==================== rgb565_color_tracker
### Signal wires on met1, rgb565_color_tracker

(3 px per um) Supply wires on this layer in grey.
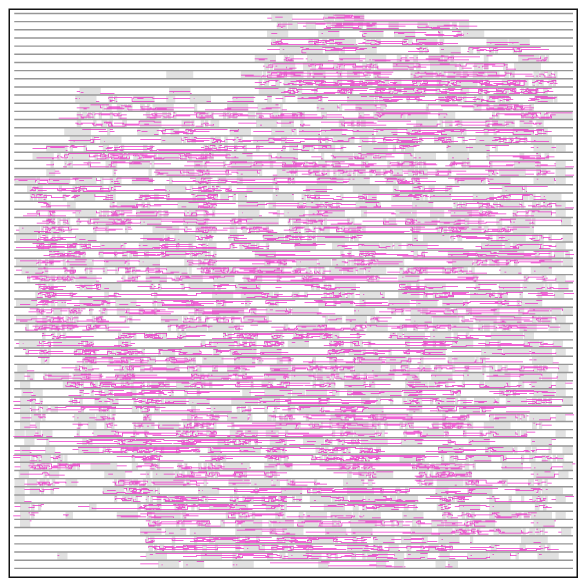
### The metal 3 layer, rgb565_color_tracker

(2 px per um)
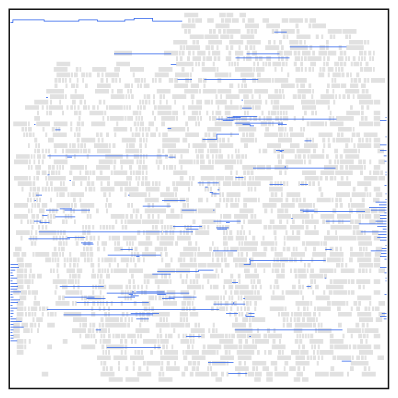
## config.mk

```make
export PLATFORM = sky130hd
export DESIGN_NAME = rgb565_color_tracker
export DESIGN_NICKNAME = d
export VERILOG_FILES = /design/src/rtl/rgb565_color_tracker.sv
export SDC_FILE = /design/constraint.sdc
export NUM_CORES = 1
export LEC_CHECK = 0
export ABC_AREA = 1
export CORE_UTILIZATION = 42
export DETAILED_ROUTE_END_ITERATION = 6
export PLACE_DENSITY_LB_ADDON = 0.1
export SLEW_MARGIN = 20
export SYNTH_ARGS = -nofsm -noshare
export SYNTH_HDL_FRONTEND = slang
export SYNTH_SLANG_ARGS = --single-unit
```

## constraint.sdc

```tcl
create_clock -name clk -period 8.7 [get_ports clk]
set_clock_uncertainty 0.1 [all_clocks]
set_input_delay 2.61 -clock clk [delete_from_list [all_inputs] [get_ports clk]]
set_output_delay 2.61 -clock clk [all_outputs]
set_load 0.005 [all_outputs]
```

## src/rtl/rgb565_color_tracker.sv

```systemverilog
// rgb565_color_tracker: taps the camera frame-buffer write stream, classifies
// each RGB565 pixel against a colour threshold and accumulates match count,
// bounding box and coordinate sums. At frame end a restoring divider (one
// quotient bit per cycle) produces the centroid, presented on valid/ready.
// Optional build macro: TRACKER_ROI_EN restricts matching to the ROI window.
module rgb565_color_tracker #(
  parameter int IMG_WIDTH  = 160,
  parameter int IMG_HEIGHT = 120,
  parameter int ADDR_WIDTH = $clog2(IMG_WIDTH*IMG_HEIGHT),
  parameter int R_MIN      = 20,
  parameter int G_MAX      = 20,
  parameter int B_MAX      = 10,
  parameter int ROI_X0     = 0,
  parameter int ROI_X1     = IMG_WIDTH-1,
  parameter int ROI_Y0     = 0,
  parameter int ROI_Y1     = IMG_HEIGHT-1,
  localparam int X_W       = $clog2(IMG_WIDTH),
  localparam int Y_W       = $clog2(IMG_HEIGHT),
  localparam int CNT_W     = $clog2(IMG_WIDTH*IMG_HEIGHT+1),
  localparam int SUM_W     = CNT_W + ((X_W > Y_W) ? X_W : Y_W)
)(
  input  logic                  clk,
  input  logic                  reset,
  input  logic                  we,
  input  logic [ADDR_WIDTH-1:0] wAddr,
  input  logic [15:0]           wData,
  output logic                  out_valid,
  input  logic                  out_ready,
  output logic                  found,
  output logic [CNT_W-1:0]      pix_count,
  output logic [X_W-1:0]        cx,
  output logic [Y_W-1:0]        cy,
  output logic [X_W-1:0]        x_min,
  output logic [X_W-1:0]        x_max,
  output logic [Y_W-1:0]        y_min,
  output logic [Y_W-1:0]        y_max,
  output logic                  overrun
);

  localparam int BC_W = $clog2(SUM_W);
  localparam logic [ADDR_WIDTH-1:0] LAST_ADDR = ADDR_WIDTH'(IMG_WIDTH*IMG_HEIGHT-1);
  localparam logic [X_W-1:0]  X_LAST   = X_W'(IMG_WIDTH-1);
  localparam logic [Y_W-1:0]  Y_LAST   = Y_W'(IMG_HEIGHT-1);
  localparam logic [BC_W-1:0] BIT_LAST = BC_W'(SUM_W-1);
  localparam logic [4:0]      R_MIN_V  = 5'(R_MIN);
  localparam logic [5:0]      G_MAX_V  = 6'(G_MAX);
  localparam logic [4:0]      B_MAX_V  = 5'(B_MAX);

  typedef enum logic [1:0] {IDLE, DIV_X, DIV_Y, DONE} state_t;
  state_t state_reg, state_next;

  // Position counters and running accumulators
  logic [X_W-1:0]   x_reg, x_next, pos_x;
  logic [Y_W-1:0]   y_reg, y_next, pos_y;
  logic [CNT_W-1:0] cnt_reg, cnt_next, fold_cnt;
  logic [SUM_W-1:0] sx_reg, sx_next, fold_sx;
  logic [SUM_W-1:0] sy_reg, sy_next, fold_sy;
  logic [X_W-1:0]   xmin_reg, xmin_next, fold_xmin, xmax_reg, xmax_next, fold_xmax;
  logic [Y_W-1:0]   ymin_reg, ymin_next, fold_ymin, ymax_reg, ymax_next, fold_ymax;
  logic             frame_start, frame_end, in_roi, match;

  // Snapshot taken at frame end and divider state
  logic [CNT_W-1:0] snap_cnt_reg;
  logic [SUM_W-1:0] snap_sy_reg;
  logic [X_W-1:0]   snap_xmin_reg, snap_xmax_reg;
  logic [Y_W-1:0]   snap_ymin_reg, snap_ymax_reg;
  logic [SUM_W-1:0] div_reg, quot_reg, quot_shift;
  logic [CNT_W-1:0] rem_reg, rem_next;
  logic [CNT_W:0]   rem_shift, rem_diff;
  logic             q_bit;
  logic [BC_W-1:0]  bit_reg;
  logic [X_W-1:0]   qx_reg;
  logic [Y_W-1:0]   qy_reg;
  logic             busy, last_bit, accept_snap;

  assign frame_start = we && (wAddr == '0);
  assign frame_end   = we && (wAddr == LAST_ADDR);
  assign busy        = (state_reg == DIV_X) || (state_reg == DIV_Y);
  assign last_bit    = (bit_reg == BIT_LAST);
  assign accept_snap = frame_end && !busy;

  // Address 0 forces position (0,0) so a restarted stream realigns at once
  assign pos_x = frame_start ? '0 : x_reg;
  assign pos_y = frame_start ? '0 : y_reg;

`ifdef TRACKER_ROI_EN
  assign in_roi = (int'(pos_x) >= ROI_X0) && (int'(pos_x) <= ROI_X1) &&
                  (int'(pos_y) >= ROI_Y0) && (int'(pos_y) <= ROI_Y1);
`else
  logic unused_roi;
  assign unused_roi = ^{ROI_X0, ROI_X1, ROI_Y0, ROI_Y1};
  assign in_roi     = 1'b1;
`endif

  assign match = we && in_roi && (wData[15:11] >= R_MIN_V) &&
                 (wData[10:5] <= G_MAX_V) && (wData[4:0] <= B_MAX_V);

  // Fold the current pixel into the (possibly restarted) accumulators
  always_comb begin
    fold_cnt  = frame_start ? '0 : cnt_reg;
    fold_sx   = frame_start ? '0 : sx_reg;
    fold_sy   = frame_start ? '0 : sy_reg;
    fold_xmin = frame_start ? X_LAST : xmin_reg;
    fold_xmax = frame_start ? '0 : xmax_reg;
    fold_ymin = frame_start ? Y_LAST : ymin_reg;
    fold_ymax = frame_start ? '0 : ymax_reg;
    if (match) begin
      fold_cnt = fold_cnt + 1'b1;
      fold_sx  = fold_sx + SUM_W'(pos_x);
      fold_sy  = fold_sy + SUM_W'(pos_y);
      if (pos_x < fold_xmin) fold_xmin = pos_x;
      if (pos_x > fold_xmax) fold_xmax = pos_x;
      if (pos_y < fold_ymin) fold_ymin = pos_y;
      if (pos_y > fold_ymax) fold_ymax = pos_y;
    end
  end

  // Next accumulator/position values; frame end hands off and clears
  always_comb begin
    cnt_next  = fold_cnt;
    sx_next   = fold_sx;
    sy_next   = fold_sy;
    xmin_next = fold_xmin;
    xmax_next = fold_xmax;
    ymin_next = fold_ymin;
    ymax_next = fold_ymax;
    x_next    = x_reg;
    y_next    = y_reg;
    if (frame_end) begin
      cnt_next  = '0;
      sx_next   = '0;
      sy_next   = '0;
      xmin_next = X_LAST;
      xmax_next = '0;
      ymin_next = Y_LAST;
      ymax_next = '0;
    end
    if (we) begin
      if (pos_x == X_LAST) begin
        x_next = '0;
        y_next = (pos_y == Y_LAST) ? '0 : pos_y + 1'b1;
      end else begin
        x_next = pos_x + 1'b1;
        y_next = pos_y;
      end
    end
  end

  // One restoring-division step: shift in next dividend bit, try subtract
  always_comb begin
    rem_shift  = {rem_reg, div_reg[SUM_W-1]};
    rem_diff   = rem_shift - {1'b0, snap_cnt_reg};
    q_bit      = (rem_shift >= {1'b0, snap_cnt_reg});
    rem_next   = q_bit ? rem_diff[CNT_W-1:0] : rem_shift[CNT_W-1:0];
    quot_shift = {quot_reg[SUM_W-2:0], q_bit};
  end

  // FSM next state: two fixed-length divides then a one-cycle publish
  always_comb begin
    state_next = state_reg;
    case (state_reg)
      IDLE:  if (frame_end) state_next = DIV_X;
      DIV_X: if (last_bit) state_next = DIV_Y;
      DIV_Y: if (last_bit) state_next = DONE;
      DONE:  state_next = frame_end ? DIV_X : IDLE;
      default: state_next = IDLE;
    endcase
  end

  // FSM state register
  always_ff @(posedge clk) begin
    if (reset) state_reg <= IDLE;
    else       state_reg <= state_next;
  end

  // Accumulators, snapshot and divider datapath
  always_ff @(posedge clk) begin
    if (reset) begin
      x_reg <= '0;  y_reg <= '0;
      cnt_reg <= '0; sx_reg <= '0; sy_reg <= '0;
      xmin_reg <= X_LAST; xmax_reg <= '0;
      ymin_reg <= Y_LAST; ymax_reg <= '0;
      snap_cnt_reg <= '0; snap_sy_reg <= '0;
      snap_xmin_reg <= '0; snap_xmax_reg <= '0;
      snap_ymin_reg <= '0; snap_ymax_reg <= '0;
      div_reg <= '0; quot_reg <= '0; rem_reg <= '0; bit_reg <= '0;
      qx_reg <= '0; qy_reg <= '0;
    end else begin
      x_reg <= x_next;  y_reg <= y_next;
      cnt_reg <= cnt_next; sx_reg <= sx_next; sy_reg <= sy_next;
      xmin_reg <= xmin_next; xmax_reg <= xmax_next;
      ymin_reg <= ymin_next; ymax_reg <= ymax_next;
      if (accept_snap) begin
        snap_cnt_reg  <= fold_cnt;
        snap_sy_reg   <= fold_sy;
        snap_xmin_reg <= fold_xmin;
        snap_xmax_reg <= fold_xmax;
        snap_ymin_reg <= fold_ymin;
        snap_ymax_reg <= fold_ymax;
        div_reg  <= fold_sx;
        quot_reg <= '0;
        rem_reg  <= '0;
        bit_reg  <= '0;
      end else if (busy) begin
        if (last_bit) begin
          // Quotient is always below the image size, so truncation is lossless
          if (state_reg == DIV_X) begin
            qx_reg   <= quot_shift[X_W-1:0];
            div_reg  <= snap_sy_reg;
            quot_reg <= '0;
            rem_reg  <= '0;
            bit_reg  <= '0;
          end else begin
            qy_reg <= quot_shift[Y_W-1:0];
          end
        end else begin
          div_reg  <= {div_reg[SUM_W-2:0], 1'b0};
          quot_reg <= quot_shift;
          rem_reg  <= rem_next;
          bit_reg  <= bit_reg + 1'b1;
        end
      end
    end
  end

  // Result registers, valid/ready handshake and overrun pulse
  always_ff @(posedge clk) begin
    if (reset) begin
      out_valid <= 1'b0; found <= 1'b0; pix_count <= '0;
      cx <= '0; cy <= '0;
      x_min <= '0; x_max <= '0; y_min <= '0; y_max <= '0;
      overrun <= 1'b0;
    end else begin
      overrun <= ((state_reg == DONE) && out_valid && !out_ready) || (frame_end && busy);
      if (state_reg == DONE) begin
        out_valid <= 1'b1;
        pix_count <= snap_cnt_reg;
        if (snap_cnt_reg == '0) begin
          // Empty frame: divider output is meaningless, publish all zeros
          found <= 1'b0;
          cx <= '0; cy <= '0;
          x_min <= '0; x_max <= '0; y_min <= '0; y_max <= '0;
        end else begin
          found <= 1'b1;
          cx <= qx_reg; cy <= qy_reg;
          x_min <= snap_xmin_reg; x_max <= snap_xmax_reg;
          y_min <= snap_ymin_reg; y_max <= snap_ymax_reg;
        end
      end else if (out_valid && out_ready) begin
        out_valid <= 1'b0;
      end
    end
  end

endmodule

```

==> job_summary.md <==
### Flow metrics

| Metric | Value |
|---|---|
| Result of the run | finished clean |
| H-tree depth | 2 |
| Switching power | 1.238 mW |
| Mapped Cells | 2,050 |
| Final Cycle Share | 75.91% |
| CP Launch Type | input port |
| Leakage Power | 6.901 nW |
| Cell Count, Final, Fillers Out | 2,594 |
| FP Core Util | 42.55% |
| Largest cell class | logic gates |
| Top routing layer in use | met4 |
| CP startpoint | we |
| Slew Limit Fails | 0 |
| CP endpoint kind | register |
| Setup Buffers After CTS | 0 |
About 'Signal wires on met1' of rgb565_color_tracker:
- wire length on this layer: 19,000 um
- nets with wire on the layer: 2,109
- main direction: horizontal
via count: 12,930
drt total wl: 37.14 mm
GR Layer Usage met1: 29.99%

About 'The metal 3 layer' of rgb565_color_tracker:
- main direction: horizontal
- share of all routed wire: 4.3%

==> worst max-delay path, stage by stage <==
cell	delay (ns)
clkdlybuf4s50_1	0.46
buf_4	0.21
inv_2	0.16
nor2_1	0.12
nand2_1	0.07
nor2_2	0.12
nand2_4	0.18
inv_2	0.54
nor2_1	0.33
ha_1	0.44
nand2_1	0.06
nor2_1	0.09
a211oi_1	0.06
nor2_1	0.14
nor2_1	0.06
o21bai_1	0.17
nand2_1	0.10
nand2_1	0.11
nand2_1	0.14
nor2_1	0.27
xor2_1	0.26
o21ai_0	0.11
==> synth_stat cells, drive strengths merged, types with 2 or more instances <==
cell      n  area share (%)
a211oi    3            0.15
a21boi    2            0.10
a21oi   162             5.6
a31oi     4            0.17
and2      7            0.30
buf      19            0.81
clkbuf   70             1.8
clkinv    3           0.077
dfxtp   304              42
fa        2            0.27
ha       63             5.4
inv     237             6.1
nand2   473              12
nand2b   18            0.77
nand3    54             1.9
nand3b    2            0.10
nand4    26             1.2
nor2    212             5.5
nor3     24             1.0
nor3b     2            0.10
nor4      5            0.21
o211ai   11            0.56
o21ai   202             6.9
o21bai    4            0.20
o221ai    2            0.12
o22ai    42             1.8
or2      36             1.5
xnor2    26             1.6
xor2     27             1.6

==================== endec_job_scheduler
### Wiring by layer, endec_job_scheduler

(8 px per um) Two of the layers only.
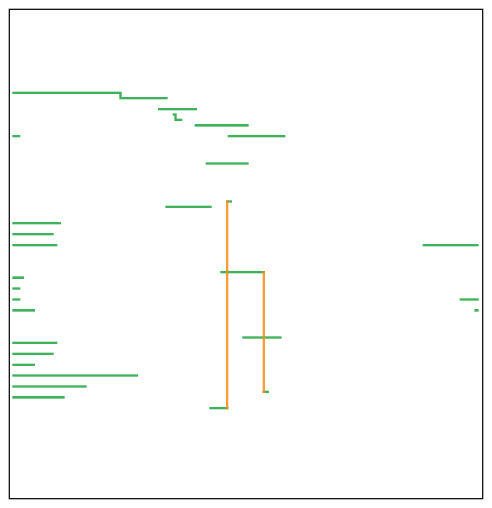
File: src/rtl/endec_job_scheduler.sv
// Job scheduler for the shared convolutional encoder / Viterbi decoder datapath:
// round-robin grant, per-job config latch, staggered stage enables, completion/abort/error pulses.
module endec_job_scheduler #(
    parameter int FRAME_LEN = 16,
    parameter int TB_DEPTH  = 16,
    parameter int RATE_W    = 2,
    parameter int CL_W      = 3,
    parameter int CL_MIN    = 3
) (
    input  logic              sys_clk,
    input  logic              rst,
    input  logic              i_enc_req,
    input  logic              i_dec_req,
    input  logic [RATE_W-1:0] i_code_rate,
    input  logic [CL_W-1:0]   i_constr_len,
    input  logic              i_abort,
    output logic              o_enc_ack,
    output logic              o_dec_ack,
    output logic [RATE_W-1:0] o_code_rate,
    output logic [CL_W-1:0]   o_constr_len,
    output logic              o_mode_sel,
    output logic              o_en_c,
    output logic              o_en_e,
    output logic              o_en_b,
    output logic              o_en_a,
    output logic              o_en_m,
    output logic              o_en_t,
    output logic              o_busy,
    output logic              o_done,
    output logic              o_done_mode,
    output logic              o_aborted,
    output logic              o_cfg_err
);

    localparam int DEC_CNT_W = $clog2(TB_DEPTH + 3);
    localparam int ENC_CNT_W = $clog2(FRAME_LEN);
    localparam int CNT_W     = (DEC_CNT_W > ENC_CNT_W) ? DEC_CNT_W : ENC_CNT_W;

    localparam logic [CNT_W-1:0] ENC_LAST = CNT_W'(FRAME_LEN - 1);
    localparam logic [CNT_W-1:0] RUN_LAST = CNT_W'(TB_DEPTH + 2);
    localparam logic [CNT_W-1:0] TB_LAST  = CNT_W'(TB_DEPTH - 1);
    localparam logic [CNT_W-1:0] CNT_ONE  = CNT_W'(1);

    typedef enum logic [2:0] {
        IDLE, CFG, ENC_RUN, DEC_RUN, DEC_TB, DONE, ERR
    } state_t;

    state_t           state;
    logic [CNT_W-1:0] cnt;
    logic             favor_dec;
    logic             grant_dec;
    logic             cfg_bad;
    logic             abortable;

    // Decode pipeline stagger, {c, e, b, a, m}: each stage starts one cycle after the one feeding it.
    function automatic logic [4:0] run_enables(input logic [CNT_W-1:0] c);
        int unsigned v;
        v = 32'(c);
        run_enables = {1'b1,
                       v < TB_DEPTH,
                       (v >= 1) && (v <= TB_DEPTH),
                       (v >= 2) && (v <= TB_DEPTH + 1),
                       (v >= 3) && (v <= TB_DEPTH + 2)};
    endfunction

    assign grant_dec = i_dec_req && (!i_enc_req || favor_dec);
    assign cfg_bad   = (o_constr_len < CL_W'(CL_MIN)) || (o_code_rate < RATE_W'(2));
    assign abortable = (state == CFG) || (state == ENC_RUN) || (state == DEC_RUN) || (state == DEC_TB);

    always_ff @(posedge sys_clk or posedge rst) begin
        if (rst) begin
            state        <= IDLE;
            cnt          <= '0;
            favor_dec    <= 1'b0;
            o_enc_ack    <= 1'b0;
            o_dec_ack    <= 1'b0;
            o_code_rate  <= '0;
            o_constr_len <= '0;
            o_mode_sel   <= 1'b0;
            o_en_c       <= 1'b0;
            o_en_e       <= 1'b0;
            o_en_b       <= 1'b0;
            o_en_a       <= 1'b0;
            o_en_m       <= 1'b0;
            o_en_t       <= 1'b0;
            o_busy       <= 1'b0;
            o_done       <= 1'b0;
            o_done_mode  <= 1'b0;
            o_aborted    <= 1'b0;
            o_cfg_err    <= 1'b0;
        end else begin
            o_enc_ack <= 1'b0;
            o_dec_ack <= 1'b0;
            o_done    <= 1'b0;
            o_aborted <= 1'b0;
            o_cfg_err <= 1'b0;
            // Abort outranks every normal transition of an in-flight job.
            if (i_abort && abortable) begin
                state     <= IDLE;
                cnt       <= '0;
                {o_en_c, o_en_e, o_en_b, o_en_a, o_en_m, o_en_t} <= '0;
                o_busy    <= 1'b0;
                o_aborted <= 1'b1;
            end else begin
                case (state)
                    IDLE: begin
                        cnt <= '0;
                        if (i_enc_req || i_dec_req) begin
                            state        <= CFG;
                            o_busy       <= 1'b1;
                            o_code_rate  <= i_code_rate;
                            o_constr_len <= i_constr_len;
                            o_mode_sel   <= grant_dec;
                            o_enc_ack    <= !grant_dec;
                            o_dec_ack    <= grant_dec;
                            favor_dec    <= !grant_dec;
                        end
                    end
                    CFG: begin
                        cnt <= '0;
                        if (cfg_bad) begin
                            state <= ERR;
                        end else if (!o_mode_sel) begin
                            state  <= ENC_RUN;
                            o_en_c <= 1'b1;
                        end else begin
                            state <= DEC_RUN;
                            {o_en_c, o_en_e, o_en_b, o_en_a, o_en_m} <= run_enables('0);
                        end
                    end
                    ENC_RUN: begin
                        if (cnt == ENC_LAST) begin
                            state       <= DONE;
                            cnt         <= '0;
                            o_en_c      <= 1'b0;
                            o_done      <= 1'b1;
                            o_done_mode <= o_mode_sel;
                        end else begin
                            cnt <= cnt + CNT_ONE;
                        end
                    end
                    DEC_RUN: begin
                        if (cnt == RUN_LAST) begin
                            state  <= DEC_TB;
                            cnt    <= '0;
                            {o_en_c, o_en_e, o_en_b, o_en_a, o_en_m} <= '0;
                            o_en_t <= 1'b1;
                        end else begin
                            cnt <= cnt + CNT_ONE;
                            {o_en_c, o_en_e, o_en_b, o_en_a, o_en_m} <= run_enables(cnt + CNT_ONE);
                        end
                    end
                    DEC_TB: begin
                        if (cnt == TB_LAST) begin
                            state       <= DONE;
                            cnt         <= '0;
                            o_en_t      <= 1'b0;
                            o_done      <= 1'b1;
                            o_done_mode <= o_mode_sel;
                        end else begin
                            cnt <= cnt + CNT_ONE;
                        end
                    end
                    DONE, ERR: begin
                        state  <= IDLE;
                        cnt    <= '0;
                        o_busy <= 1'b0;
                    end
                    default: begin
                        state  <= IDLE;
                        cnt    <= '0;
                        o_busy <= 1'b0;
                    end
                endcase
                if (state == CFG && cfg_bad) begin
                    o_cfg_err <= 1'b1;
                end
            end
        end
    end

endmodule
File: config.mk
export PLATFORM = sky130hd
export DESIGN_NAME = endec_job_scheduler
export DESIGN_NICKNAME = d
export VERILOG_FILES = /design/src/rtl/endec_job_scheduler.sv
export SDC_FILE = /design/constraint.sdc
export NUM_CORES = 1
export LEC_CHECK = 0
export CORE_AREA = 2 2 57 59
export DETAILED_ROUTE_END_ITERATION = 10
export DIE_AREA = 0 0 59 61
export GPL_ROUTABILITY_DRIVEN = 1
export PLACE_DENSITY = 0.82
export SLEW_MARGIN = 5
export SYNTH_ARGS = -nofsm -noshare
export SYNTH_HDL_FRONTEND = slang
export SYNTH_SLANG_ARGS = --single-unit
File: constraint.sdc
create_clock -name sys_clk -period 5.05 [get_ports sys_clk]
set_input_delay 0.505 -clock sys_clk [delete_from_list [all_inputs] [get_ports sys_clk]]
set_output_delay 0.505 -clock sys_clk [all_outputs]
set_load 0.1 [all_outputs]
==> job_summary.md <==
### Flow metrics

| Metric | Value |
|---|---|
| Result of the run | finished clean |
| Crit-path cells | clkdlybuf4s50_1 |
| Worst slew margin | 29.98% |
| CTS tree | done |
| Worst Setup Slack, final | 2.618 ns |
| Initial antenna violation count | 0 |
| GP Congestion | 0.8987 |
| Synth top area share | 43.92% |
| Inverters | 8 |
| Metal3 WL | 136 um |
| IO Port Bufs | 28 |
| Met1 wire length | 1.460 mm |
| Tool Warnings | 29 |
| Ys Warns | 0 |
| Crit path DRT | 4.55 ns |
| Detailed Route Iter0 Violations | 56 |
| Min-Delay Path Class | register to register |
| Via-per-instance ratio | 5.756 |
| WL met2 | 1.611 mm |
| Clock-cell share | 1.944% |
| Clock latency on the worst-skew pair | 0.34 ns |
| Max-cap viol count | 0 |
| Fin Hold WS | 0.5123 ns |
| Count leader, synth | dfrtp_1 |
| CTS Buffer Depth | 2 |
| Chip footprint | 3599 sq um |
| RSZ-0062 raised after global routing | false |
| Reg area | 700.7 sq um |
| Most common logic cells in the final layout | dfrtp_1, clkdlybuf4s50_1, nor2_1 |
| Largest cell class | logic gates |
| Slowest cell on crit path | clkdlybuf4s50_1 |
About 'Wiring by layer' of endec_job_scheduler:
- met3: green (wire length 136 um)
- met4: orange (wire length 40.8 um)
gr usage total: 20.15%
WL/cell: 15.25 um
via count: 1,226

==> layer usage <==
layer	vias up	track usage [%]
li1	593	-
met1	593	27.17
met2	36	33.17
met3	4	2.772
met4	0	7.792
met5	-	0
==> kinds of logic (layout without fill, tap and decap cells) <==
logic type	count (synthesis)	count (layout)	synth area share, %
multiplexers	8	8	5.569
flip-flops	28	28	43.92
buffers and inverters	16	40	7.293
AND/OR/NAND/NOR	60	60	22.35
adder cells (fa/ha/maj)	5	5	3.922
AND-OR/OR-AND	37	37	15.84
XOR/XNOR	2	2	1.098
==> path summary, 6_finish.rpt <==
kind / startpoint / cells past startpoint / endpoint
max in group asynchronous: rst / 2 / o_done
min in group asynchronous: rst / 2 / o_en_m
setup reg to reg: cnt[0] / 7 / state[2]
hold / removal: favor_dec / 2 / favor_dec
hold reg to reg: favor_dec / 2 / favor_dec
setup / recovery: o_code_rate[1] / 1 / o_code_rate[1]
==> through the flow <==
stage,instances
3_3_place_gp,209
4_1_cts,213
3_5_place_dp,209
5_1_grt,213
6_report,213
2_1_floorplan,156

==================== vga_rx_decoder
### Wiring by layer, vga_rx_decoder

(4 px per um) Two of the layers only.
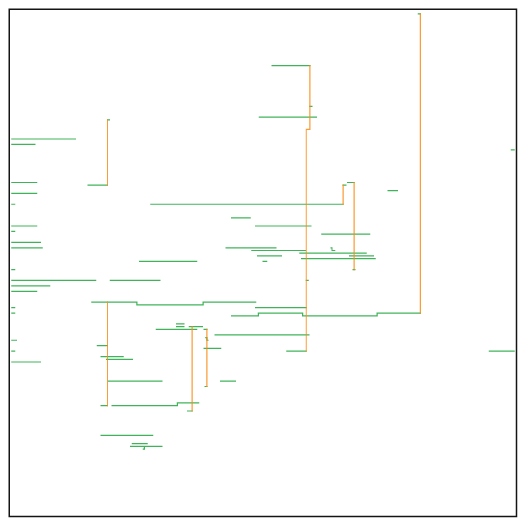
==> src/rtl/vga_rx_decoder.sv <==
// Sink-side VGA timing decoder: samples syncs and RGB, recovers active pixel
// coordinates, checks line/frame timing and declares lock after clean frames.
module vga_rx_decoder #(
  parameter int H_ACTIVE_VIDEO = 640,
  parameter int H_FRONT_PORCH  = 16,
  parameter int H_SYNC_PULSE   = 96,
  parameter int H_BACK_PORCH   = 48,
  parameter int V_ACTIVE_VIDEO = 480,
  parameter int V_FRONT_PORCH  = 11,
  parameter int V_SYNC_PULSE   = 2,
  parameter int V_BACK_PORCH   = 31,
  parameter int LOCK_FRAMES    = 2,
  localparam int POS_W = $clog2(H_ACTIVE_VIDEO) + 1
) (
  input  logic             clk,
  input  logic             nrst,
  input  logic             enable,
  input  logic             hsync,
  input  logic             vsync,
  input  logic             Rin,
  input  logic             Gin,
  input  logic             Bin,
  output logic             pixel_valid,
  output logic             Rout,
  output logic             Gout,
  output logic             Bout,
  output logic [POS_W-1:0] hpos,
  output logic [POS_W-1:0] vpos,
  output logic             frame_start,
  output logic             locked,
  output logic             timing_error,
  output logic [7:0]       err_count
);

  localparam int H_TOTAL = H_ACTIVE_VIDEO + H_FRONT_PORCH + H_SYNC_PULSE + H_BACK_PORCH;
  localparam int V_TOTAL = V_ACTIVE_VIDEO + V_FRONT_PORCH + V_SYNC_PULSE + V_BACK_PORCH;
  localparam int PH_W    = $clog2(2 * H_TOTAL + 1);
  localparam int LN_W    = $clog2(V_TOTAL + 1) + 1;
  localparam int GOOD_W  = $clog2(LOCK_FRAMES + 1);

  localparam logic [PH_W-1:0]   PH_MAX    = PH_W'(2 * H_TOTAL);
  localparam logic [PH_W-1:0]   H_LAST    = PH_W'(H_TOTAL - 1);
  localparam logic [PH_W-1:0]   H_RISE    = PH_W'(H_SYNC_PULSE);
  localparam logic [PH_W-1:0]   H_START   = PH_W'(H_SYNC_PULSE + H_BACK_PORCH);
  localparam logic [PH_W-1:0]   H_END     = PH_W'(H_SYNC_PULSE + H_BACK_PORCH + H_ACTIVE_VIDEO);
  localparam logic [LN_W-1:0]   LN_MAX    = '1;
  localparam logic [LN_W-1:0]   V_LAST    = LN_W'(V_TOTAL - 1);
  localparam logic [LN_W-1:0]   V_START   = LN_W'(V_SYNC_PULSE + V_BACK_PORCH);
  localparam logic [LN_W-1:0]   V_END     = LN_W'(V_SYNC_PULSE + V_BACK_PORCH + V_ACTIVE_VIDEO);
  localparam logic [GOOD_W-1:0] GOOD_LAST = GOOD_W'(LOCK_FRAMES - 1);

  typedef enum logic [1:0] {SEARCH, VERIFY, LOCKED} state_t;

  state_t             r_state;
  logic [GOOD_W-1:0]  r_good;
  logic               r_hs_q, r_vs_q, r_hs_d, r_vs_d;
  logic [2:0]         r_rgb_q;
  logic [PH_W-1:0]    r_h_phase;
  logic [LN_W-1:0]    r_v_line;
  logic               r_pixel_valid, r_frame_start, r_timing_error;
  logic [2:0]         r_rgb_out;
  logic [POS_W-1:0]   r_hpos, r_vpos;
  logic [7:0]         r_err_count;

  state_t             w_state_nxt;
  logic [GOOD_W-1:0]  w_good_nxt;
  logic               w_hfall, w_hrise, w_vfall;
  logic [PH_W-1:0]    w_h_phase;
  logic [LN_W-1:0]    w_v_line;
  logic               w_active, w_valid_nxt, w_err;
  logic [POS_W-1:0]   w_hpos, w_vpos;

  assign w_hfall = r_hs_d & ~r_hs_q;
  assign w_hrise = ~r_hs_d & r_hs_q;
  assign w_vfall = r_vs_d & ~r_vs_q;

  // NOTE: every signal written in always_comb gets a default first, so no path can infer a latch.
  always_comb begin
    w_h_phase = r_h_phase;
    if (w_hfall)                 w_h_phase = '0;
    else if (r_h_phase != PH_MAX) w_h_phase = r_h_phase + PH_W'(1);

    w_v_line = r_v_line;
    if (w_vfall)                         w_v_line = '0;
    else if (w_hfall && r_v_line != LN_MAX) w_v_line = r_v_line + LN_W'(1);
  end

  assign w_active = (w_h_phase >= H_START) && (w_h_phase < H_END) &&
                    (w_v_line >= V_START) && (w_v_line < V_END);
  assign w_hpos   = POS_W'(w_h_phase - H_START);
  assign w_vpos   = POS_W'(w_v_line - V_START);

  // Counters are unaligned in SEARCH, so that state (including the exit vfall) is never checked.
  assign w_err = (r_state != SEARCH) &&
                 ((w_hfall && r_h_phase != H_LAST) ||
                  (w_hrise && w_h_phase != H_RISE) ||
                  (w_vfall && r_v_line  != V_LAST) ||
                  (w_h_phase == PH_MAX && r_h_phase != PH_MAX));

  always_comb begin
    w_state_nxt = r_state;
    w_good_nxt  = r_good;
    case (r_state)
      SEARCH: if (w_vfall) begin
        w_state_nxt = VERIFY;
        w_good_nxt  = '0;
      end
      VERIFY: if (w_err) begin
        w_good_nxt = '0;
      end else if (w_vfall) begin
        if (r_good == GOOD_LAST) begin
          w_state_nxt = LOCKED;
          w_good_nxt  = '0;
        end else begin
          w_good_nxt = r_good + GOOD_W'(1);
        end
      end
      LOCKED: if (w_err) w_state_nxt = SEARCH;
      default: w_state_nxt = SEARCH;
    endcase
  end

  assign w_valid_nxt = w_active && (w_state_nxt == LOCKED);

  // NOTE: sequential state uses non-blocking assignments so every flop samples pre-edge values.
  always_ff @(posedge clk or negedge nrst) begin
    if (!nrst) begin
      r_state        <= SEARCH;
      r_good         <= '0;
      r_hs_q         <= 1'b1;
      r_vs_q         <= 1'b1;
      r_hs_d         <= 1'b1;
      r_vs_d         <= 1'b1;
      r_rgb_q        <= '0;
      r_h_phase      <= '0;
      r_v_line       <= '0;
      r_pixel_valid  <= 1'b0;
      r_frame_start  <= 1'b0;
      r_timing_error <= 1'b0;
      r_rgb_out      <= '0;
      r_hpos         <= '0;
      r_vpos         <= '0;
      r_err_count    <= '0;
    end else if (enable) begin
      r_state        <= w_state_nxt;
      r_good         <= w_good_nxt;
      r_hs_q         <= hsync;
      r_vs_q         <= vsync;
      r_hs_d         <= r_hs_q;
      r_vs_d         <= r_vs_q;
      r_rgb_q        <= {Rin, Gin, Bin};
      r_h_phase      <= w_h_phase;
      r_v_line       <= w_v_line;
      r_pixel_valid  <= w_valid_nxt;
      r_frame_start  <= w_valid_nxt && (w_hpos == '0) && (w_vpos == '0);
      r_timing_error <= w_err;
      r_rgb_out      <= w_valid_nxt ? r_rgb_q : 3'b000;
      if (w_valid_nxt) begin
        r_hpos <= w_hpos;
        r_vpos <= w_vpos;
      end
      if (w_err && r_err_count != 8'hFF) r_err_count <= r_err_count + 8'd1;
    end
  end

  // Pulse-type outputs are masked while the clock enable is low; their flops simply hold.
  assign pixel_valid  = r_pixel_valid & enable;
  assign frame_start  = r_frame_start & enable;
  assign timing_error = r_timing_error & enable;
  assign Rout         = r_rgb_out[2] & enable;
  assign Gout         = r_rgb_out[1] & enable;
  assign Bout         = r_rgb_out[0] & enable;
  assign hpos         = r_hpos;
  assign vpos         = r_vpos;
  assign locked       = (r_state == LOCKED);
  assign err_count    = r_err_count;

endmodule

==> config.mk <==
export PLATFORM = sky130hd
export DESIGN_NAME = vga_rx_decoder
export DESIGN_NICKNAME = d
export VERILOG_FILES = /design/src/rtl/vga_rx_decoder.sv
export SDC_FILE = /design/constraint.sdc
export NUM_CORES = 1
export LEC_CHECK = 0
export CAP_MARGIN = 20
export CORE_MARGIN = 3
export CORE_UTILIZATION = 31
export DETAILED_ROUTE_END_ITERATION = 16
export HOLD_SLACK_MARGIN = 0.05
export PLACE_DENSITY = 0.54
export SYNTH_ARGS = -nofsm -noshare
export SYNTH_HDL_FRONTEND = slang
export SYNTH_SLANG_ARGS = --single-unit
==> constraint.sdc <==
create_clock -name clk -period 3.3 [get_ports clk]
set_input_delay 0.33 -clock clk [delete_from_list [all_inputs] [get_ports clk]]
set_output_delay 0.33 -clock clk [all_outputs]
set_load 0.005 [all_outputs]
==> job_summary.md <==
### Flow metrics

| Metric | Value |
|---|---|
| Result of the run | finished clean |
| Min-Delay Startpoint | enable |
| Share of layout cells above drive strength 1 | 24.68% |
| Synth top area cells | dfrtp_1, mux2_2, ha_1 |
| Clock transition at path regs | 0.06 ns |
| Top pwr grp | the clock network |
| Min-Delay Path Class | input port to register |
| Cell Count, Final, Fillers Out | 727 |
| Setup crit end | r_frame_start |
| H-tree depth | 3 |
| Area grow syn2layout | 29.17% |
| Clock Power Share | 34.9% |
| Met1 wire length | 5.715 mm |
| Slew @ Worst Pin | 0.6184 ns |
| Clk. pwr | 1.06 mW |
| PD cells | 522.8 nW/um^2 |
| Reg2reg end | r_frame_start |
| Cell count after placement | 709 |
| Chip footprint | 15,980 sq um |
| FP Core Util | 32.01% |
| WL met2 | 5.379 mm |
| Setup TNS | 0 ns |
| Num CTS Buffers | 9 |
| Setup Buffers After CTS | 0 |
| Metal3 WL | 562 um |
| Crit path max fanout | 4 |
| Critical path type | register to register |
| Peak supply drop | 0.2269 mV |
| Clock latency on the worst-skew pair | 0.34 ns |
| Setup Viol. Count Final | 0 |
| Post-CTS sizing | 0 |
| Dominant Register Cell | dfrtp_1 |
| WP data arrival | 3.46 ns |
| Synth Area in XOR/XNOR | 5.260% |
| Slowest cell on crit path | or4_1 |
| Die height | 126.4 um |
| Drt first pass iters | 5 |
| Final Critical Period | 3.216 ns |
| GP Congestion | 0.8759 |
| Post-synth seq share | 38.52% |
| CTS Buffer Depth | 2 |
| Yosys synthesis chip area | 4496 sq um |
| Clk sinks | 69 |
| Clk_skew | 0.008335 ns |
| CP Launch Type | register |
| FF-to-FF setup slack | 0.08 ns |
| Post-DP HPWL | 8.793 mm |
| Final hold violations | 0 |
| Top routing layer in use | met4 |
| Comb power | 0.923 mW |
| P_seq | 1.05 mW |
| Via-per-instance ratio | 5.274 |
| CTS tree | done |
| Total gr overflow | 0 |
## Picture notes: 'Wiring by layer' of vga_rx_decoder
- met3: green (wire length 563 um)
- met4: orange (wire length 251 um)
WL/cell: 16.38 um
via count: 3,834
drt total wl: 11.91 mm
gr usage total: 15.59%

## layout make-up
class	instances	area (sq um)
flip-flops and latches	69	1734
well taps	180	225.2
clock buffers	12	256.5
clock inverters	3	68.82
inverters	23	86.33
multi-input cells	341	2577
repair buffers	99	858.3
fillers	1374	8235
## Yosys cell counts (all sizes together), types with 3 or more instances
cell type	count
nor4	10
nor2	31
xor2	13
mux2	41
a311oi	3
a21boi	3
or4	4
nand3	21
and2	8
o21ai	21
a41oi	4
clkbuf	9
dfstp	4
and3	10
nor3	11
nand2b	9
nand4	6
nand2	30
nor2b	5
xnor2	14
mux2i	6
dfrtp	65
a21oi	21
or3	5
buf	22
ha	12
a31oi	3
nor4b	5
o31ai	4
inv	23
o22ai	6
## stage by stage
stage                     cell area [sq um]  setup slack (ns)  utilization, %
after detailed placement               5418           0.02830           38.58
final                                  5807           0.08435           41.35
after floorplan                        4524           0.02765               -
after CTS                              5753          0.002891           40.97
after global placement                 5418           0.02908           38.58
after global routing                   5807          -0.05642           41.35

==================== present_round_sched
### Wiring by layer, present_round_sched

(1.5 px per um) Two of the layers only.
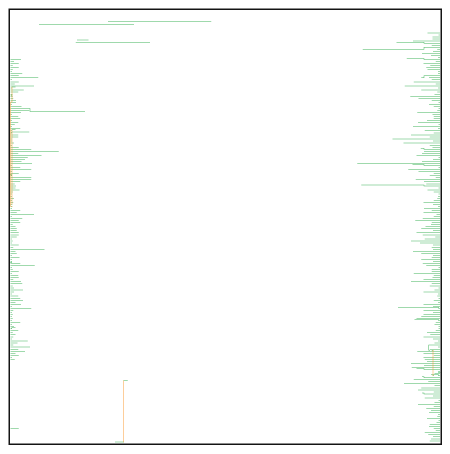
### The metal 3 layer, present_round_sched

(1 px per um)
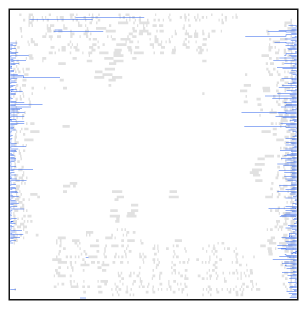
===== config.mk =====
export PLATFORM = sky130hd
export DESIGN_NAME = present_round_sched
export DESIGN_NICKNAME = d
export VERILOG_FILES = /design/src/rtl/present_round_sched.sv
export SDC_FILE = /design/constraint.sdc
export NUM_CORES = 1
export LEC_CHECK = 0
export ABC_AREA = 1
export CAP_MARGIN = 40
export CELL_PAD_IN_SITES_DETAIL_PLACEMENT = 2
export CELL_PAD_IN_SITES_GLOBAL_PLACEMENT = 2
export CORE_AREA = 2 2 285 287
export CTS_CLUSTER_SIZE = 16
export DETAILED_ROUTE_END_ITERATION = 10
export DIE_AREA = 0 0 287 289
export DONT_BUFFER_PORTS = 1
export PLACE_DENSITY_LB_ADDON = 0.1
export SYNTH_ARGS = -nofsm -noshare
export SYNTH_HDL_FRONTEND = slang
export SYNTH_SLANG_ARGS = --single-unit

===== constraint.sdc =====
create_clock -name clk -period 2.1 [get_ports clk]
set_input_delay 0.42 -clock clk [delete_from_list [all_inputs] [get_ports clk]]
set_output_delay 0.42 -clock clk [all_outputs]
set_load 0.02 [all_outputs]

===== src/rtl/present_round_sched.sv =====
// present_round_sched
// Sequencing controller and two-way round-robin arbiter for an iterative
// PRESENT-128 round datapath. A granted job is loaded into the datapath in
// its accept cycle. The scheduler then issues ceil(31/ROUNDS_PER_CYCLE) step
// commands. The ciphertext is returned with the requester id on a
// valid/ready output port.
//
// Handshake semantics (both ports): a transfer happens in a cycle where valid
// and ready are both 1 at the rising edge. A requester may withdraw valid at
// any time before its transfer. req_ready is asserted only towards the
// arbitration winner, and only while that requester's valid is high.
// out_valid stays high and out_data/out_id stay stable until out_ready is seen.
module present_round_sched #(
  parameter int ROUNDS_PER_CYCLE = 2
) (
  input  logic              clk,
  input  logic              rst,
  input  logic [1:0]        req_valid,
  output logic [1:0]        req_ready,
  input  logic [1:0][63:0]  req_data,
  input  logic [1:0][127:0] req_key,
  output logic              dp_load,
  output logic [63:0]       dp_data,
  output logic [127:0]      dp_key,
  output logic              dp_en,
  output logic [4:0]        dp_round_base,
  output logic [4:0]        dp_nrounds,
  output logic              dp_last,
  input  logic [63:0]       dp_result,
  output logic              out_valid,
  input  logic              out_ready,
  output logic [63:0]       out_data,
  output logic              out_id,
  output logic              busy
);

  // The datapath can execute at most 31 rounds in one step, and at least one.
  if (ROUNDS_PER_CYCLE < 1 || ROUNDS_PER_CYCLE > 31) begin : g_bad_rounds
    $error("present_round_sched: ROUNDS_PER_CYCLE must be in 1..31");
  end

  localparam logic [5:0] STEP6 = 6'(ROUNDS_PER_CYCLE);
  localparam logic [4:0] STEP5 = STEP6[4:0];

  typedef enum logic [1:0] {
    S_IDLE = 2'd0,
    S_RUN  = 2'd1,
    S_DONE = 2'd2
  } state_t;

  state_t     r_state;
  state_t     w_state_nxt;
  logic [4:0] r_base;        // round number of the first round in the next step
  logic [4:0] w_base_nxt;
  logic       r_last_grant;  // requester that won the previous arbitration
  logic       r_id;          // requester of the job in flight

  logic       w_arb_open;    // this cycle may accept a new job
  logic       w_win;         // arbitration winner (meaningful when w_grant)
  logic       w_grant;       // a job is accepted this cycle
  logic [5:0] w_sum;         // base + step, 6 bits so 31+step does not wrap
  logic       w_is_last;     // this step reaches round 31

  // Arbitration window: idle, or the cycle in which the finished result is
  // handed off. Nothing is accepted while reset is asserted.
  always_comb begin
    w_arb_open = !rst && ((r_state == S_IDLE) ||
                          ((r_state == S_DONE) && out_ready));
  end

  // Round-robin pick: a sole requester wins; on a tie, the requester that did
  // not win last time wins.
  always_comb begin
    w_win = 1'b0;
    case (req_valid)
      2'b01:   w_win = 1'b0;
      2'b10:   w_win = 1'b1;
      2'b11:   w_win = ~r_last_grant;
      default: w_win = 1'b0;
    endcase
    w_grant = w_arb_open && (req_valid != 2'b00);
  end

  // Step arithmetic for the RUN state.
  always_comb begin
    w_sum     = {1'b0, r_base} + STEP6;
    w_is_last = (w_sum > 6'd31);
  end

  // Next-state logic and all command and output values.
  always_comb begin
    w_state_nxt   = r_state;
    w_base_nxt    = r_base;
    req_ready     = 2'b00;
    dp_load       = 1'b0;
    dp_data       = '0;
    dp_key        = '0;
    dp_en         = 1'b0;
    dp_round_base = '0;
    dp_nrounds    = '0;
    dp_last       = 1'b0;
    out_valid     = 1'b0;
    out_data      = '0;
    out_id        = 1'b0;

    // The winner's job is loaded in the same cycle it is accepted.
    if (w_grant) begin
      req_ready[w_win] = 1'b1;
      dp_load          = 1'b1;
      dp_data          = req_data[w_win];
      dp_key           = req_key[w_win];
    end

    case (r_state)
      S_IDLE: begin
        if (w_grant) begin
          w_state_nxt = S_RUN;
        end
      end
      S_RUN: begin
        dp_en         = 1'b1;
        dp_round_base = r_base;
        dp_last       = w_is_last;
        // The last step may be shorter: only rounds up to 31 remain.
        dp_nrounds    = w_is_last ? 5'(6'd32 - {1'b0, r_base}) : STEP5;
        w_base_nxt    = w_sum[4:0];
        if (w_is_last) begin
          w_state_nxt = S_DONE;
        end
      end
      S_DONE: begin
        // dp_result still holds this job's ciphertext. A load issued in the
        // hand-off cycle only takes effect at the following edge.
        out_valid = 1'b1;
        out_data  = dp_result;
        out_id    = r_id;
        if (out_ready) begin
          w_state_nxt = w_grant ? S_RUN : S_IDLE;
        end
      end
      default: begin
        w_state_nxt = S_IDLE;
      end
    endcase
  end

  // State, round base and arbitration history registers.
  always_ff @(posedge clk) begin
    if (rst) begin
      r_state      <= S_IDLE;
      r_base       <= 5'd1;
      r_last_grant <= 1'b1;
      r_id         <= 1'b0;
    end else begin
      r_state <= w_state_nxt;
      r_base  <= w_grant ? 5'd1 : w_base_nxt;
      if (w_grant) begin
        r_last_grant <= w_win;
        r_id         <= w_win;
      end
    end
  end

  // Busy whenever a job is running or its result is waiting.
  always_comb begin
    busy = (r_state != S_IDLE);
  end

endmodule

==> job_summary.md <==
### Flow metrics

| Metric | Value |
|---|---|
| Max incr delay on CP | 0.32 ns |
| Min-Delay Path Class | input port to register |
| Result of the run | finished with violations |
| Setup Viol. Count Final | 153 |
| H-tree depth | 1 |
| Final Cycle Share | 105.5% |
| Nets | 1,431 |
| Share of layout cells above drive strength 1 | 54.83% |
| Clk sinks | 8 |
| Failing checks | negative setup slack |
| Drt drc | 0 |
| NonClk Buf Share | 27.80% |
| Vias in the first global route | 6,347 |
| Setup crit end | dp_key[21] |
| Tool Warnings | 29 |
| Crit path max fanout | 5 |
| GP Congestion | 0.7094 |
| Clk. pwr | 0.334 mW |
| Worst Setup Slack, final | -0.1163 ns |
Notes on 'Wiring by layer' of present_round_sched above:
- met3: green (wire length 2,720 um)
- met4: orange (wire length 189 um)

Notes on 'The metal 3 layer' of present_round_sched above:
- share of all routed wire: 7.2%
- wire length on this layer: 2,720 um
- main direction: horizontal
- longest straight run: 68.5 um
- nets with wire on the layer: 356
met3 Use GR: 1.307%
drt total wl: 37.67 mm

==> critical path: cells and delay by family, from the launching register on <==
| kind | cells | cell delay, ns |
|---|---|---|
| AND-OR/OR-AND | 1 | 0.12 |
| flip-flops | 1 | 0.32 |
| buffers and inverters | 6 | 0.73 |
| AND/OR/NAND/NOR | 4 | 0.37 |
==> cell usage after synthesis, drive strengths merged <==
library cell / number / area (sq um)
nor3: 1 / 5.000
a21oi: 5 / 25.02
inv: 82 / 307.8
or2: 1 / 6.260
nor2: 83 / 316.6
conb: 1 / 3.750
a211oi: 1 / 7.510
o21ai: 2 / 10.01
buf: 48 / 286.5
dfxtp: 8 / 160.2
nand3: 2 / 10.01
ha: 2 / 25.02
clkbuf: 4 / 15.01
nand4: 1 / 6.260
nand2: 595 / 2233
==> registers in the layout, summed over array words and instances (netlist names) <==
name          cells
r_last_grant      1
r_base            4
r_id              1
r_state           2
==> routing by layer <==
| metal | wire length (um) | part of all wire [%] | vias up |
|---|---|---|---|
| met4 | 188 | 0.50 | 0 |
| met5 | 0 | 0 | - |
| met1 | 13010 | 35 | 2698 |
| met3 | 2720 | 7.2 | 8 |
| met2 | 21750 | 58 | 362 |
| li1 | - | - | 2681 |

==================== rr_mux_4_1_arbiter
### Sequential cells grouped by signal name, rr_mux_4_1_arbiter

(10 px per um)
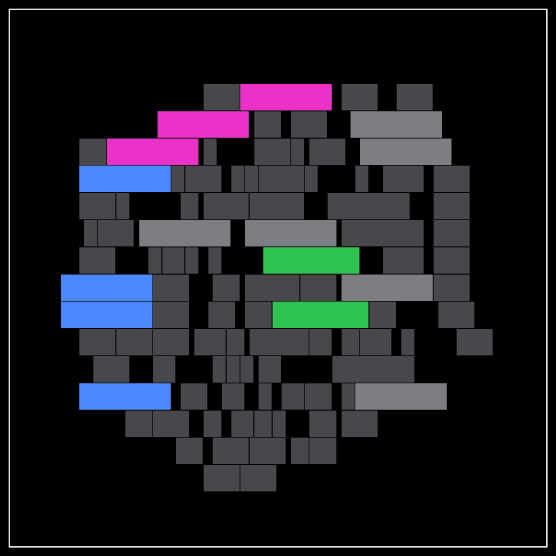
### The metal 3 layer, rr_mux_4_1_arbiter

(6 px per um)
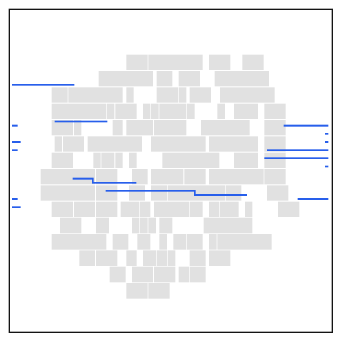
File: config.mk
export PLATFORM = sky130hd
export DESIGN_NAME = rr_mux_4_1_arbiter
export DESIGN_NICKNAME = d
export VERILOG_FILES = /design/src/rtl/rr_mux_4_1_arbiter_pkg.sv /design/src/rtl/rr_mux_4_1_arbiter_pick.sv /design/src/rtl/rr_mux_4_1_arbiter.sv
export SDC_FILE = /design/constraint.sdc
export NUM_CORES = 1
export LEC_CHECK = 0
export CORE_MARGIN = 5
export CORE_UTILIZATION = 45
export CTS_CLUSTER_DIAMETER = 150
export CTS_CLUSTER_SIZE = 12
export DETAILED_ROUTE_END_ITERATION = 6
export GPL_ROUTABILITY_DRIVEN = 0
export PLACE_DENSITY = 0.85
export SYNTH_ARGS = -nofsm -noshare
export SYNTH_HDL_FRONTEND = slang
export SYNTH_SLANG_ARGS = --single-unit
export TNS_END_PERCENT = 30
File: constraint.sdc
create_clock -name clk -period 3.3 [get_ports clk]
set_clock_uncertainty 0.15 [all_clocks]
set_input_delay 0.33 -clock clk [delete_from_list [all_inputs] [get_ports clk]]
set_output_delay 0.33 -clock clk [all_outputs]
set_load 0.1 [all_outputs]
File: src/rtl/rr_mux_4_1_arbiter_pkg.sv
// Shared constants for the round-robin 4:1 mux arbiter: FSM encoding, default
// parameters and hold-counter sizing helpers.
package rr_mux_4_1_arbiter_pkg;

    localparam logic IDLE  = 1'b0;
    localparam logic GRANT = 1'b1;

    localparam int unsigned DEFAULT_W        = 2;
    localparam int unsigned DEFAULT_MAX_HOLD = 8;

    // Counter only has to reach MAX_HOLD-1; keep at least one bit for MAX_HOLD=1.
    function automatic int unsigned hold_cnt_width(input int unsigned max_hold);
        return (max_hold > 1) ? $clog2(max_hold) : 1;
    endfunction

    function automatic logic [3:0] onehot4(input logic [1:0] idx);
        return 4'b0001 << idx;
    endfunction

endpackage

File: src/rtl/rr_mux_4_1_arbiter_pick.sv
// Round-robin picker: first asserted request scanning last+1 .. last+4 (mod 4).
module rr_pick_4
    import rr_mux_4_1_arbiter_pkg::*;
(
    input  logic [3:0] req,
    input  logic [1:0] last,
    output logic [1:0] pick,
    output logic       any
);

    logic [1:0] idx;

    always_comb begin
        pick = '0;
        idx  = '0;
        any  = |req;
        // Descending scan so the nearest position after last wins; k=4 wraps to last.
        for (int k = 4; k >= 1; k--) begin
            idx = last + 2'(k);
            if (req[idx]) begin
                pick = idx;
            end
        end
    end

endmodule

File: src/rtl/rr_mux_4_1_arbiter.sv
// Round-robin arbiter owning a shared 4:1 data mux; one-hot grants, hold-limited
// tenures and a registered output beat with a valid flag.
module rr_mux_4_1_arbiter
    import rr_mux_4_1_arbiter_pkg::*;
#(
    parameter int unsigned W        = DEFAULT_W,
    parameter int unsigned MAX_HOLD = DEFAULT_MAX_HOLD
) (
    input  logic         clk,
    input  logic         reset,
    input  logic [3:0]   req,
    input  logic [W-1:0] d0,
    input  logic [W-1:0] d1,
    input  logic [W-1:0] d2,
    input  logic [W-1:0] d3,
    output logic [3:0]   gnt,
    output logic [1:0]   sel,
    output logic [W-1:0] y,
    output logic         y_valid,
    output logic         busy
);

    localparam int unsigned HW = hold_cnt_width(MAX_HOLD);
    localparam logic [HW-1:0] HOLD_MAX = HW'(MAX_HOLD - 1);

    logic          state_q, state_d;
    logic [3:0]    gnt_q, gnt_d;
    logic [1:0]    sel_q, sel_d;
    logic [1:0]    last_q, last_d;
    logic [W-1:0]  y_q, y_d;
    logic          y_valid_q, y_valid_d;
    logic [HW-1:0] hold_cnt_q, hold_cnt_d;

    logic [1:0]   pick;
    logic         any;
    logic [W-1:0] d_sel;
    logic         other_req;
    logic         forced;

    rr_pick_4 u_pick (
        .req  (req),
        .last (last_q),
        .pick (pick),
        .any  (any)
    );

    always_comb begin
        d_sel = '0;
        case (sel_q)
            2'd0:    d_sel = d0;
            2'd1:    d_sel = d1;
            2'd2:    d_sel = d2;
            default: d_sel = d3;
        endcase
    end

    assign other_req = |(req & ~onehot4(sel_q));
    assign forced    = (hold_cnt_q == HOLD_MAX) && other_req;

    always_comb begin
        state_d    = state_q;
        gnt_d      = gnt_q;
        sel_d      = sel_q;
        last_d     = last_q;
        y_d        = y_q;
        y_valid_d  = y_valid_q;
        hold_cnt_d = hold_cnt_q;
        case (state_q)
            IDLE: begin
                y_valid_d = 1'b0;
                if (any) begin
                    gnt_d      = onehot4(pick);
                    sel_d      = pick;
                    hold_cnt_d = '0;
                    state_d    = GRANT;
                end
            end
            GRANT: begin
                if (req[sel_q]) begin
                    // The beat is captured even on the cycle a forced release happens.
                    y_d       = d_sel;
                    y_valid_d = 1'b1;
                    if (forced) begin
                        gnt_d   = '0;
                        last_d  = sel_q;
                        state_d = IDLE;
                    end else if (hold_cnt_q != HOLD_MAX) begin
                        hold_cnt_d = hold_cnt_q + 1'b1;
                    end
                end else begin
                    y_valid_d = 1'b0;
                    gnt_d     = '0;
                    last_d    = sel_q;
                    state_d   = IDLE;
                end
            end
            default: state_d = IDLE;
        endcase
    end

    always_ff @(posedge clk or posedge reset) begin
        if (reset) begin
            state_q    <= IDLE;
            gnt_q      <= '0;
            sel_q      <= '0;
            last_q     <= 2'd3;
            y_q        <= '0;
            y_valid_q  <= 1'b0;
            hold_cnt_q <= '0;
        end else begin
            state_q    <= state_d;
            gnt_q      <= gnt_d;
            sel_q      <= sel_d;
            last_q     <= last_d;
            y_q        <= y_d;
            y_valid_q  <= y_valid_d;
            hold_cnt_q <= hold_cnt_d;
        end
    end

    assign gnt     = gnt_q;
    assign sel     = sel_q;
    assign y       = y_q;
    assign y_valid = y_valid_q;
    assign busy    = (state_q == GRANT);

endmodule
==> job_summary.md <==
### Flow metrics

| Metric | Value |
|---|---|
| WL/cell | 13.87 um |
| Slowest cell on crit path | clkdlybuf4s50_1 |
| Clock transition at path regs | 0.09 ns |
| Initial antenna violation count | 0 |
| CTS tree | done |
| Vias in the first global route | 668 |
| Chip footprint | 2874 sq um |
| Post-route ant nets | 0 |
| Drt first pass iters | 3 |
| IO Port Bufs | 23 |
| Synth top area cells | dfrtp_1, mux4_2, dfstp_2 |
| FF-to-FF setup slack | 1.33 ns |
| Largest net degree at the start of global routing | 16 |
| Mapped Avg Cell Area | 11.26 sq um |
| Slew Limit Fails | 0 |
| Area grow syn2layout | 31.29% |
| First-pass GRT wire length | 2.973 mm |
| Result of the run | finished clean |
| CTS Buffer Depth | 2 |
| WL met2 | 842 um |
| Final hold violations | 0 |
| Final Cycle Share | 72.29% |
| Register bit count reported by yosys | 15 |
| Post-synth top cells | dfrtp_1, nor2_1, nand2_1 |
| Cells in synth_stat.txt | 76 |
| Die width | 53.61 um |
| Drt drc | 0 |
| F_max | 419.2 MHz |
Notes on 'Sequential cells grouped by signal name' of rr_mux_4_1_arbiter above:
- gnt: blue (placed flops 4; where left middle)
- hold_cnt_q: magenta (placed flops 3)
- last_q: green (placed flops 2)
- not coloured: 6
flop share of the area: 33.63%
Reg area: 377.9 sq um
post-layout util: 63.69%

Notes on 'The metal 3 layer' of rr_mux_4_1_arbiter above:
- nets with wire on the layer: 14
- share of all routed wire: 5.2%
via count: 672
met3 Use GR: 5.817%
drt total wl: 1.748 mm

## registers in the layout (all words and copies together), names as in the netlist
register and flops:
y_valid 1, busy 1, gnt 4, y 2, sel 2, last_q 2, hold_cnt_q 3
## worst register-to-register path, stage by stage, from the launching register on
cell	delay (ns)
dfrtp_1	0.57
mux4_2	0.58
nor2b_2	0.15
a41oi_2	0.09
a32o_1	0.33
## final cells by class
| cell class | count | share of cell area [%] |
|---|---|---|
| Multi-Input combinational cell | 55 | 39.87 |
| Sequential cell | 15 | 33.63 |
| Clock buffer | 4 | 2.339 |
| Timing Repair Buffer | 23 | 20.04 |
| Tap cell | 25 | 2.784 |
| Inverter | 4 | 1.336 |

==================== multi_phase_light_controller
### Routing congestion, multi_phase_light_controller

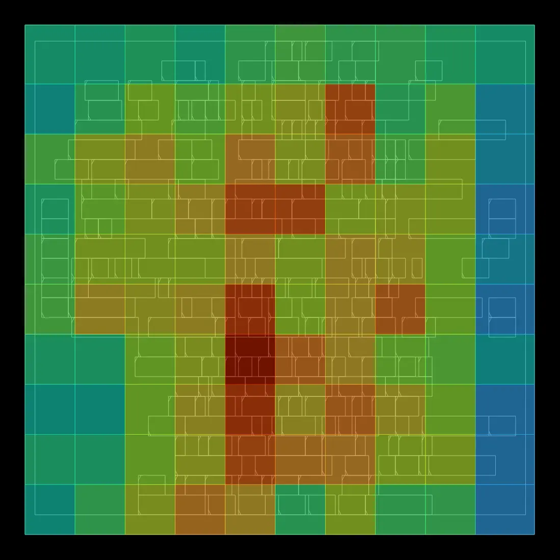
### The metal 3 layer, multi_phase_light_controller

(6 px per um)
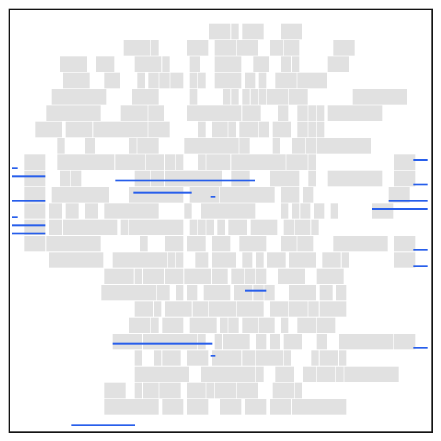
### Signal wires on met1, multi_phase_light_controller

(8 px per um) Supply wires on this layer in grey.
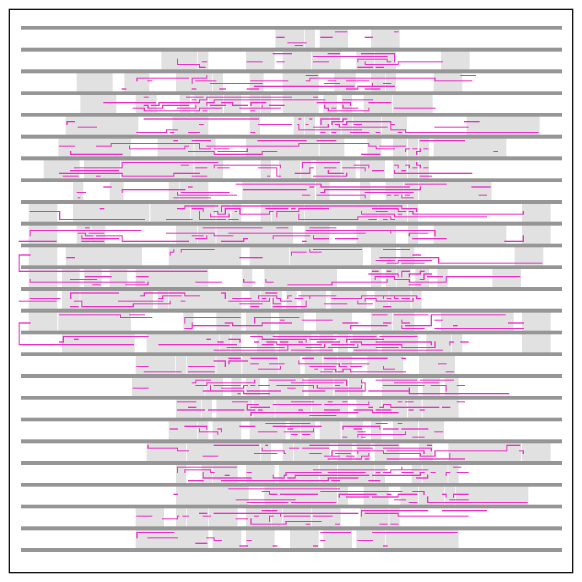
==> src/rtl/multi_phase_light_controller.sv <==
// multi_phase_light_controller
// Round-robin traffic light sequencer for NUM_DIRS approaches. Each phase is
// green, then yellow, then an all-red clearance gap. The green+yellow duration
// is chosen at the start of each phase from manual high-flow switches or from
// per-direction car counts. A stop-sign switch overrides everything with a
// flashing all-red pattern. Every output comes straight from a flop.
module multi_phase_light_controller #(
  parameter int NUM_DIRS       = 2,
  parameter int CNT_W          = 6,
  parameter int REGULAR_T      = 15,
  parameter int HIGH_T         = 18,
  parameter int LOW_T          = 10,
  parameter int YELLOW_T       = 3,
  parameter int ALL_RED_T      = 1,
  parameter int OVERFLOW_LIMIT = 5,
  parameter int COUNT_MAX      = 60
) (
  input  logic                      clk_1hz,
  input  logic                      reset_counts,
  input  logic                      stop_sign_sw,
  input  logic [NUM_DIRS-1:0]       high_sw,
  input  logic [NUM_DIRS-1:0]       car_pulse,
  output logic [NUM_DIRS-1:0]       green,
  output logic [NUM_DIRS-1:0]       yellow,
  output logic [NUM_DIRS-1:0]       red,
  output logic [1:0]                active_dir,
  output logic [CNT_W-1:0]          timer_val,
  output logic [NUM_DIRS-1:0]       high_led,
  output logic [NUM_DIRS*CNT_W-1:0] car_count
);

  // Clearance counter only needs to reach ALL_RED_T-1.
  localparam int         CLR_W    = (ALL_RED_T > 1) ? $clog2(ALL_RED_T) : 1;
  localparam logic [1:0] LAST_DIR = 2'(NUM_DIRS - 1);

  typedef enum logic [1:0] {
    ST_ALL_RED    = 2'd0,
    ST_GREEN      = 2'd1,
    ST_YELLOW     = 2'd2,
    ST_STOP_BLINK = 2'd3
  } state_t;

  state_t               state_q, state_d;
  logic [CLR_W-1:0]     clr_q, clr_d;
  logic [1:0]           dir_q, dir_d;
  logic [CNT_W-1:0]     timer_q, timer_d;
  logic [NUM_DIRS-1:0]  green_q, green_d;
  logic [NUM_DIRS-1:0]  yellow_q, yellow_d;
  logic [NUM_DIRS-1:0]  red_q, red_d;
  logic [NUM_DIRS-1:0]  led_q, led_d;
  logic                 blink_q, blink_d;
  logic [CNT_W-1:0]     count_q [NUM_DIRS];
  logic [CNT_W-1:0]     count_d [NUM_DIRS];

  // Duration-load arbitration results
  logic                 sw_hit, ovf_hit, hi_hit, lead_ok;
  logic [1:0]           sw_dir, ovf_dir, hi_dir, next_dir;
  logic [CNT_W-1:0]     load_dur;
  logic [NUM_DIRS-1:0]  load_led;
  logic                 any_max;

  // Pick the high-flow direction for the next load: lowest-index manual switch
  // wins, otherwise a direction whose count leads every other by the limit.
  always_comb begin
    sw_hit  = 1'b0;
    sw_dir  = 2'd0;
    ovf_hit = 1'b0;
    ovf_dir = 2'd0;
    lead_ok = 1'b0;
    // Descending scan so the lowest asserted index is the one left standing.
    for (int d = NUM_DIRS - 1; d >= 0; d--) begin
      if (high_sw[d]) begin
        sw_hit = 1'b1;
        sw_dir = 2'(d);
      end
    end
    // Comparisons done in int so count + limit cannot wrap at CNT_W bits.
    for (int d = NUM_DIRS - 1; d >= 0; d--) begin
      lead_ok = 1'b1;
      for (int o = 0; o < NUM_DIRS; o++) begin
        if (o != d && (int'(count_q[d]) < int'(count_q[o]) + OVERFLOW_LIMIT)) begin
          lead_ok = 1'b0;
        end
      end
      if (lead_ok) begin
        ovf_hit = 1'b1;
        ovf_dir = 2'(d);
      end
    end
    hi_hit   = sw_hit | ovf_hit;
    hi_dir   = sw_hit ? sw_dir : ovf_dir;
    next_dir = (dir_q == LAST_DIR) ? 2'd0 : dir_q + 2'd1;
    if (!hi_hit) begin
      load_dur = CNT_W'(REGULAR_T);
    end else if (hi_dir == next_dir) begin
      load_dur = CNT_W'(HIGH_T);
    end else begin
      load_dur = CNT_W'(LOW_T);
    end
    load_led = '0;
    for (int d = 0; d < NUM_DIRS; d++) begin
      if (hi_hit && hi_dir == 2'(d)) begin
        load_led[d] = 1'b1;
      end
    end
  end

  // Phase sequencing: next state, clearance count, direction, timer, indicator.
  always_comb begin
    state_d = state_q;
    clr_d   = clr_q;
    dir_d   = dir_q;
    timer_d = timer_q;
    led_d   = led_q;
    blink_d = blink_q;
    if (stop_sign_sw) begin
      // Flashing mode: first cycle shows red on, then alternates.
      state_d = ST_STOP_BLINK;
      clr_d   = '0;
      timer_d = '0;
      led_d   = '0;
      blink_d = (state_q == ST_STOP_BLINK) ? ~blink_q : 1'b1;
    end else begin
      case (state_q)
        ST_ALL_RED: begin
          if (clr_q == CLR_W'(ALL_RED_T - 1)) begin
            state_d = ST_GREEN;
            clr_d   = '0;
            dir_d   = next_dir;
            timer_d = load_dur;
            led_d   = load_led;
          end else begin
            clr_d = clr_q + 1'b1;
          end
        end
        ST_GREEN: begin
          timer_d = timer_q - 1'b1;
          if (timer_d <= CNT_W'(YELLOW_T)) begin
            state_d = ST_YELLOW;
          end
        end
        ST_YELLOW: begin
          if (timer_q <= CNT_W'(1)) begin
            timer_d = '0;
            state_d = ST_ALL_RED;
            clr_d   = '0;
          end else begin
            timer_d = timer_q - 1'b1;
          end
        end
        ST_STOP_BLINK: begin
          // Leaving flashing mode restarts the rotation at direction 0.
          state_d = ST_ALL_RED;
          clr_d   = '0;
          dir_d   = LAST_DIR;
          timer_d = '0;
          blink_d = 1'b0;
        end
        default: begin
          state_d = ST_ALL_RED;
          clr_d   = '0;
        end
      endcase
    end
  end

  // Lamp drives are derived from the next state so they register alongside it.
  always_comb begin
    green_d  = '0;
    yellow_d = '0;
    red_d    = '1;
    case (state_d)
      ST_GREEN: begin
        for (int d = 0; d < NUM_DIRS; d++) begin
          if (dir_d == 2'(d)) begin
            green_d[d] = 1'b1;
            red_d[d]   = 1'b0;
          end
        end
      end
      ST_YELLOW: begin
        for (int d = 0; d < NUM_DIRS; d++) begin
          if (dir_d == 2'(d)) begin
            yellow_d[d] = 1'b1;
            red_d[d]    = 1'b0;
          end
        end
      end
      ST_STOP_BLINK: begin
        red_d = {NUM_DIRS{blink_d}};
      end
      default: begin
        red_d = '1;
      end
    endcase
  end

  // Car counters: count strobes, clear everything once any counter tops out,
  // and hold at zero while flashing.
  always_comb begin
    any_max = 1'b0;
    for (int d = 0; d < NUM_DIRS; d++) begin
      if (count_q[d] == CNT_W'(COUNT_MAX)) begin
        any_max = 1'b1;
      end
    end
    for (int d = 0; d < NUM_DIRS; d++) begin
      count_d[d] = count_q[d];
      if (stop_sign_sw || any_max) begin
        count_d[d] = '0;
      end else if (car_pulse[d]) begin
        count_d[d] = count_q[d] + 1'b1;
      end
    end
  end

  // State and output registers; reset_counts clears them without a clock.
  always_ff @(posedge clk_1hz or posedge reset_counts) begin
    if (reset_counts) begin
      state_q  <= ST_ALL_RED;
      clr_q    <= '0;
      dir_q    <= LAST_DIR;
      timer_q  <= '0;
      green_q  <= '0;
      yellow_q <= '0;
      red_q    <= '1;
      led_q    <= '0;
      blink_q  <= 1'b0;
      for (int d = 0; d < NUM_DIRS; d++) begin
        count_q[d] <= '0;
      end
    end else begin
      state_q  <= state_d;
      clr_q    <= clr_d;
      dir_q    <= dir_d;
      timer_q  <= timer_d;
      green_q  <= green_d;
      yellow_q <= yellow_d;
      red_q    <= red_d;
      led_q    <= led_d;
      blink_q  <= blink_d;
      for (int d = 0; d < NUM_DIRS; d++) begin
        count_q[d] <= count_d[d];
      end
    end
  end

  assign green      = green_q;
  assign yellow     = yellow_q;
  assign red        = red_q;
  assign active_dir = dir_q;
  assign timer_val  = timer_q;
  assign high_led   = led_q;

  // Pack the per-direction counters onto the flat output bus.
  for (genvar gi = 0; gi < NUM_DIRS; gi++) begin : g_count_pack
    assign car_count[gi*CNT_W +: CNT_W] = count_q[gi];
  end

endmodule
==> config.mk <==
export PLATFORM = sky130hd
export DESIGN_NAME = multi_phase_light_controller
export DESIGN_NICKNAME = d
export VERILOG_FILES = /design/src/rtl/multi_phase_light_controller.sv
export SDC_FILE = /design/constraint.sdc
export NUM_CORES = 1
export LEC_CHECK = 0
export CAP_MARGIN = 15
export CORE_UTILIZATION = 43
export DETAILED_ROUTE_END_ITERATION = 6
export PLACE_DENSITY = 0.77
export SLEW_MARGIN = 20
export SYNTH_ARGS = -nofsm -noshare
export SYNTH_HDL_FRONTEND = slang
export SYNTH_SLANG_ARGS = --single-unit
==> constraint.sdc <==
create_clock -name clk_1hz -period 5.9 [get_ports clk_1hz]
set_input_delay 0.59 -clock clk_1hz [delete_from_list [all_inputs] [get_ports clk_1hz]]
set_output_delay 0.59 -clock clk_1hz [all_outputs]
set_load 0.05 [all_outputs]
==> job_summary.md <==
### Flow metrics

| Metric | Value |
|---|---|
| Ys Warns | 0 |
| RSZ-0062 raised after global routing | false |
| Library cells used by synthesis | 43 |
| Metal3 WL | 110 um |
| FF-to-FF setup slack | 2.89 ns |
| Post-layout util | 56.32% |
| Total power | 1.038 mW |
| Synth top area cells | dfrtp_1, ha_1, nor2_1 |
| Die height | 70.23 um |
| GP Congestion | 0.8124 |
| DP Worst Slack | 2.940 ns |
| Most used logic cell in the final layout | clkdlybuf4s50_1 |
| CTS root buf | clkbuf_8 |
| Slew @ Worst Pin | 0.9402 ns |
| Mapped Avg Cell Area | 9.355 sq um |
| Synth Cell Area | 2002 sq um |
| Area grow syn2layout | 24.19% |
| Detailed Route Iter0 Violations | 60 |
| Top routing layer in use | met4 |
| Final Critical Period | 3.013 ns |
| Mapped Cells | 214 |
| CP endpoint kind | register |
| PD cells | 417.4 nW/um^2 |
| Clk_skew | 0.005877 ns |
| Num rows | 24 |
| Post-synth seq share | 38.94% |
| Worst slew margin | 37.04% |
| Crit path top cell by count | ha_1 |
| Result of the run | finished clean |
| Post-CTS Hold Fix Bufs | 0 |
| Share of layout cells above drive strength 1 | 7.171% |
| Hold Path Depth | 1 |
| Tool Warnings | 35 |
| Chip footprint | 4932 sq um |
| Register bit count reported by yosys | 31 |
| Most common logic cells in the final layout | clkdlybuf4s50_1, nor2_1, dfrtp_1 |
| Total gr overflow | 0 |
About 'Routing congestion' of multi_phase_light_controller:
routing usage on met2: 26.77%
GRT busiest layer: met2

About 'The metal 3 layer' of multi_phase_light_controller:
- main direction: horizontal
- wire length on this layer: 111 um
- share of all routed wire: 2.7%
- nets with wire on the layer: 16
met3 Use GR: 4.040%
drt total wl: 4.161 mm

About 'Signal wires on met1' of multi_phase_light_controller:
- nets with wire on the layer: 247
- wire length on this layer: 2,090 um
- share of all routed wire: 50%
- longest straight run: 23.5 um
GR Layer Usage met1: 25.16%
via count: 1,561

## synthesized netlist by cell type (2+ instances only)
master,number
or4_1,2
dfstp_2,3
ha_1,24
a21oi_1,13
o21ai_0,12
xor2_1,14
nand2_1,11
xnor2_1,8
nand3_1,3
nor3_1,2
nand4_1,4
dfrtp_1,28
clkbuf_1,3
and2_1,6
o211ai_1,3
inv_1,16
nor2_1,33
mux2i_1,4
## state kept, by name, summed over array words and instances, names as in the netlist
name,flops
green,2
state_q,2
high_led,2
blink_q,1
yellow,2
active_dir,2
timer_val,6
car_count,12
red,2
## cells by family after synthesis
kind of cell | share of synthesized area (%)
mux | 2.563
xor+xnor | 9.625
fa+ha+maj | 15.00
buf+inv | 4.625
flops | 38.94
simple gates | 15.00
compound gates | 14.25
## final cells by class
type,count,area [sq um],share of cell area (%)
Multi-Input combinational cell,161,1130,45.45
Sequential cell,31,779.5,31.35
Timing Repair Buffer,35,347.8,13.99
Clock buffer,7,96.34,3.875
Tap cell,52,65.06,2.617
Inverter,16,60.06,2.416
Clock inverter,1,7.507,0.3020
## power breakdown
group          internal, mW  switching [mW]  total [mW]
clock network         0.106          0.0820       0.188
registers             0.272          0.0522       0.324
logic                 0.196           0.330       0.526

==================== daq_link_tx_flat
--- src/rtl/daq_link_pkg.sv ---
// rtl/daq_link_pkg.sv - shared link constants and state encoding for DAQ transmit/receive paths
package daq_link_pkg;

  localparam logic [7:0]  K_IDLE    = 8'hBC;
  localparam logic [7:0]  K_SOE     = 8'hFB;
  localparam logic [7:0]  K_EOE     = 8'hFD;
  localparam logic [31:0] IDLE_WORD = {24'h505050, K_IDLE};
  localparam logic [3:0]  IS_K_B0   = 4'b0001;
  localparam logic [3:0]  IS_K_NONE = 4'b0000;

  typedef enum logic [2:0] {
    ST_IDLE    = 3'd0,
    ST_SOE     = 3'd1,
    ST_DATA    = 3'd2,
    ST_TRAILER = 3'd3,
    ST_EOE     = 3'd4,
    ST_DRAIN   = 3'd5,
    ST_GAP     = 3'd6
  } state_t;

  // Folds both halves of a payload word into the running 16-bit event checksum.
  function automatic logic [15:0] csum_add(input logic [15:0] c, input logic [31:0] w);
    return c + w[31:16] + w[15:0];
  endfunction

endpackage

--- src/rtl/daq_link_tx_if.sv ---
// rtl/daq_link_tx_if.sv - payload input handshake and link output bundle
interface daq_link_tx_if;
  logic [31:0] in_data;
  logic        in_valid;
  logic        in_last;
  logic        in_ready;
  logic [31:0] link_data;
  logic [3:0]  link_is_k;
  logic        link_valid;

  // master: payload producer that also observes the link; slave: the transmitter.
  modport master (
    output in_data, in_valid, in_last,
    input  in_ready, link_data, link_is_k, link_valid
  );

  modport slave (
    input  in_data, in_valid, in_last,
    output in_ready, link_data, link_is_k, link_valid
  );
endinterface

--- src/rtl/daq_link_tx.sv ---
// rtl/daq_link_tx.sv - frames payload events into SOE/DATA/TRAILER/EOE link words
module daq_link_tx
  import daq_link_pkg::*;
#(
  parameter int IDLE_GAP = 4,
  parameter int MAX_LEN  = 2048
) (
  input  logic          clk_link,
  input  logic          reset_n,
  input  logic          enable,
  daq_link_tx_if.slave  bus,
  output logic [23:0]   evt_count,
  output logic [15:0]   trunc_count,
  output logic          busy
);

  localparam logic [11:0] LenLast = 12'(MAX_LEN - 1);
  // The IDLE state always contributes one idle word, so GAP covers the rest.
  localparam state_t      PostEvt = (IDLE_GAP > 1) ? ST_GAP : ST_IDLE;
  localparam logic [3:0]  GapLoad = (IDLE_GAP > 1) ? 4'(IDLE_GAP - 2) : 4'd0;

  state_t      state, state_d;
  logic [11:0] len;
  logic [15:0] csum;
  logic        trunc;
  logic [3:0]  gap_cnt;

  logic        in_ready_q;
  logic [31:0] link_data_q;
  logic [3:0]  link_is_k_q;
  logic        link_valid_q;

  logic [31:0] word_d;
  logic [3:0]  is_k_d;
  logic        ready_d;
  logic        busy_d;

  logic accept;
  logic at_max;

  assign accept = bus.in_valid && in_ready_q;
  assign at_max = (len == LenLast);

  assign bus.in_ready   = in_ready_q;
  assign bus.link_data  = link_data_q;
  assign bus.link_is_k  = link_is_k_q;
  assign bus.link_valid = link_valid_q;

  always_ff @(posedge clk_link) begin
    if (!reset_n) begin
      state <= ST_IDLE;
    end else begin
      state <= state_d;
    end
  end

  always_comb begin
    state_d = state;
    case (state)
      ST_IDLE:    if (enable && bus.in_valid) state_d = ST_SOE;
      ST_SOE:     state_d = ST_DATA;
      ST_DATA:    if (accept && (bus.in_last || at_max)) state_d = ST_TRAILER;
      ST_TRAILER: state_d = ST_EOE;
      ST_EOE:     state_d = trunc ? ST_DRAIN : PostEvt;
      ST_DRAIN:   if (accept && bus.in_last) state_d = PostEvt;
      ST_GAP:     if (gap_cnt == 4'd0) state_d = ST_IDLE;
      default:    state_d = ST_IDLE;
    endcase
  end

  always_comb begin
    word_d = IDLE_WORD;
    is_k_d = IS_K_B0;
    case (state)
      ST_SOE: word_d = {evt_count, K_SOE};
      ST_DATA: begin
        if (accept) begin
          word_d = bus.in_data;
          is_k_d = IS_K_NONE;
        end
      end
      ST_TRAILER: begin
        word_d = {trunc, 3'b000, len, csum};
        is_k_d = IS_K_NONE;
      end
      ST_EOE: word_d = {evt_count, K_EOE};
      default: ;
    endcase
    ready_d = (state_d == ST_DATA) || (state_d == ST_DRAIN);
    busy_d  = (state_d != ST_IDLE);
  end

  always_ff @(posedge clk_link) begin
    if (!reset_n) begin
      link_data_q  <= '0;
      link_is_k_q  <= '0;
      link_valid_q <= 1'b0;
      in_ready_q   <= 1'b0;
      busy         <= 1'b0;
      evt_count    <= '0;
      trunc_count  <= '0;
      len          <= '0;
      csum         <= '0;
      trunc        <= 1'b0;
      gap_cnt      <= '0;
    end else begin
      link_data_q  <= word_d;
      link_is_k_q  <= is_k_d;
      link_valid_q <= 1'b1;
      in_ready_q   <= ready_d;
      busy         <= busy_d;

      if (state == ST_SOE) begin
        len   <= '0;
        csum  <= '0;
        trunc <= 1'b0;
      end

      if (state == ST_DATA && accept) begin
        len  <= len + 12'd1;
        csum <= csum_add(csum, bus.in_data);
        if (at_max && !bus.in_last) trunc <= 1'b1;
      end

      if (state == ST_EOE) begin
        evt_count <= evt_count + 24'd1;
        if (trunc && trunc_count != 16'hFFFF) trunc_count <= trunc_count + 16'd1;
      end

      if (state_d == ST_GAP && state != ST_GAP) begin
        gap_cnt <= GapLoad;
      end else if (state == ST_GAP) begin
        gap_cnt <= gap_cnt - 4'd1;
      end
    end
  end

endmodule

--- src/flat_wrapper.sv ---
// flat-port wrapper written by rule: the top's interface ports become plain ports
module daq_link_tx_flat import daq_link_pkg::*;
#(
  parameter int IDLE_GAP = 4,
  parameter int MAX_LEN  = 2048
)
  (clk_link, reset_n, enable, evt_count, trunc_count, busy, bus_in_data, bus_in_valid, bus_in_last, bus_in_ready, bus_link_data, bus_link_is_k, bus_link_valid);
  daq_link_tx_if bus_i ();
  input  logic clk_link;
  input  logic reset_n;
  input  logic enable;
  output logic [23:0] evt_count;
  output logic [15:0] trunc_count;
  output logic busy;
  input wire logic [$bits(bus_i.in_data)-1:0] bus_in_data;
  input wire logic [$bits(bus_i.in_valid)-1:0] bus_in_valid;
  input wire logic [$bits(bus_i.in_last)-1:0] bus_in_last;
  output wire logic [$bits(bus_i.in_ready)-1:0] bus_in_ready;
  output wire logic [$bits(bus_i.link_data)-1:0] bus_link_data;
  output wire logic [$bits(bus_i.link_is_k)-1:0] bus_link_is_k;
  output wire logic [$bits(bus_i.link_valid)-1:0] bus_link_valid;
  assign bus_i.in_data = bus_in_data;
  assign bus_i.in_valid = bus_in_valid;
  assign bus_i.in_last = bus_in_last;
  assign bus_in_ready = bus_i.in_ready;
  assign bus_link_data = bus_i.link_data;
  assign bus_link_is_k = bus_i.link_is_k;
  assign bus_link_valid = bus_i.link_valid;
  daq_link_tx #(.IDLE_GAP(IDLE_GAP), .MAX_LEN(MAX_LEN)) u_core (.clk_link(clk_link), .reset_n(reset_n), .enable(enable), .bus(bus_i), .evt_count(evt_count), .trunc_count(trunc_count), .busy(busy));
endmodule
--- config.mk ---
export PLATFORM = sky130hd
export DESIGN_NAME = daq_link_tx_flat
export DESIGN_NICKNAME = d
export VERILOG_FILES = /design/src/rtl/daq_link_pkg.sv /design/src/rtl/daq_link_tx_if.sv /design/src/rtl/daq_link_tx.sv /design/src/flat_wrapper.sv
export SDC_FILE = /design/constraint.sdc
export NUM_CORES = 1
export LEC_CHECK = 0
export CAP_MARGIN = 20
export CORE_MARGIN = 2
export CORE_UTILIZATION = 30
export DETAILED_ROUTE_END_ITERATION = 6
export SLEW_MARGIN = 15
export SYNTH_ARGS = -nofsm -noshare
export SYNTH_HDL_FRONTEND = slang
export SYNTH_SLANG_ARGS = --single-unit
--- constraint.sdc ---
create_clock -name clk_link -period 2.35 [get_ports clk_link]
set_clock_uncertainty 0.05 [all_clocks]
set_input_delay 0.235 -clock clk_link [delete_from_list [all_inputs] [get_ports clk_link]]
set_output_delay 0.235 -clock clk_link [all_outputs]
set_load 0.02 [all_outputs]
### Signal wires on met1, daq_link_tx_flat

(4 px per um) Supply wires on this layer in grey.
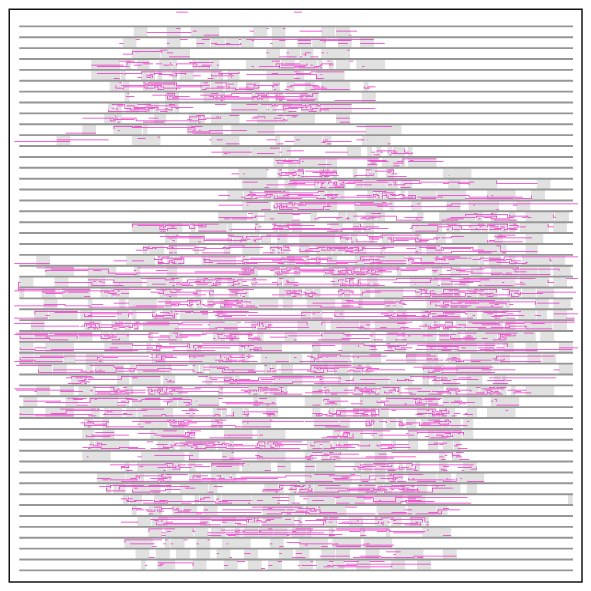
- share of all routed wire: 46%
- longest straight run: 42.3 um
- wire length on this layer: 8,870 um

==> job_summary.md <==
### Flow metrics

| Metric | Value |
|---|---|
| FF-to-FF setup slack | -0.07 ns |
| Result of the run | finished with violations |
| Clock transition at path regs | 0.08 ns |
| Min-Delay Path Class | input port to register |
| Diodes inserted | 0 |
| Worst r2r src | u_core.csum[1] |
| Clock Power Share | 39.7% |
| Chip footprint | 20,390 sq um |
| WP data arrival | 2.61 ns |
| Worst Setup Slack, final | -0.06979 ns |
| Fillcell total | 1,861 |
| Hold Path Depth | 3 |
| Drt drc | 5 |
| Count leader, synth | dfxtp_1 |
| Die width | 142.8 um |
| Metal3 WL | 1.360 mm |
| Max-cap viol count | 0 |
| Switching power | 1.220 mW |
| Peak supply drop | 0.3166 mV |
| Seq pwr share | 43.0% |
| I/O pin cnt | 116 |
| Routing usage on met2 | 28.62% |
| Initial antenna violation count | 0 |
| Well Taps | 260 |
| RSZ-0062 raised after global routing | true |
| Top pwr grp | sequential cells |
| Signal buffers | 194 |
| FP Core Util | 30.70% |
| Post-DP HPWL | 13.98 mm |
| Met1 wire length | 8.866 mm |
| #MultiIn Comb | 504 |
| Synth logic family | simple AND/OR/NAND/NOR gates |
| DP Worst Slack | -0.6468 ns |
| Num CTS Buffers | 9 |
| Top routing layer in use | met4 |
| EDFF count, synth | 0 |
| Via count | 5,650 |
| Post-synth top cells | dfxtp_1, nor2_1, nand2_1, a21oi_1, nand3_1 |
| Simple share | 22.84% |
| Gr usage total | 18.82% |
| Failing checks | design-rule violations, negative setup slack |
| Final hold violations | 0 |
| Via-per-instance ratio | 5.160 |
| GP Congestion | 0.9215 |
| WL met2 | 8.502 mm |
| Async S/R FF share, synth | 0% |
| Post-route ant nets | 0 |
| DP Area | 7672 sq um |
| Drt first pass iters | 7 |
| Nets | 901 |
| Setup Viol. Count Final | 7 |
| CTS root buf | clkbuf_16 |
| Mapped Avg Cell Area | 8.719 sq um |
| Reg area | 2248 sq um |
| Library cells used by synthesis | 68 |
| Inverters | 9 |
| Reg2reg end | u_core.csum[5] |
| Cell taking the most area after synthesis | dfxtp_1 |
-- worst max-delay path, stage by stage (launching register included) --
cell and delay [ns]:
dfxtp_2 0.33, fa_1 0.49, ha_4 0.19, fa_2 0.36
buf_4 0.15, buf_6 0.11, a21o_1 0.16, a211o_1 0.28
o211ai_1 0.09, a21oi_1 0.08
-- cell usage in the layout (no fill, tap or decap), types with 5 or more instances in the layout --
cell type	count
dfxtp_1	107
clkdlybuf4s50_1	100
nor2_1	93
buf_4	78
nand2_1	49
a21oi_1	42
nand3_1	33
xnor2_1	20
xor2_1	20
o21ai_0	19
and3_1	17
a222oi_1	17
nand4_1	16
fa_1	13
nor3_1	10
ha_1	10
clkbuf_16	9
inv_1	7
a31oi_1	7
and4_1	7
a21o_1	7
ha_4	7
dlymetal6s2s_1	7
or3_1	6
mux2i_1	6
a211oi_1	6
o22ai_1	5
nand2b_1	5
and2_1	5
dlygate4sd2_1	5
dfxtp_2	5
-- cell families (layout without fill, tap and decap cells) --
group,count (synthesis),in the layout
buffers and inverters,49,219
multiplexers,10,10
XOR/XNOR,40,40
AND-OR/OR-AND,149,149
adder cells (fa/ha/maj),34,34
AND/OR/NAND/NOR,268,268
flip-flops,112,112
other,1,3

==================== stack_alu_sequencer
**src/rtl/stack_alu_sequencer.sv**
```systemverilog
// stack_alu_sequencer: postfix token front-end that drives a push/add/mul/pop stack ALU.
// Optional macro SEQ_OVF_ABORT_EN: an ALU overflow aborts the expression like a malformed token.
module stack_alu_sequencer #(
  parameter int N     = 4,
  parameter int DEPTH = 8
) (
  input  logic         clk,
  input  logic         rst,
  input  logic         tok_valid,
  output logic         tok_ready,
  input  logic [1:0]   tok_kind,
  input  logic [N-1:0] tok_data,
  output logic [2:0]   alu_opcode,
  output logic [N-1:0] alu_in,
  input  logic [N-1:0] alu_out,
  input  logic         alu_overflow,
  output logic         res_valid,
  output logic [N-1:0] res_data,
  output logic         res_overflow,
  output logic         res_error
);
  localparam int DW = $clog2(DEPTH + 1);
  localparam logic [DW-1:0] DEPTH_FULL = DW'(DEPTH);
  localparam logic [DW-1:0] DEPTH_TWO  = DW'(2);
  localparam logic [DW-1:0] DEPTH_ONE  = DW'(1);

  localparam logic [1:0] KIND_OPERAND = 2'b00;
  localparam logic [1:0] KIND_ADD     = 2'b01;
  localparam logic [1:0] KIND_MUL     = 2'b10;
  localparam logic [1:0] KIND_END     = 2'b11;

  localparam logic [2:0] OP_NOP  = 3'b000;
  localparam logic [2:0] OP_ADD  = 3'b100;
  localparam logic [2:0] OP_MUL  = 3'b101;
  localparam logic [2:0] OP_PUSH = 3'b110;
  localparam logic [2:0] OP_POP  = 3'b111;

  typedef enum logic [2:0] {ACCEPT, ISSUE, CHECK, CAPTURE, DRAIN, FLUSH} state_t;

  state_t        state_reg, state_next;
  logic [2:0]    opcode_reg, opcode_next;
  logic [N-1:0]  operand_reg, operand_next;
  logic [DW-1:0] depth_reg, depth_next;
  logic          ovf_reg, ovf_next;
  logic          flush_reg, flush_next;
  logic          res_valid_reg, res_valid_next;
  logic [N-1:0]  res_data_reg, res_data_next;
  logic          res_overflow_reg, res_overflow_next;
  logic          res_error_reg, res_error_next;
  logic          transfer;
  logic          raise_error;
  logic          error_flush;
  logic          abort_ovf;

  assign tok_ready    = !rst && (state_reg == ACCEPT || state_reg == FLUSH);
  assign transfer     = tok_valid && tok_ready;
  assign alu_opcode   = opcode_reg;
  assign alu_in       = operand_reg;
  assign res_valid    = res_valid_reg;
  assign res_data     = res_data_reg;
  assign res_overflow = res_overflow_reg;
  assign res_error    = res_error_reg;

  always_comb begin
    state_next        = state_reg;
    opcode_next       = opcode_reg;
    operand_next      = operand_reg;
    depth_next        = depth_reg;
    ovf_next          = ovf_reg;
    flush_next        = flush_reg;
    res_valid_next    = 1'b0;
    res_data_next     = res_data_reg;
    res_overflow_next = res_overflow_reg;
    res_error_next    = res_error_reg;
    raise_error       = 1'b0;
    error_flush       = 1'b0;
    abort_ovf         = 1'b0;

    case (state_reg)
      ACCEPT: begin
        if (transfer) begin
          error_flush = (tok_kind != KIND_END);
          case (tok_kind)
            KIND_OPERAND: begin
              if (depth_reg < DEPTH_FULL) begin
                opcode_next  = OP_PUSH;
                operand_next = tok_data;
                depth_next   = depth_reg + DEPTH_ONE;
                state_next   = ISSUE;
              end else begin
                raise_error = 1'b1;
              end
            end
            KIND_ADD, KIND_MUL: begin
              if (depth_reg >= DEPTH_TWO) begin
                opcode_next = (tok_kind == KIND_ADD) ? OP_ADD : OP_MUL;
                depth_next  = depth_reg - DEPTH_ONE;
                state_next  = ISSUE;
              end else begin
                raise_error = 1'b1;
              end
            end
            default: begin
              if (depth_reg == DEPTH_ONE) begin
                opcode_next = OP_POP;
                depth_next  = '0;
                state_next  = ISSUE;
              end else begin
                raise_error = 1'b1;
              end
            end
          endcase
        end
      end
      ISSUE: begin
        opcode_next = OP_NOP;
        if (opcode_reg == OP_ADD || opcode_reg == OP_MUL) begin
          state_next = CHECK;
        end else if (opcode_reg == OP_POP) begin
          state_next = CAPTURE;
        end else begin
          state_next = ACCEPT;
        end
      end
      CHECK: begin
        ovf_next   = ovf_reg | alu_overflow;
        state_next = ACCEPT;
`ifdef SEQ_OVF_ABORT_EN
        if (alu_overflow) begin
          raise_error = 1'b1;
          error_flush = 1'b1;
          abort_ovf   = 1'b1;
        end
`endif
      end
      CAPTURE: begin
        res_valid_next    = 1'b1;
        res_data_next     = alu_out;
        res_overflow_next = ovf_reg;
        res_error_next    = 1'b0;
        ovf_next          = 1'b0;
        state_next        = ACCEPT;
      end
      DRAIN: begin
        // Pops alternate with nop cycles; leave only after the trailing nop.
        if (opcode_reg == OP_POP) begin
          opcode_next = OP_NOP;
        end else if (depth_reg != '0) begin
          opcode_next = OP_POP;
          depth_next  = depth_reg - DEPTH_ONE;
        end else begin
          state_next = flush_reg ? FLUSH : ACCEPT;
        end
      end
      FLUSH: begin
        if (transfer && tok_kind == KIND_END) begin
          state_next = ACCEPT;
        end
      end
      default: state_next = ACCEPT;
    endcase

    if (raise_error) begin
      res_valid_next    = 1'b1;
      res_error_next    = 1'b1;
      res_data_next     = '0;
      res_overflow_next = ovf_reg | abort_ovf;
      ovf_next          = 1'b0;
      flush_next        = error_flush;
      if (depth_reg != '0) begin
        opcode_next = OP_POP;
        depth_next  = depth_reg - DEPTH_ONE;
        state_next  = DRAIN;
      end else begin
        state_next = error_flush ? FLUSH : ACCEPT;
      end
    end
  end

  always_ff @(posedge clk) begin
    if (rst) begin
      state_reg        <= ACCEPT;
      opcode_reg       <= OP_NOP;
      operand_reg      <= '0;
      depth_reg        <= '0;
      ovf_reg          <= 1'b0;
      flush_reg        <= 1'b0;
      res_valid_reg    <= 1'b0;
      res_data_reg     <= '0;
      res_overflow_reg <= 1'b0;
      res_error_reg    <= 1'b0;
    end else begin
      state_reg        <= state_next;
      opcode_reg       <= opcode_next;
      operand_reg      <= operand_next;
      depth_reg        <= depth_next;
      ovf_reg          <= ovf_next;
      flush_reg        <= flush_next;
      res_valid_reg    <= res_valid_next;
      res_data_reg     <= res_data_next;
      res_overflow_reg <= res_overflow_next;
      res_error_reg    <= res_error_next;
    end
  end
endmodule

```
**config.mk**
```make
export PLATFORM = sky130hd
export DESIGN_NAME = stack_alu_sequencer
export DESIGN_NICKNAME = d
export VERILOG_FILES = /design/src/rtl/stack_alu_sequencer.sv
export SDC_FILE = /design/constraint.sdc
export NUM_CORES = 1
export LEC_CHECK = 0
export CORE_MARGIN = 3
export CORE_UTILIZATION = 50
export CTS_CLUSTER_DIAMETER = 40
export DETAILED_ROUTE_END_ITERATION = 6
export PLACE_DENSITY = 0.76
export SLEW_MARGIN = 10
export SYNTH_ARGS = -nofsm -noshare
export SYNTH_HDL_FRONTEND = slang
export SYNTH_SLANG_ARGS = --single-unit
```
**constraint.sdc**
```tcl
create_clock -name clk -period 6.3 [get_ports clk]
set_input_delay 1.26 -clock clk [delete_from_list [all_inputs] [get_ports clk]]
set_output_delay 1.26 -clock clk [all_outputs]
set_load 0.02 [all_outputs]
```
### Routing congestion, stack_alu_sequencer

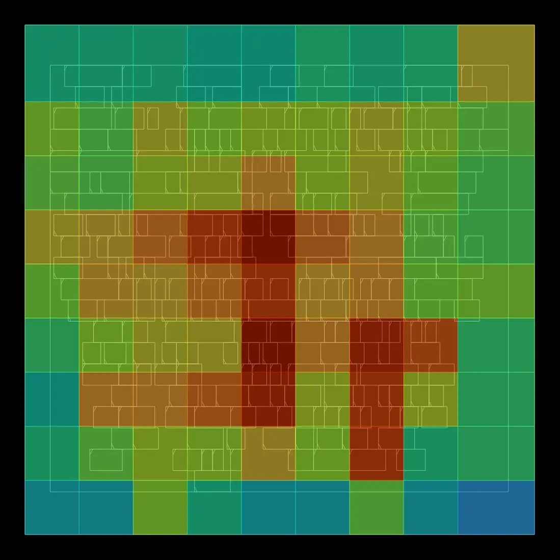
WL/cell: 16.97 um
met3 Use GR: 4.159%
post-layout util: 64.06%
gr usage total: 22.90%
GR Layer Usage met1: 31.96%

==> job_summary.md <==
### Flow metrics

| Metric | Value |
|---|---|
| Result of the run | finished clean |
| Setup Buffers After CTS | 0 |
| F_max | 225.4 MHz |
| Die height | 64.98 um |
| EDFF count, synth | 0 |
| Most common logic cells in the final layout | clkdlybuf4s50_1, dfxtp_1, nand2_1 |
| Post-synth seq share | 26.47% |
| Int Pwr | 0.2310 mW |
| Via count | 1,788 |
| Die width | 64.98 um |
| Leakage Power | 0.7542 nW |
| Post-synth top cells | dfxtp_1, nand2_1, nor2_1, a21oi_1, inv_1 |
| Detailed Route Iter0 Violations | 221 |
| FF-to-FF setup slack | 3.85 ns |
| Clock transition at path regs | 0.14 ns |
| Yosys synthesis chip area | 1739 sq um |
| Count leader, synth | dfxtp_1 |
| Fin Hold WS | 0.4696 ns |
| Simple share | 29.50% |
| Worst reg-to-reg path cell count | 4 |
| Synth logic family | simple AND/OR/NAND/NOR gates |
| Mux cell area share | 2.302% |
| Clock latency on the worst-skew pair | 0.32 ns |
| Peak supply drop | 0.1181 mV |
| Drt drc | 0 |
| Max-cap viol count | 0 |
| Chip footprint | 4222 sq um |
| Final Critical Period | 4.437 ns |
### Signal wires on met1, stack_alu_sequencer

(10 px per um) Supply wires on this layer in grey.
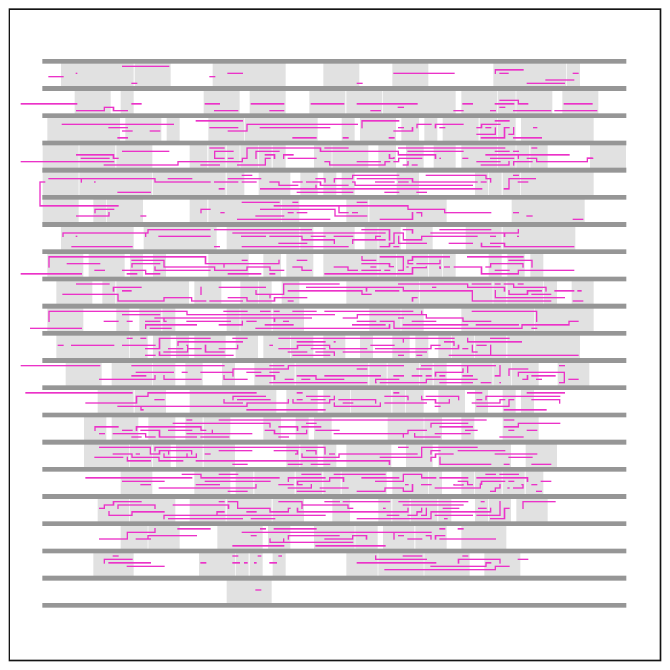
- longest straight run: 26.7 um
- nets with wire on the layer: 231

-- power groups by stage --
stage / combinational, mW / sequential, mW / clock [mW]
5_1_grt: 0.140 / 0.170 / 0.0783
3_3_place_gp: 0.124 / 0.170 / 0
3_5_place_dp: 0.127 / 0.171 / 0
4_1_cts: 0.127 / 0.168 / 0.0726
6_report: 0.130 / 0.169 / 0.0707
2_1_floorplan: 0.0943 / 0.165 / 0
-- per-layer routing --
layer  vias up  share of wire, %  GRT usage [%]
li1        832                 -              -
met1       847                44          31.96
met2        94                46          35.76
met3        15               7.7          4.159
met4         0               2.0          6.596
met5         -                 0              0
-- worst max-delay path, cell delays in order --
cell,delay [ns]
clkdlybuf4s50_1,0.89
nor3_1,0.38
clkdlybuf4s50_1,0.65
-- worst min path at each step --
stage                           start            to  cells past startpoint  slack, ns
after floorplan               ovf_reg  res_overflow                      2       0.43
after global placement    res_data[3]   res_data[3]                      2       0.44
after detailed placement  res_data[0]   res_data[0]                      2       0.45
after CTS                 res_data[0]   res_data[0]                      2       0.47
after global routing      res_data[0]   res_data[0]                      2       0.50
final                     res_data[0]   res_data[0]                      2       0.47

==================== mm_console_stream_arbiter_flat
### The metal 3 layer, mm_console_stream_arbiter_flat

(6 px per um)
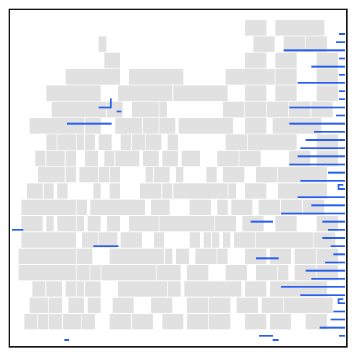
### Sequential cells grouped by signal name, mm_console_stream_arbiter_flat

(8 px per um)
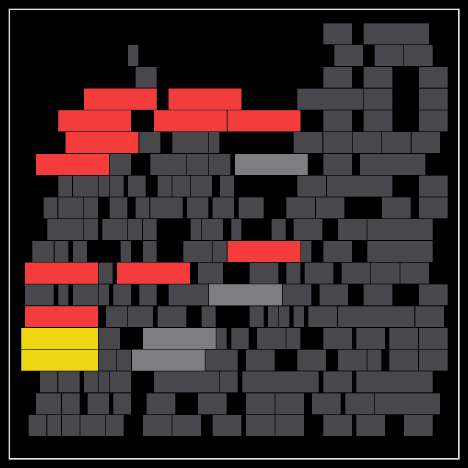
### Routing congestion, mm_console_stream_arbiter_flat

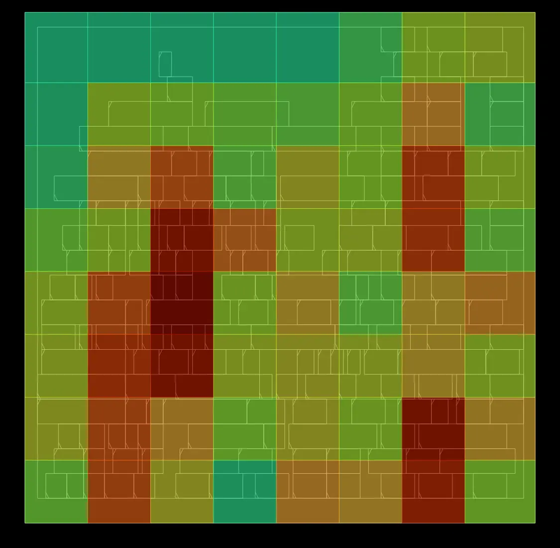
$ cat src/rtl/mm_console_pkg.sv
// Shared definitions for the console stream arbiter and its helpers.
//   state_e    : arbiter FSM states (ST_IDLE, ST_LOCKED)
//   CONSOLE_DW : console byte width
package mm_console_pkg;

    localparam int CONSOLE_DW = 8;

    typedef enum logic {
        ST_IDLE   = 1'b0,
        ST_LOCKED = 1'b1
    } state_e;

endpackage

$ cat src/rtl/mm_console_stream_arbiter_if.sv
// Avalon-ST bundle between NUM_SRC console sources, the arbiter and the sink.
//   in_valid/in_data/in_sop/in_eop : per-source beat, source i in byte lane i
//   in_ready                       : per-source ready, at most one bit set
//   out_valid/out_data/out_sop/out_eop/out_channel : merged stream
//   out_ready                      : downstream ready
// master = sources + sink side, slave = arbiter side.
interface mm_console_stream_arbiter_if
    import mm_console_pkg::*;
#(
    parameter int NUM_SRC = 4,
    parameter int SRC_W   = 2
) ();

    logic [NUM_SRC-1:0]            in_valid;
    logic [NUM_SRC*CONSOLE_DW-1:0] in_data;
    logic [NUM_SRC-1:0]            in_sop;
    logic [NUM_SRC-1:0]            in_eop;
    logic [NUM_SRC-1:0]            in_ready;
    logic                          out_valid;
    logic [CONSOLE_DW-1:0]         out_data;
    logic                          out_sop;
    logic                          out_eop;
    logic [SRC_W-1:0]              out_channel;
    logic                          out_ready;

    modport master (
        output in_valid, in_data, in_sop, in_eop, out_ready,
        input  in_ready, out_valid, out_data, out_sop, out_eop, out_channel
    );

    modport slave (
        input  in_valid, in_data, in_sop, in_eop, out_ready,
        output in_ready, out_valid, out_data, out_sop, out_eop, out_channel
    );

endinterface

$ cat src/rtl/mm_console_rr_pick.sv
// Combinational round-robin pick.
//   req_i        : request vector
//   last_grant_i : previous winner; scanning starts at last_grant_i+1
//   found_o      : any request set
//   idx_o        : winning index (0 when found_o = 0)
module mm_console_rr_pick #(
    parameter int NUM_SRC = 4,
    parameter int SRC_W   = 2
) (
    input  logic [NUM_SRC-1:0] req_i,
    input  logic [SRC_W-1:0]   last_grant_i,
    output logic               found_o,
    output logic [SRC_W-1:0]   idx_o
);

    localparam logic [SRC_W:0] NUM_SRC_X = (SRC_W+1)'(NUM_SRC);

    logic [SRC_W:0] cand;

    // The loop ends on k = NUM_SRC, which revisits last_grant_i itself last.
    always_comb begin
        found_o = 1'b0;
        idx_o   = '0;
        cand    = '0;
        for (int k = 1; k <= NUM_SRC; k++) begin
            cand = {1'b0, last_grant_i} + (SRC_W+1)'(k);
            if (cand >= NUM_SRC_X) begin
                cand = cand - NUM_SRC_X;
            end
            if (!found_o && req_i[cand[SRC_W-1:0]]) begin
                found_o = 1'b1;
                idx_o   = cand[SRC_W-1:0];
            end
        end
    end

endmodule

$ cat src/rtl/mm_console_stream_arbiter.sv
// Packet-aware round-robin arbiter for the shared console byte stream.
//   clk, reset  : clock, asynchronous active-high reset
//   st          : stream bundle (slave side), see mm_console_stream_arbiter_if
//   timeout_err : one-cycle pulse after the watchdog releases a stalled source
//   busy        : high while a source owns the stream
//
// state     | meaning
// ST_IDLE   | no owner; pick next requester round-robin (one bubble cycle)
// ST_LOCKED | grant_q owns the stream until its eop is accepted or watchdog
module mm_console_stream_arbiter
    import mm_console_pkg::*;
#(
    parameter int NUM_SRC = 4,
    parameter int SRC_W   = 2,
    parameter int TIMEOUT = 1024,
    parameter int TO_W    = 11
) (
    input  logic clk,
    input  logic reset,
    mm_console_stream_arbiter_if.slave st,
    output logic timeout_err,
    output logic busy
);

    state_e           state_q, state_d;
    logic [SRC_W-1:0] grant_q, grant_d;
    logic [SRC_W-1:0] last_grant_q, last_grant_d;
    logic [TO_W-1:0]  wd_cnt_q, wd_cnt_d;
    logic             timeout_err_q, timeout_err_d;

    logic                  pick_found;
    logic [SRC_W-1:0]      pick_idx;
    logic                  locked;
    logic                  g_valid, g_sop, g_eop;
    logic [CONSOLE_DW-1:0] g_data;
    logic [NUM_SRC-1:0]    in_ready_c;
    logic                  accept;

    mm_console_rr_pick #(
        .NUM_SRC (NUM_SRC),
        .SRC_W   (SRC_W)
    ) u_rr_pick (
        .req_i        (st.in_valid),
        .last_grant_i (last_grant_q),
        .found_o      (pick_found),
        .idx_o        (pick_idx)
    );

    assign locked = (state_q == ST_LOCKED);

    // Mux of the granted source's fields; zero-latency pass-through.
    always_comb begin
        g_valid    = 1'b0;
        g_sop      = 1'b0;
        g_eop      = 1'b0;
        g_data     = '0;
        in_ready_c = '0;
        for (int i = 0; i < NUM_SRC; i++) begin
            if (grant_q == SRC_W'(i)) begin
                g_valid       = st.in_valid[i];
                g_sop         = st.in_sop[i];
                g_eop         = st.in_eop[i];
                g_data        = st.in_data[i*CONSOLE_DW +: CONSOLE_DW];
                in_ready_c[i] = locked & st.out_ready;
            end
        end
    end

    assign st.out_valid   = locked & g_valid;
    assign st.out_data    = g_data;
    assign st.out_sop     = g_sop;
    assign st.out_eop     = g_eop;
    assign st.out_channel = grant_q;
    assign st.in_ready    = in_ready_c;
    assign accept         = st.out_valid & st.out_ready;
    assign timeout_err    = timeout_err_q;
    assign busy           = locked;

    always_comb begin
        state_d       = state_q;
        grant_d       = grant_q;
        last_grant_d  = last_grant_q;
        wd_cnt_d      = wd_cnt_q;
        timeout_err_d = 1'b0;
        unique case (state_q)
            ST_IDLE: begin
                wd_cnt_d = '0;
                if (pick_found) begin
                    grant_d      = pick_idx;
                    last_grant_d = pick_idx;
                    state_d      = ST_LOCKED;
                end
            end
            ST_LOCKED: begin
                // Only a missing source beat counts; sink backpressure with
                // valid held is not a source fault. last_grant_q already
                // holds the owner, so a timed-out source drops to lowest
                // priority.
                if (accept && g_eop) begin
                    wd_cnt_d = '0;
                    state_d  = ST_IDLE;
                end else if (g_valid) begin
                    wd_cnt_d = '0;
                end else if (wd_cnt_q == TO_W'(TIMEOUT - 1)) begin
                    wd_cnt_d      = '0;
                    timeout_err_d = 1'b1;
                    state_d       = ST_IDLE;
                end else begin
                    wd_cnt_d = wd_cnt_q + 1'b1;
                end
            end
            default: state_d = ST_IDLE;
        endcase
    end

    always_ff @(posedge clk or posedge reset) begin
        if (reset) begin
            state_q       <= ST_IDLE;
            grant_q       <= '0;
            last_grant_q  <= SRC_W'(NUM_SRC - 1);
            wd_cnt_q      <= '0;
            timeout_err_q <= 1'b0;
        end else begin
            state_q       <= state_d;
            grant_q       <= grant_d;
            last_grant_q  <= last_grant_d;
            wd_cnt_q      <= wd_cnt_d;
            timeout_err_q <= timeout_err_d;
        end
    end

endmodule

$ cat src/flat_wrapper.sv
// flat-port wrapper written by rule: the top's interface ports become plain ports
module mm_console_stream_arbiter_flat import mm_console_pkg::*;
#(
    parameter int NUM_SRC = 4,
    parameter int SRC_W   = 2,
    parameter int TIMEOUT = 1024,
    parameter int TO_W    = 11
)
  (clk, reset, timeout_err, busy, st_in_valid, st_in_data, st_in_sop, st_in_eop, st_out_ready, st_in_ready, st_out_valid, st_out_data, st_out_sop, st_out_eop, st_out_channel);
  mm_console_stream_arbiter_if #(.NUM_SRC(NUM_SRC), .SRC_W(SRC_W)) st_i ();
  input  logic clk;
  input  logic reset;
  output logic timeout_err;
  output logic busy;
  input wire logic [$bits(st_i.in_valid)-1:0] st_in_valid;
  input wire logic [$bits(st_i.in_data)-1:0] st_in_data;
  input wire logic [$bits(st_i.in_sop)-1:0] st_in_sop;
  input wire logic [$bits(st_i.in_eop)-1:0] st_in_eop;
  input wire logic [$bits(st_i.out_ready)-1:0] st_out_ready;
  output wire logic [$bits(st_i.in_ready)-1:0] st_in_ready;
  output wire logic [$bits(st_i.out_valid)-1:0] st_out_valid;
  output wire logic [$bits(st_i.out_data)-1:0] st_out_data;
  output wire logic [$bits(st_i.out_sop)-1:0] st_out_sop;
  output wire logic [$bits(st_i.out_eop)-1:0] st_out_eop;
  output wire logic [$bits(st_i.out_channel)-1:0] st_out_channel;
  assign st_i.in_valid = st_in_valid;
  assign st_i.in_data = st_in_data;
  assign st_i.in_sop = st_in_sop;
  assign st_i.in_eop = st_in_eop;
  assign st_i.out_ready = st_out_ready;
  assign st_in_ready = st_i.in_ready;
  assign st_out_valid = st_i.out_valid;
  assign st_out_data = st_i.out_data;
  assign st_out_sop = st_i.out_sop;
  assign st_out_eop = st_i.out_eop;
  assign st_out_channel = st_i.out_channel;
  mm_console_stream_arbiter #(.NUM_SRC(NUM_SRC), .SRC_W(SRC_W), .TIMEOUT(TIMEOUT), .TO_W(TO_W)) u_core (.clk(clk), .reset(reset), .st(st_i), .timeout_err(timeout_err), .busy(busy));
endmodule
$ cat config.mk
export PLATFORM = sky130hd
export DESIGN_NAME = mm_console_stream_arbiter_flat
export DESIGN_NICKNAME = d
export VERILOG_FILES = /design/src/rtl/mm_console_pkg.sv /design/src/rtl/mm_console_stream_arbiter_if.sv /design/src/rtl/mm_console_rr_pick.sv /design/src/rtl/mm_console_stream_arbiter.sv /design/src/flat_wrapper.sv
export SDC_FILE = /design/constraint.sdc
export NUM_CORES = 1
export LEC_CHECK = 0
export CAP_MARGIN = 40
export CORE_UTILIZATION = 41
export DETAILED_ROUTE_END_ITERATION = 8
export GPL_TIMING_DRIVEN = 0
export HOLD_SLACK_MARGIN = 0.12
export PLACE_DENSITY = 0.94
export SLEW_MARGIN = 20
export SYNTH_ARGS = -nofsm -noshare
export SYNTH_HDL_FRONTEND = slang
export SYNTH_SLANG_ARGS = --single-unit
$ cat constraint.sdc
create_clock -name clk -period 2.7 [get_ports clk]
set_input_delay 0.405 -clock clk [delete_from_list [all_inputs] [get_ports clk]]
set_output_delay 0.405 -clock clk [all_outputs]
set_load 0.02 [all_outputs]
==> job_summary.md <==
### Flow metrics

| Metric | Value |
|---|---|
| IO Port Bufs | 65 |
| CTS tree | done |
| FP Core Util | 43.38% |
| Setup Viol. Count Final | 0 |
| Fin area | 1912 sq um |
| Library cells used by synthesis | 39 |
| Seq pwr share | 24.2% |
| Nets | 225 |
| Via-per-instance ratio | 5.710 |
| Area grow syn2layout | 59.83% |
| Critical path type | register to primary output |
| Well Taps | 31 |
| GR Layer Usage met1 | 27.08% |
| Met3 Use GR | 3.953% |
| Synth top area cells | dfrtp_1, mux4_2, mux4_1 |
| Result of the run | finished clean |
| Combinational power share | 67.1% |
| Via count | 1,182 |
| Largest net degree at the start of global routing | 18 |
| Crit-path cells | buf_6 > buf_2 > mux4_2 > clkdlybuf4s50_1 |
| #MultiIn Comb | 80 |
| Cell Count, Final, Fillers Out | 207 |
| FF-to-FF setup slack | 1.05 ns |
| Worst slew margin | 58.61% |
| And-or/or-and share of the synthesized area | 14.75% |
| Leakage Power | 0.7279 nW |
| Synthesized Nets | 155 |
| Tool Warnings | 26 |
| Comb gate area | 713.2 sq um |
| Slew Limit Fails | 0 |
| Share of layout cells above drive strength 1 | 13.07% |
| Post-synth seq share | 35.77% |
| Max incr delay on CP | 0.57 ns |
| Cells in synth_stat.txt | 107 |
| CTS Buffer Depth | 2 |
| Post-DP HPWL | 2.962 mm |
| Total gr overflow | 0 |
| Drt drc | 0 |
| RSZ-0062 raised after global routing | false |
| GP Congestion | 0.8411 |
| Mux cell area share | 21.65% |
| Critical Path Stages | 4 |
| CLK BUF | 4 |
| Max-cap viol count | 0 |
| Slew @ Worst Pin | 0.6202 ns |
| CTS root buf | clkbuf_4 |
| Final Cycle Share | 96.49% |
| Crit path DRT | 2.30 ns |
| Num CTS Buffers | 3 |
| Cell taking the most area after synthesis | dfrtp_1 |
| Post-CTS sizing | 0 |
## Picture notes: 'The metal 3 layer' of mm_console_stream_arbiter_flat
- longest straight run: 10.3 um
- main direction: horizontal
- nets with wire on the layer: 44

## Picture notes: 'Sequential cells grouped by signal name' of mm_console_stream_arbiter_flat
- u_core.last_grant_q: yellow (placed flops 2)
- u_core.wd_cnt_q: red (placed flops 11)
- not coloured: 4
Reg area: 427.9 sq um
flop share of the area: 22.38%
post-layout util: 69.33%

## Picture notes: 'Routing congestion' of mm_console_stream_arbiter_flat
GRT busiest layer: met2
routing usage on met2: 44.90%

==> synth_stat cells (2+ instances only) <==
master	count
a211oi_2	2
a21oi_1	3
a32oi_1	2
and2_1	3
buf_2	2
buf_6	2
dfrtp_1	15
dfstp_2	2
inv_1	5
mux4_1	3
mux4_2	8
nand2_1	4
nand2b_1	3
nand3_1	6
nor2_1	3
nor3_1	6
o21ai_0	7
o31ai_1	5
or3_1	3
or4_1	2
xnor2_1	2
xor2_1	2
==> power by group through the flow <==
stage	clock network (mW)	logic (mW)	registers [mW]
finish	0.133	1.02	0.368
global route	0.152	1.08	0.376
CTS	0.135	1.03	0.367
detailed placement	0	1.02	0.373
global placement	0	0.991	0.367
floorplan	0	0.599	0.386
==> sequential cells by signal (all words and copies together) (netlist names) <==
name                   cells
u_core.wd_cnt_q           11
u_core.timeout_err         1
u_core.last_grant_q        2
u_core.st.out_channel      2
u_core.busy                1
==> worst reg2reg max path, stage by stage (launching register included) <==
cell,delay (ns)
dfrtp_1,0.37
buf_6,0.13
mux4_2,0.54
nand2b_4,0.18
buf_6,0.14
nor3_1,0.20
==> layer usage <==
metal  up-vias  share of wire [%]
li1        562                  -
met1       563                 40
met2        49                 52
met3         8                5.5
met4         0                2.5
met5         -                  0

==================== clkdiv_multi
$ cat src/rtl/clkdiv_pkg.sv
// -----------------------------------------------------------------------------
// clkdiv_pkg
// Shared definitions for the multi-channel clock divider.
//   DEF_CNT_W    : default width of the half-period value and per-channel counter
//   DEF_RST_HALF : half-period loaded into every channel at reset (50 MHz -> 1 MHz)
//   ch_w()       : width of the channel-select field, never less than 1
//   chan_flags_t : single-bit state held by each channel
// Optional feature macro used by the files that import this package:
//   CLKDIV_TICK_EN - adds the per-channel tick output.
// -----------------------------------------------------------------------------
package clkdiv_pkg;

    localparam int DEF_CNT_W    = 16;
    localparam int DEF_RST_HALF = 25;

    // A single channel still needs a 1-bit select so the port exists.
    function automatic int ch_w(input int n);
        return (n <= 2) ? 1 : $clog2(n);
    endfunction

    // Per-channel flag state. The counter and the two half-period values are
    // kept as separate CNT_W-wide registers inside the channel because their
    // width is a module parameter.
    typedef struct packed {
        logic pend_valid;  // a written half-period waits to be applied
        logic out;         // divided square-wave level
    } chan_flags_t;

endpackage

$ cat src/rtl/clkdiv_chan.sv
// -----------------------------------------------------------------------------
// clkdiv_chan
// One divider channel: counter, current/pending half-period, output level and
// (with CLKDIV_TICK_EN defined) a one-cycle pulse on every rising toggle.
// Ports:
//   clk_i   - system clock
//   rst_i   - synchronous, active-high reset
//   en_i    - run enable; low forces the output low and the counter to 0
//   we_i    - write strobe for half_i (already decoded for this channel)
//   half_i  - new half-period in clk cycles (0 is treated as 1)
//   out_o   - registered divided output
//   pend_o  - registered: a written value waits to be applied
//   tick_o  - registered rising-toggle pulse (CLKDIV_TICK_EN only)
// -----------------------------------------------------------------------------
module clkdiv_chan
    import clkdiv_pkg::*;
#(
    parameter int CNT_W    = DEF_CNT_W,
    parameter int RST_HALF = DEF_RST_HALF
) (
    input  logic             clk_i,
    input  logic             rst_i,
    input  logic             en_i,
    input  logic             we_i,
    input  logic [CNT_W-1:0] half_i,
`ifdef CLKDIV_TICK_EN
    output logic             tick_o,
`endif
    output logic             out_o,
    output logic             pend_o
);

    localparam logic [CNT_W-1:0] ONE      = CNT_W'(1);
    localparam logic [CNT_W-1:0] HALF_RST = CNT_W'(RST_HALF);

    logic [CNT_W-1:0] cnt_q, cnt_d;
    logic [CNT_W-1:0] half_cur_q, half_cur_d;
    logic [CNT_W-1:0] half_pend_q, half_pend_d;
    chan_flags_t      flags_q, flags_d;
    logic             wrap;

    // half_cur is never 0 (reset value and writes are clamped), so the
    // subtraction cannot underflow and the counter tops out at half_cur-1.
    assign wrap = (cnt_q == (half_cur_q - ONE));

    always_comb begin
        cnt_d       = cnt_q;
        half_cur_d  = half_cur_q;
        half_pend_d = half_pend_q;
        flags_d     = flags_q;

        if (!en_i) begin
            // Idle: park low and take any waiting value straight away.
            cnt_d       = '0;
            flags_d.out = 1'b0;
            if (flags_q.pend_valid) begin
                half_cur_d         = half_pend_q;
                flags_d.pend_valid = 1'b0;
            end
        end else if (wrap) begin
            cnt_d       = '0;
            flags_d.out = ~flags_q.out;
            if (flags_q.pend_valid) begin
                half_cur_d         = half_pend_q;
                flags_d.pend_valid = 1'b0;
            end
        end else begin
            cnt_d = cnt_q + ONE;
        end

        // A write lands after the wrap/disable decision above, so a write in
        // the same cycle stays pending for the next application point.
        if (we_i) begin
            half_pend_d        = (half_i == '0) ? ONE : half_i;
            flags_d.pend_valid = 1'b1;
        end
    end

`ifdef CLKDIV_TICK_EN
    logic tick_q, tick_d;
    // High during the first cycle the output is high after a rising toggle.
    assign tick_d = en_i & wrap & ~flags_q.out;
    assign tick_o = tick_q;
`endif

    always_ff @(posedge clk_i) begin
        if (rst_i) begin
            cnt_q       <= '0;
            half_cur_q  <= HALF_RST;
            half_pend_q <= HALF_RST;
            flags_q     <= '0;
`ifdef CLKDIV_TICK_EN
            tick_q      <= 1'b0;
`endif
        end else begin
            cnt_q       <= cnt_d;
            half_cur_q  <= half_cur_d;
            half_pend_q <= half_pend_d;
            flags_q     <= flags_d;
`ifdef CLKDIV_TICK_EN
            tick_q      <= tick_d;
`endif
        end
    end

    assign out_o  = flags_q.out;
    assign pend_o = flags_q.pend_valid;

endmodule

$ cat src/rtl/clkdiv_multi.sv
// -----------------------------------------------------------------------------
// clkdiv_multi
// NUM_CH independent programmable square-wave dividers off one system clock.
// A half-period written at runtime takes effect at the channel's next toggle
// (or immediately while the channel is disabled), so outputs never glitch.
// Ports:
//   clk      - system clock
//   rst      - synchronous, active-high reset
//   ch_en    - per-channel run enable
//   cfg_we   - one-cycle write strobe
//   cfg_ch   - target channel; indices >= NUM_CH are ignored
//   cfg_half - new half-period in clk cycles (0 clamps to 1)
//   clk_out  - registered divided output per channel
//   pend     - registered: a written value is waiting on this channel
//   tick     - registered one-cycle pulse per rising toggle
//              (present only when CLKDIV_TICK_EN is defined)
// -----------------------------------------------------------------------------
module clkdiv_multi
    import clkdiv_pkg::*;
#(
    parameter int NUM_CH   = 4,
    parameter int CNT_W    = DEF_CNT_W,
    parameter int RST_HALF = DEF_RST_HALF,
    localparam int CH_W    = ch_w(NUM_CH)
) (
    input  logic              clk,
    input  logic              rst,
    input  logic [NUM_CH-1:0] ch_en,
    input  logic              cfg_we,
    input  logic [CH_W-1:0]   cfg_ch,
    input  logic [CNT_W-1:0]  cfg_half,
`ifdef CLKDIV_TICK_EN
    output logic [NUM_CH-1:0] tick,
`endif
    output logic [NUM_CH-1:0] clk_out,
    output logic [NUM_CH-1:0] pend
);

    logic [NUM_CH-1:0] ch_we;

    for (genvar i = 0; i < NUM_CH; i++) begin : g_ch
        // Out-of-range indices match no channel, so such writes are dropped.
        assign ch_we[i] = cfg_we & (cfg_ch == CH_W'(i));

        clkdiv_chan #(
            .CNT_W    (CNT_W),
            .RST_HALF (RST_HALF)
        ) u_chan (
            .clk_i  (clk),
            .rst_i  (rst),
            .en_i   (ch_en[i]),
            .we_i   (ch_we[i]),
            .half_i (cfg_half),
`ifdef CLKDIV_TICK_EN
            .tick_o (tick[i]),
`endif
            .out_o  (clk_out[i]),
            .pend_o (pend[i])
        );
    end

endmodule

$ cat config.mk
export PLATFORM = sky130hd
export DESIGN_NAME = clkdiv_multi
export DESIGN_NICKNAME = d
export VERILOG_FILES = /design/src/rtl/clkdiv_pkg.sv /design/src/rtl/clkdiv_chan.sv /design/src/rtl/clkdiv_multi.sv
export SDC_FILE = /design/constraint.sdc
export NUM_CORES = 1
export LEC_CHECK = 0
export CAP_MARGIN = 40
export CORE_ASPECT_RATIO = 1.1
export CORE_UTILIZATION = 40
export DETAILED_ROUTE_END_ITERATION = 6
export DONT_BUFFER_PORTS = 1
export PLACE_DENSITY = 0.54
export REMOVE_ABC_BUFFERS = 1
export SETUP_SLACK_MARGIN = 0.4
export SYNTH_ARGS = -nofsm -noshare
export SYNTH_HDL_FRONTEND = slang
export SYNTH_SLANG_ARGS = --single-unit
$ cat constraint.sdc
create_clock -name clk -period 3.15 [get_ports clk]
set_input_delay 0.7875 -clock clk [delete_from_list [all_inputs] [get_ports clk]]
set_output_delay 0.7875 -clock clk [all_outputs]
set_load 0.1 [all_outputs]
### Routing congestion, clkdiv_multi

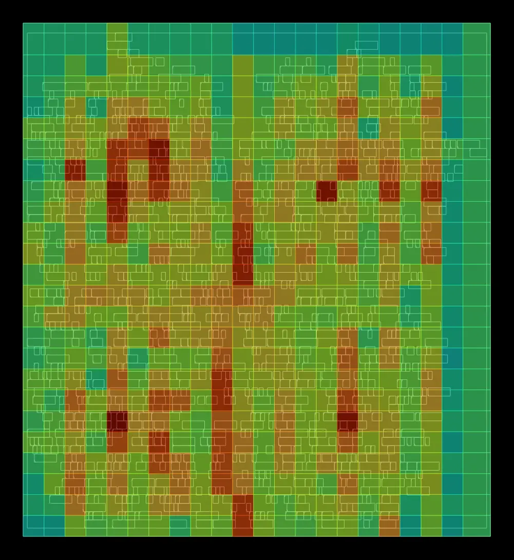
gr usage total: 17.56%
WL/cell: 15.05 um
routing usage on met2: 30.00%
GRT busiest layer: met2
post-layout util: 46.27%

### Signal wires on met1, clkdiv_multi

(3 px per um) Supply wires on this layer in grey.
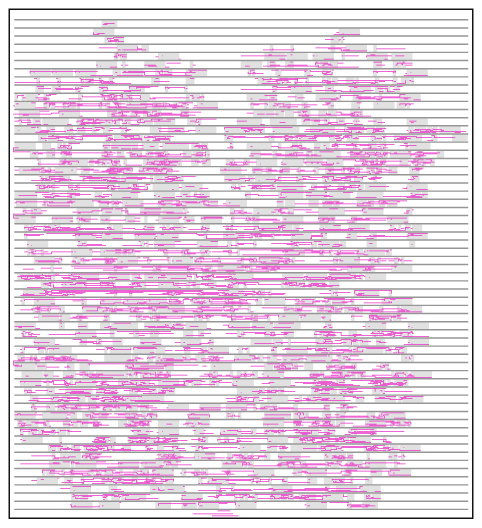
- main direction: horizontal
- nets with wire on the layer: 1,152
- share of all routed wire: 47%
drt total wl: 22.62 mm
GR Layer Usage met1: 22.37%
via count: 7,855

### Wiring by layer, clkdiv_multi

(3 px per um) Two of the layers only.
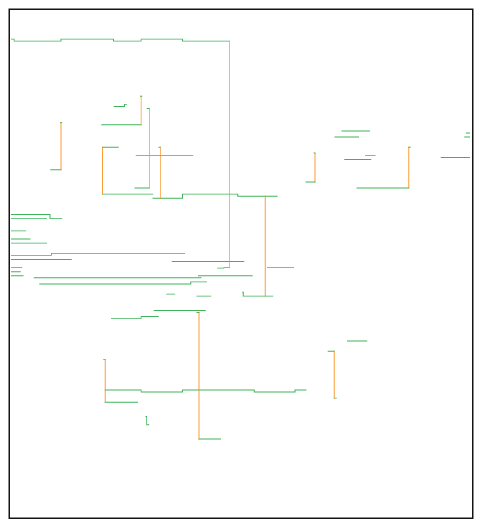
- met3: green (wire length 712 um)
- met4: orange (wire length 288 um)

==> job_summary.md <==
### Flow metrics

| Metric | Value |
|---|---|
| Post-synth seq share | 39.40% |
| Initial antenna violation count | 0 |
| Post-route ant nets | 0 |
| Cell taking the most area after synthesis | dfxtp_1 |
| Count leader, synth | dfxtp_1 |
| EDFF count, synth | 0 |
| H-tree depth | 4 |
| Synth logic family | simple AND/OR/NAND/NOR gates |
| Drt drc | 0 |
| Mapped Cells | 1,195 |
| Synth Area in XOR/XNOR | 11.55% |
| Dominant Register Cell | dfxtp_1 |
| First-pass GRT wire length | 36.97 mm |
| Clock Power Share | 42.9% |
| Switching power | 1.144 mW |
| Final hold violations | 0 |
| PD cells | 428.9 nW/um^2 |
| Drt first pass iters | 4 |
| Clock-cell share | 4.861% |
| Post-synth top cells | dfxtp_1, nand2_1, nor2_1, nand2b_1, xor2_1 |
| Area grow syn2layout | 12.46% |
| CLK BUF | 19 |
| Die height | 169.2 um |
| Setup Buffers After CTS | 4 |
| Result of the run | finished clean |
| CTS tree | done |
| Top pwr grp | sequential cells |
| Most common logic cells in the final layout | dfxtp_1, nand2_1, nor2_1 |
| Worst reg-to-reg path cell count | 10 |
| Num rows | 60 |
| CP endpoint kind | register |
| Comb gate area | 6001 sq um |
| Core area | 24,700 sq um |
| Min-Delay Path Class | register to register |
routing by layer:
| layer | global-route usage, % | vias to the layer above | part of all wire [%] |
|---|---|---|---|
| li1 | - | 4063 | - |
| met1 | 22.37 | 3688 | 47 |
| met2 | 30.00 | 79 | 48 |
| met3 | 3.141 | 25 | 3.1 |
| met4 | 5.652 | 0 | 1.3 |
| met5 | 0 | - | 0 |
path summary, 6_finish.rpt:
check                           startpoint                            end  slack (ns)
max reg2reg   g_ch[1].u_chan.half_cur_q[0]   g_ch[1].u_chan.half_cur_q[8]        0.32
min reg2reg  g_ch[2].u_chan.half_pend_q[7]  g_ch[2].u_chan.half_pend_q[7]        0.46
min          g_ch[2].u_chan.half_pend_q[7]  g_ch[2].u_chan.half_pend_q[7]        0.46
max           g_ch[1].u_chan.half_cur_q[0]   g_ch[1].u_chan.half_cur_q[8]        0.32
critical path: cells and delay by family (launching register included):
kind / cells / cell delay, ns
fa+ha+maj: 1 / 0.12
flops: 1 / 0.36
compound gates: 2 / 0.47
mux: 1 / 0.19
buf+inv: 2 / 0.24
simple gates: 4 / 1.36


==> gallery <==
Signal wires on met1.
image #1
(12 px per um) Supply wires on this layer in grey.
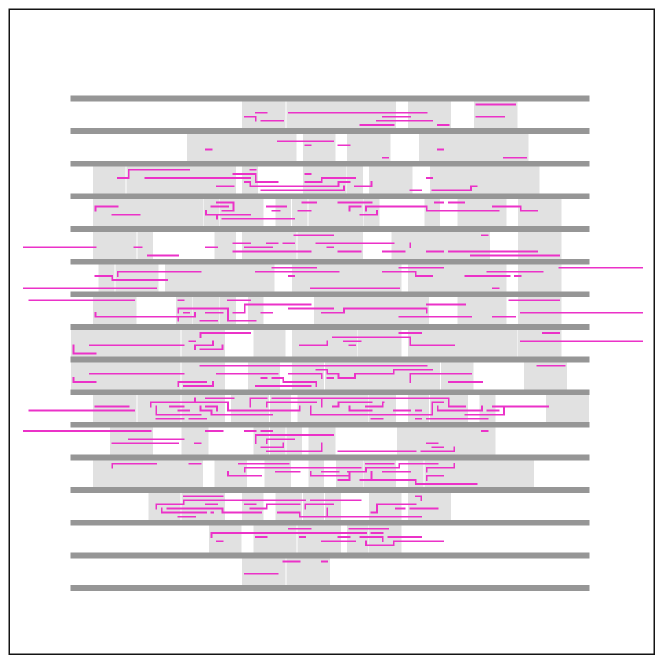
image #2
(4 px per um) Supply wires on this layer in grey.
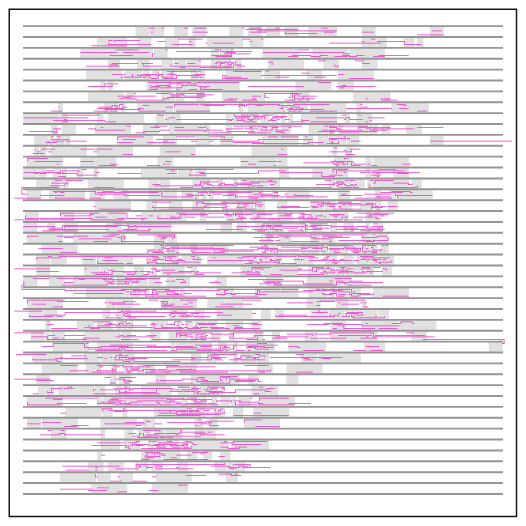
image #3
(10 px per um) Supply wires on this layer in grey.
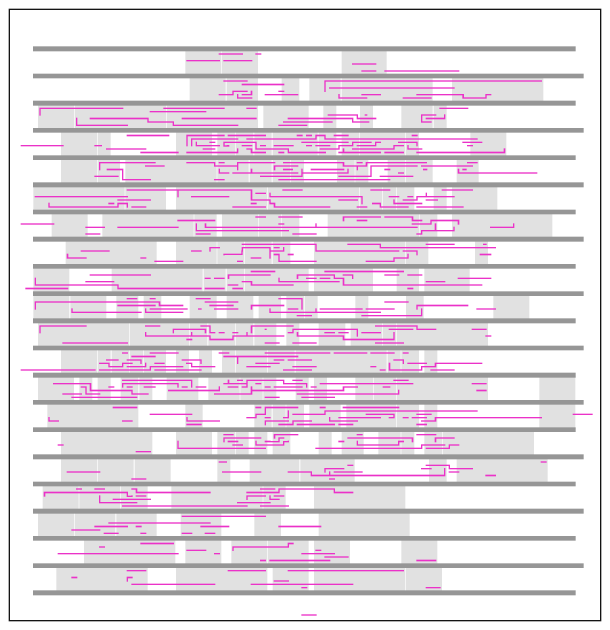
image #4
(10 px per um) Supply wires on this layer in grey.
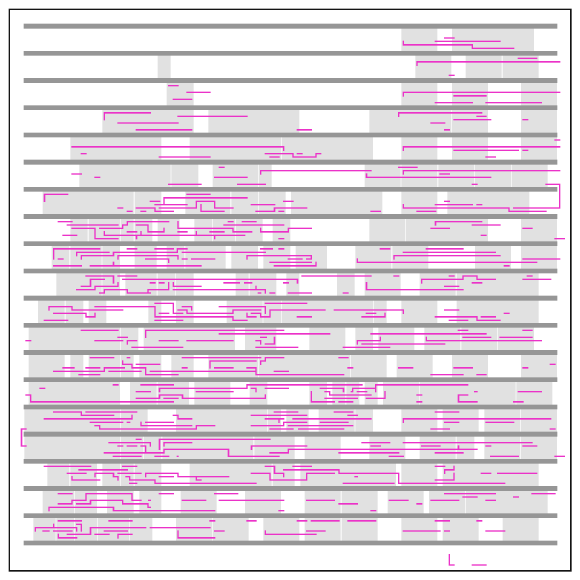
image #5
(2 px per um) Supply wires on this layer in grey.
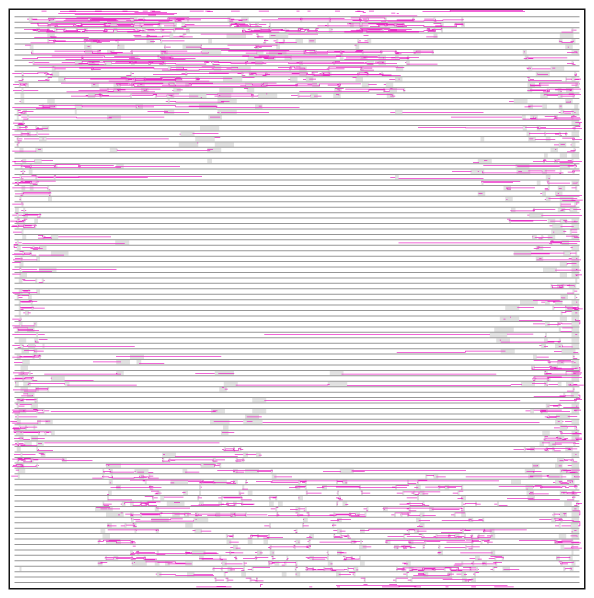
Image #2 is vga_rx_decoder.
Image #1 is rr_mux_4_1_arbiter.
Image #5 is present_round_sched.
Image #4 is mm_console_stream_arbiter_flat.
Image #3 is endec_job_scheduler.

Key to image #1:
- wire length on this layer: 789 um
- longest straight run: 18.9 um
- main direction: horizontal


==> notes/layouts.md <==
Pictures saved along the way, in no particular order.

Metal 4.
picture 1
(4 px per um) Supply wires on this layer in grey.
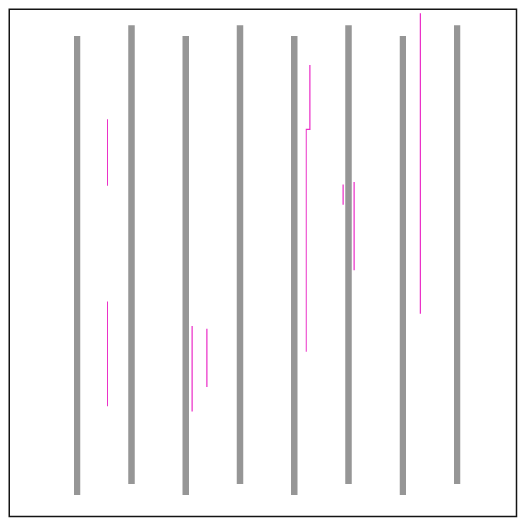
picture 2
(8 px per um) Supply wires on this layer in grey.
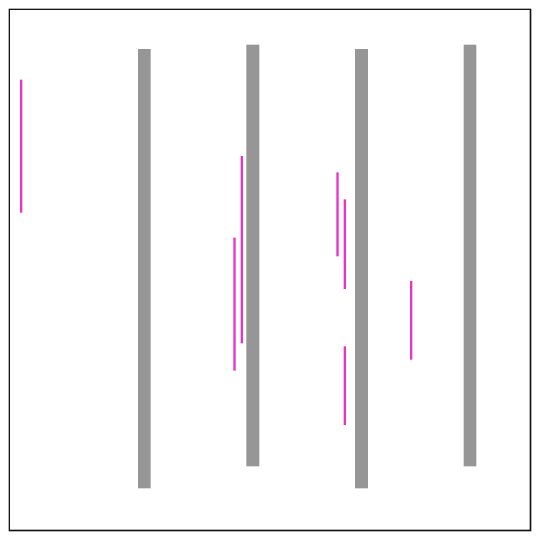
picture 3
(3 px per um) Supply wires on this layer in grey.
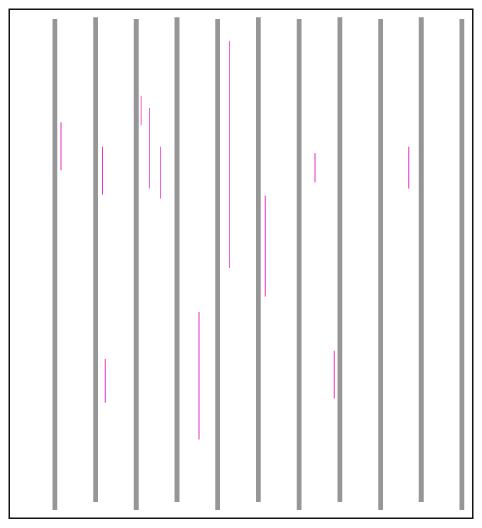
picture 4
(3 px per um) Supply wires on this layer in grey.
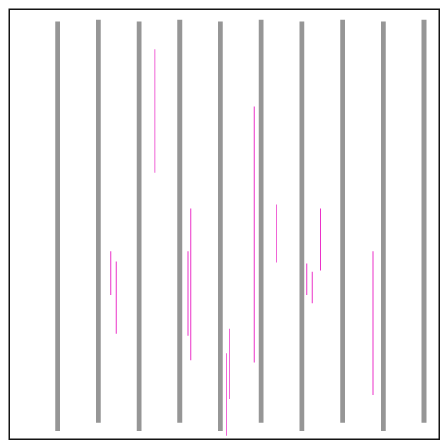
picture 5
(2 px per um) Supply wires on this layer in grey.
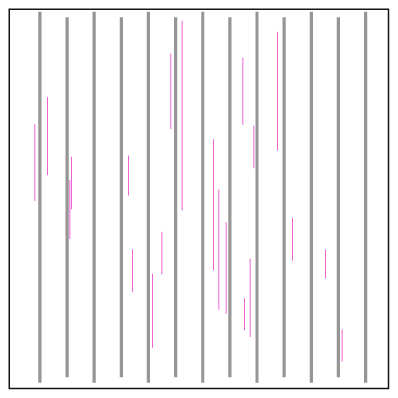
- picture 1 = vga_rx_decoder
- picture 4 = daq_link_tx_flat
- picture 5 = rgb565_color_tracker
- picture 2 = stack_alu_sequencer
- picture 3 = clkdiv_multi
- smallest die: picture 2

Key to picture 2:
- main direction: vertical
- nets with wire on the layer: 7
- longest straight run: 23.1 um

Power and IR drop assume default switching activity.
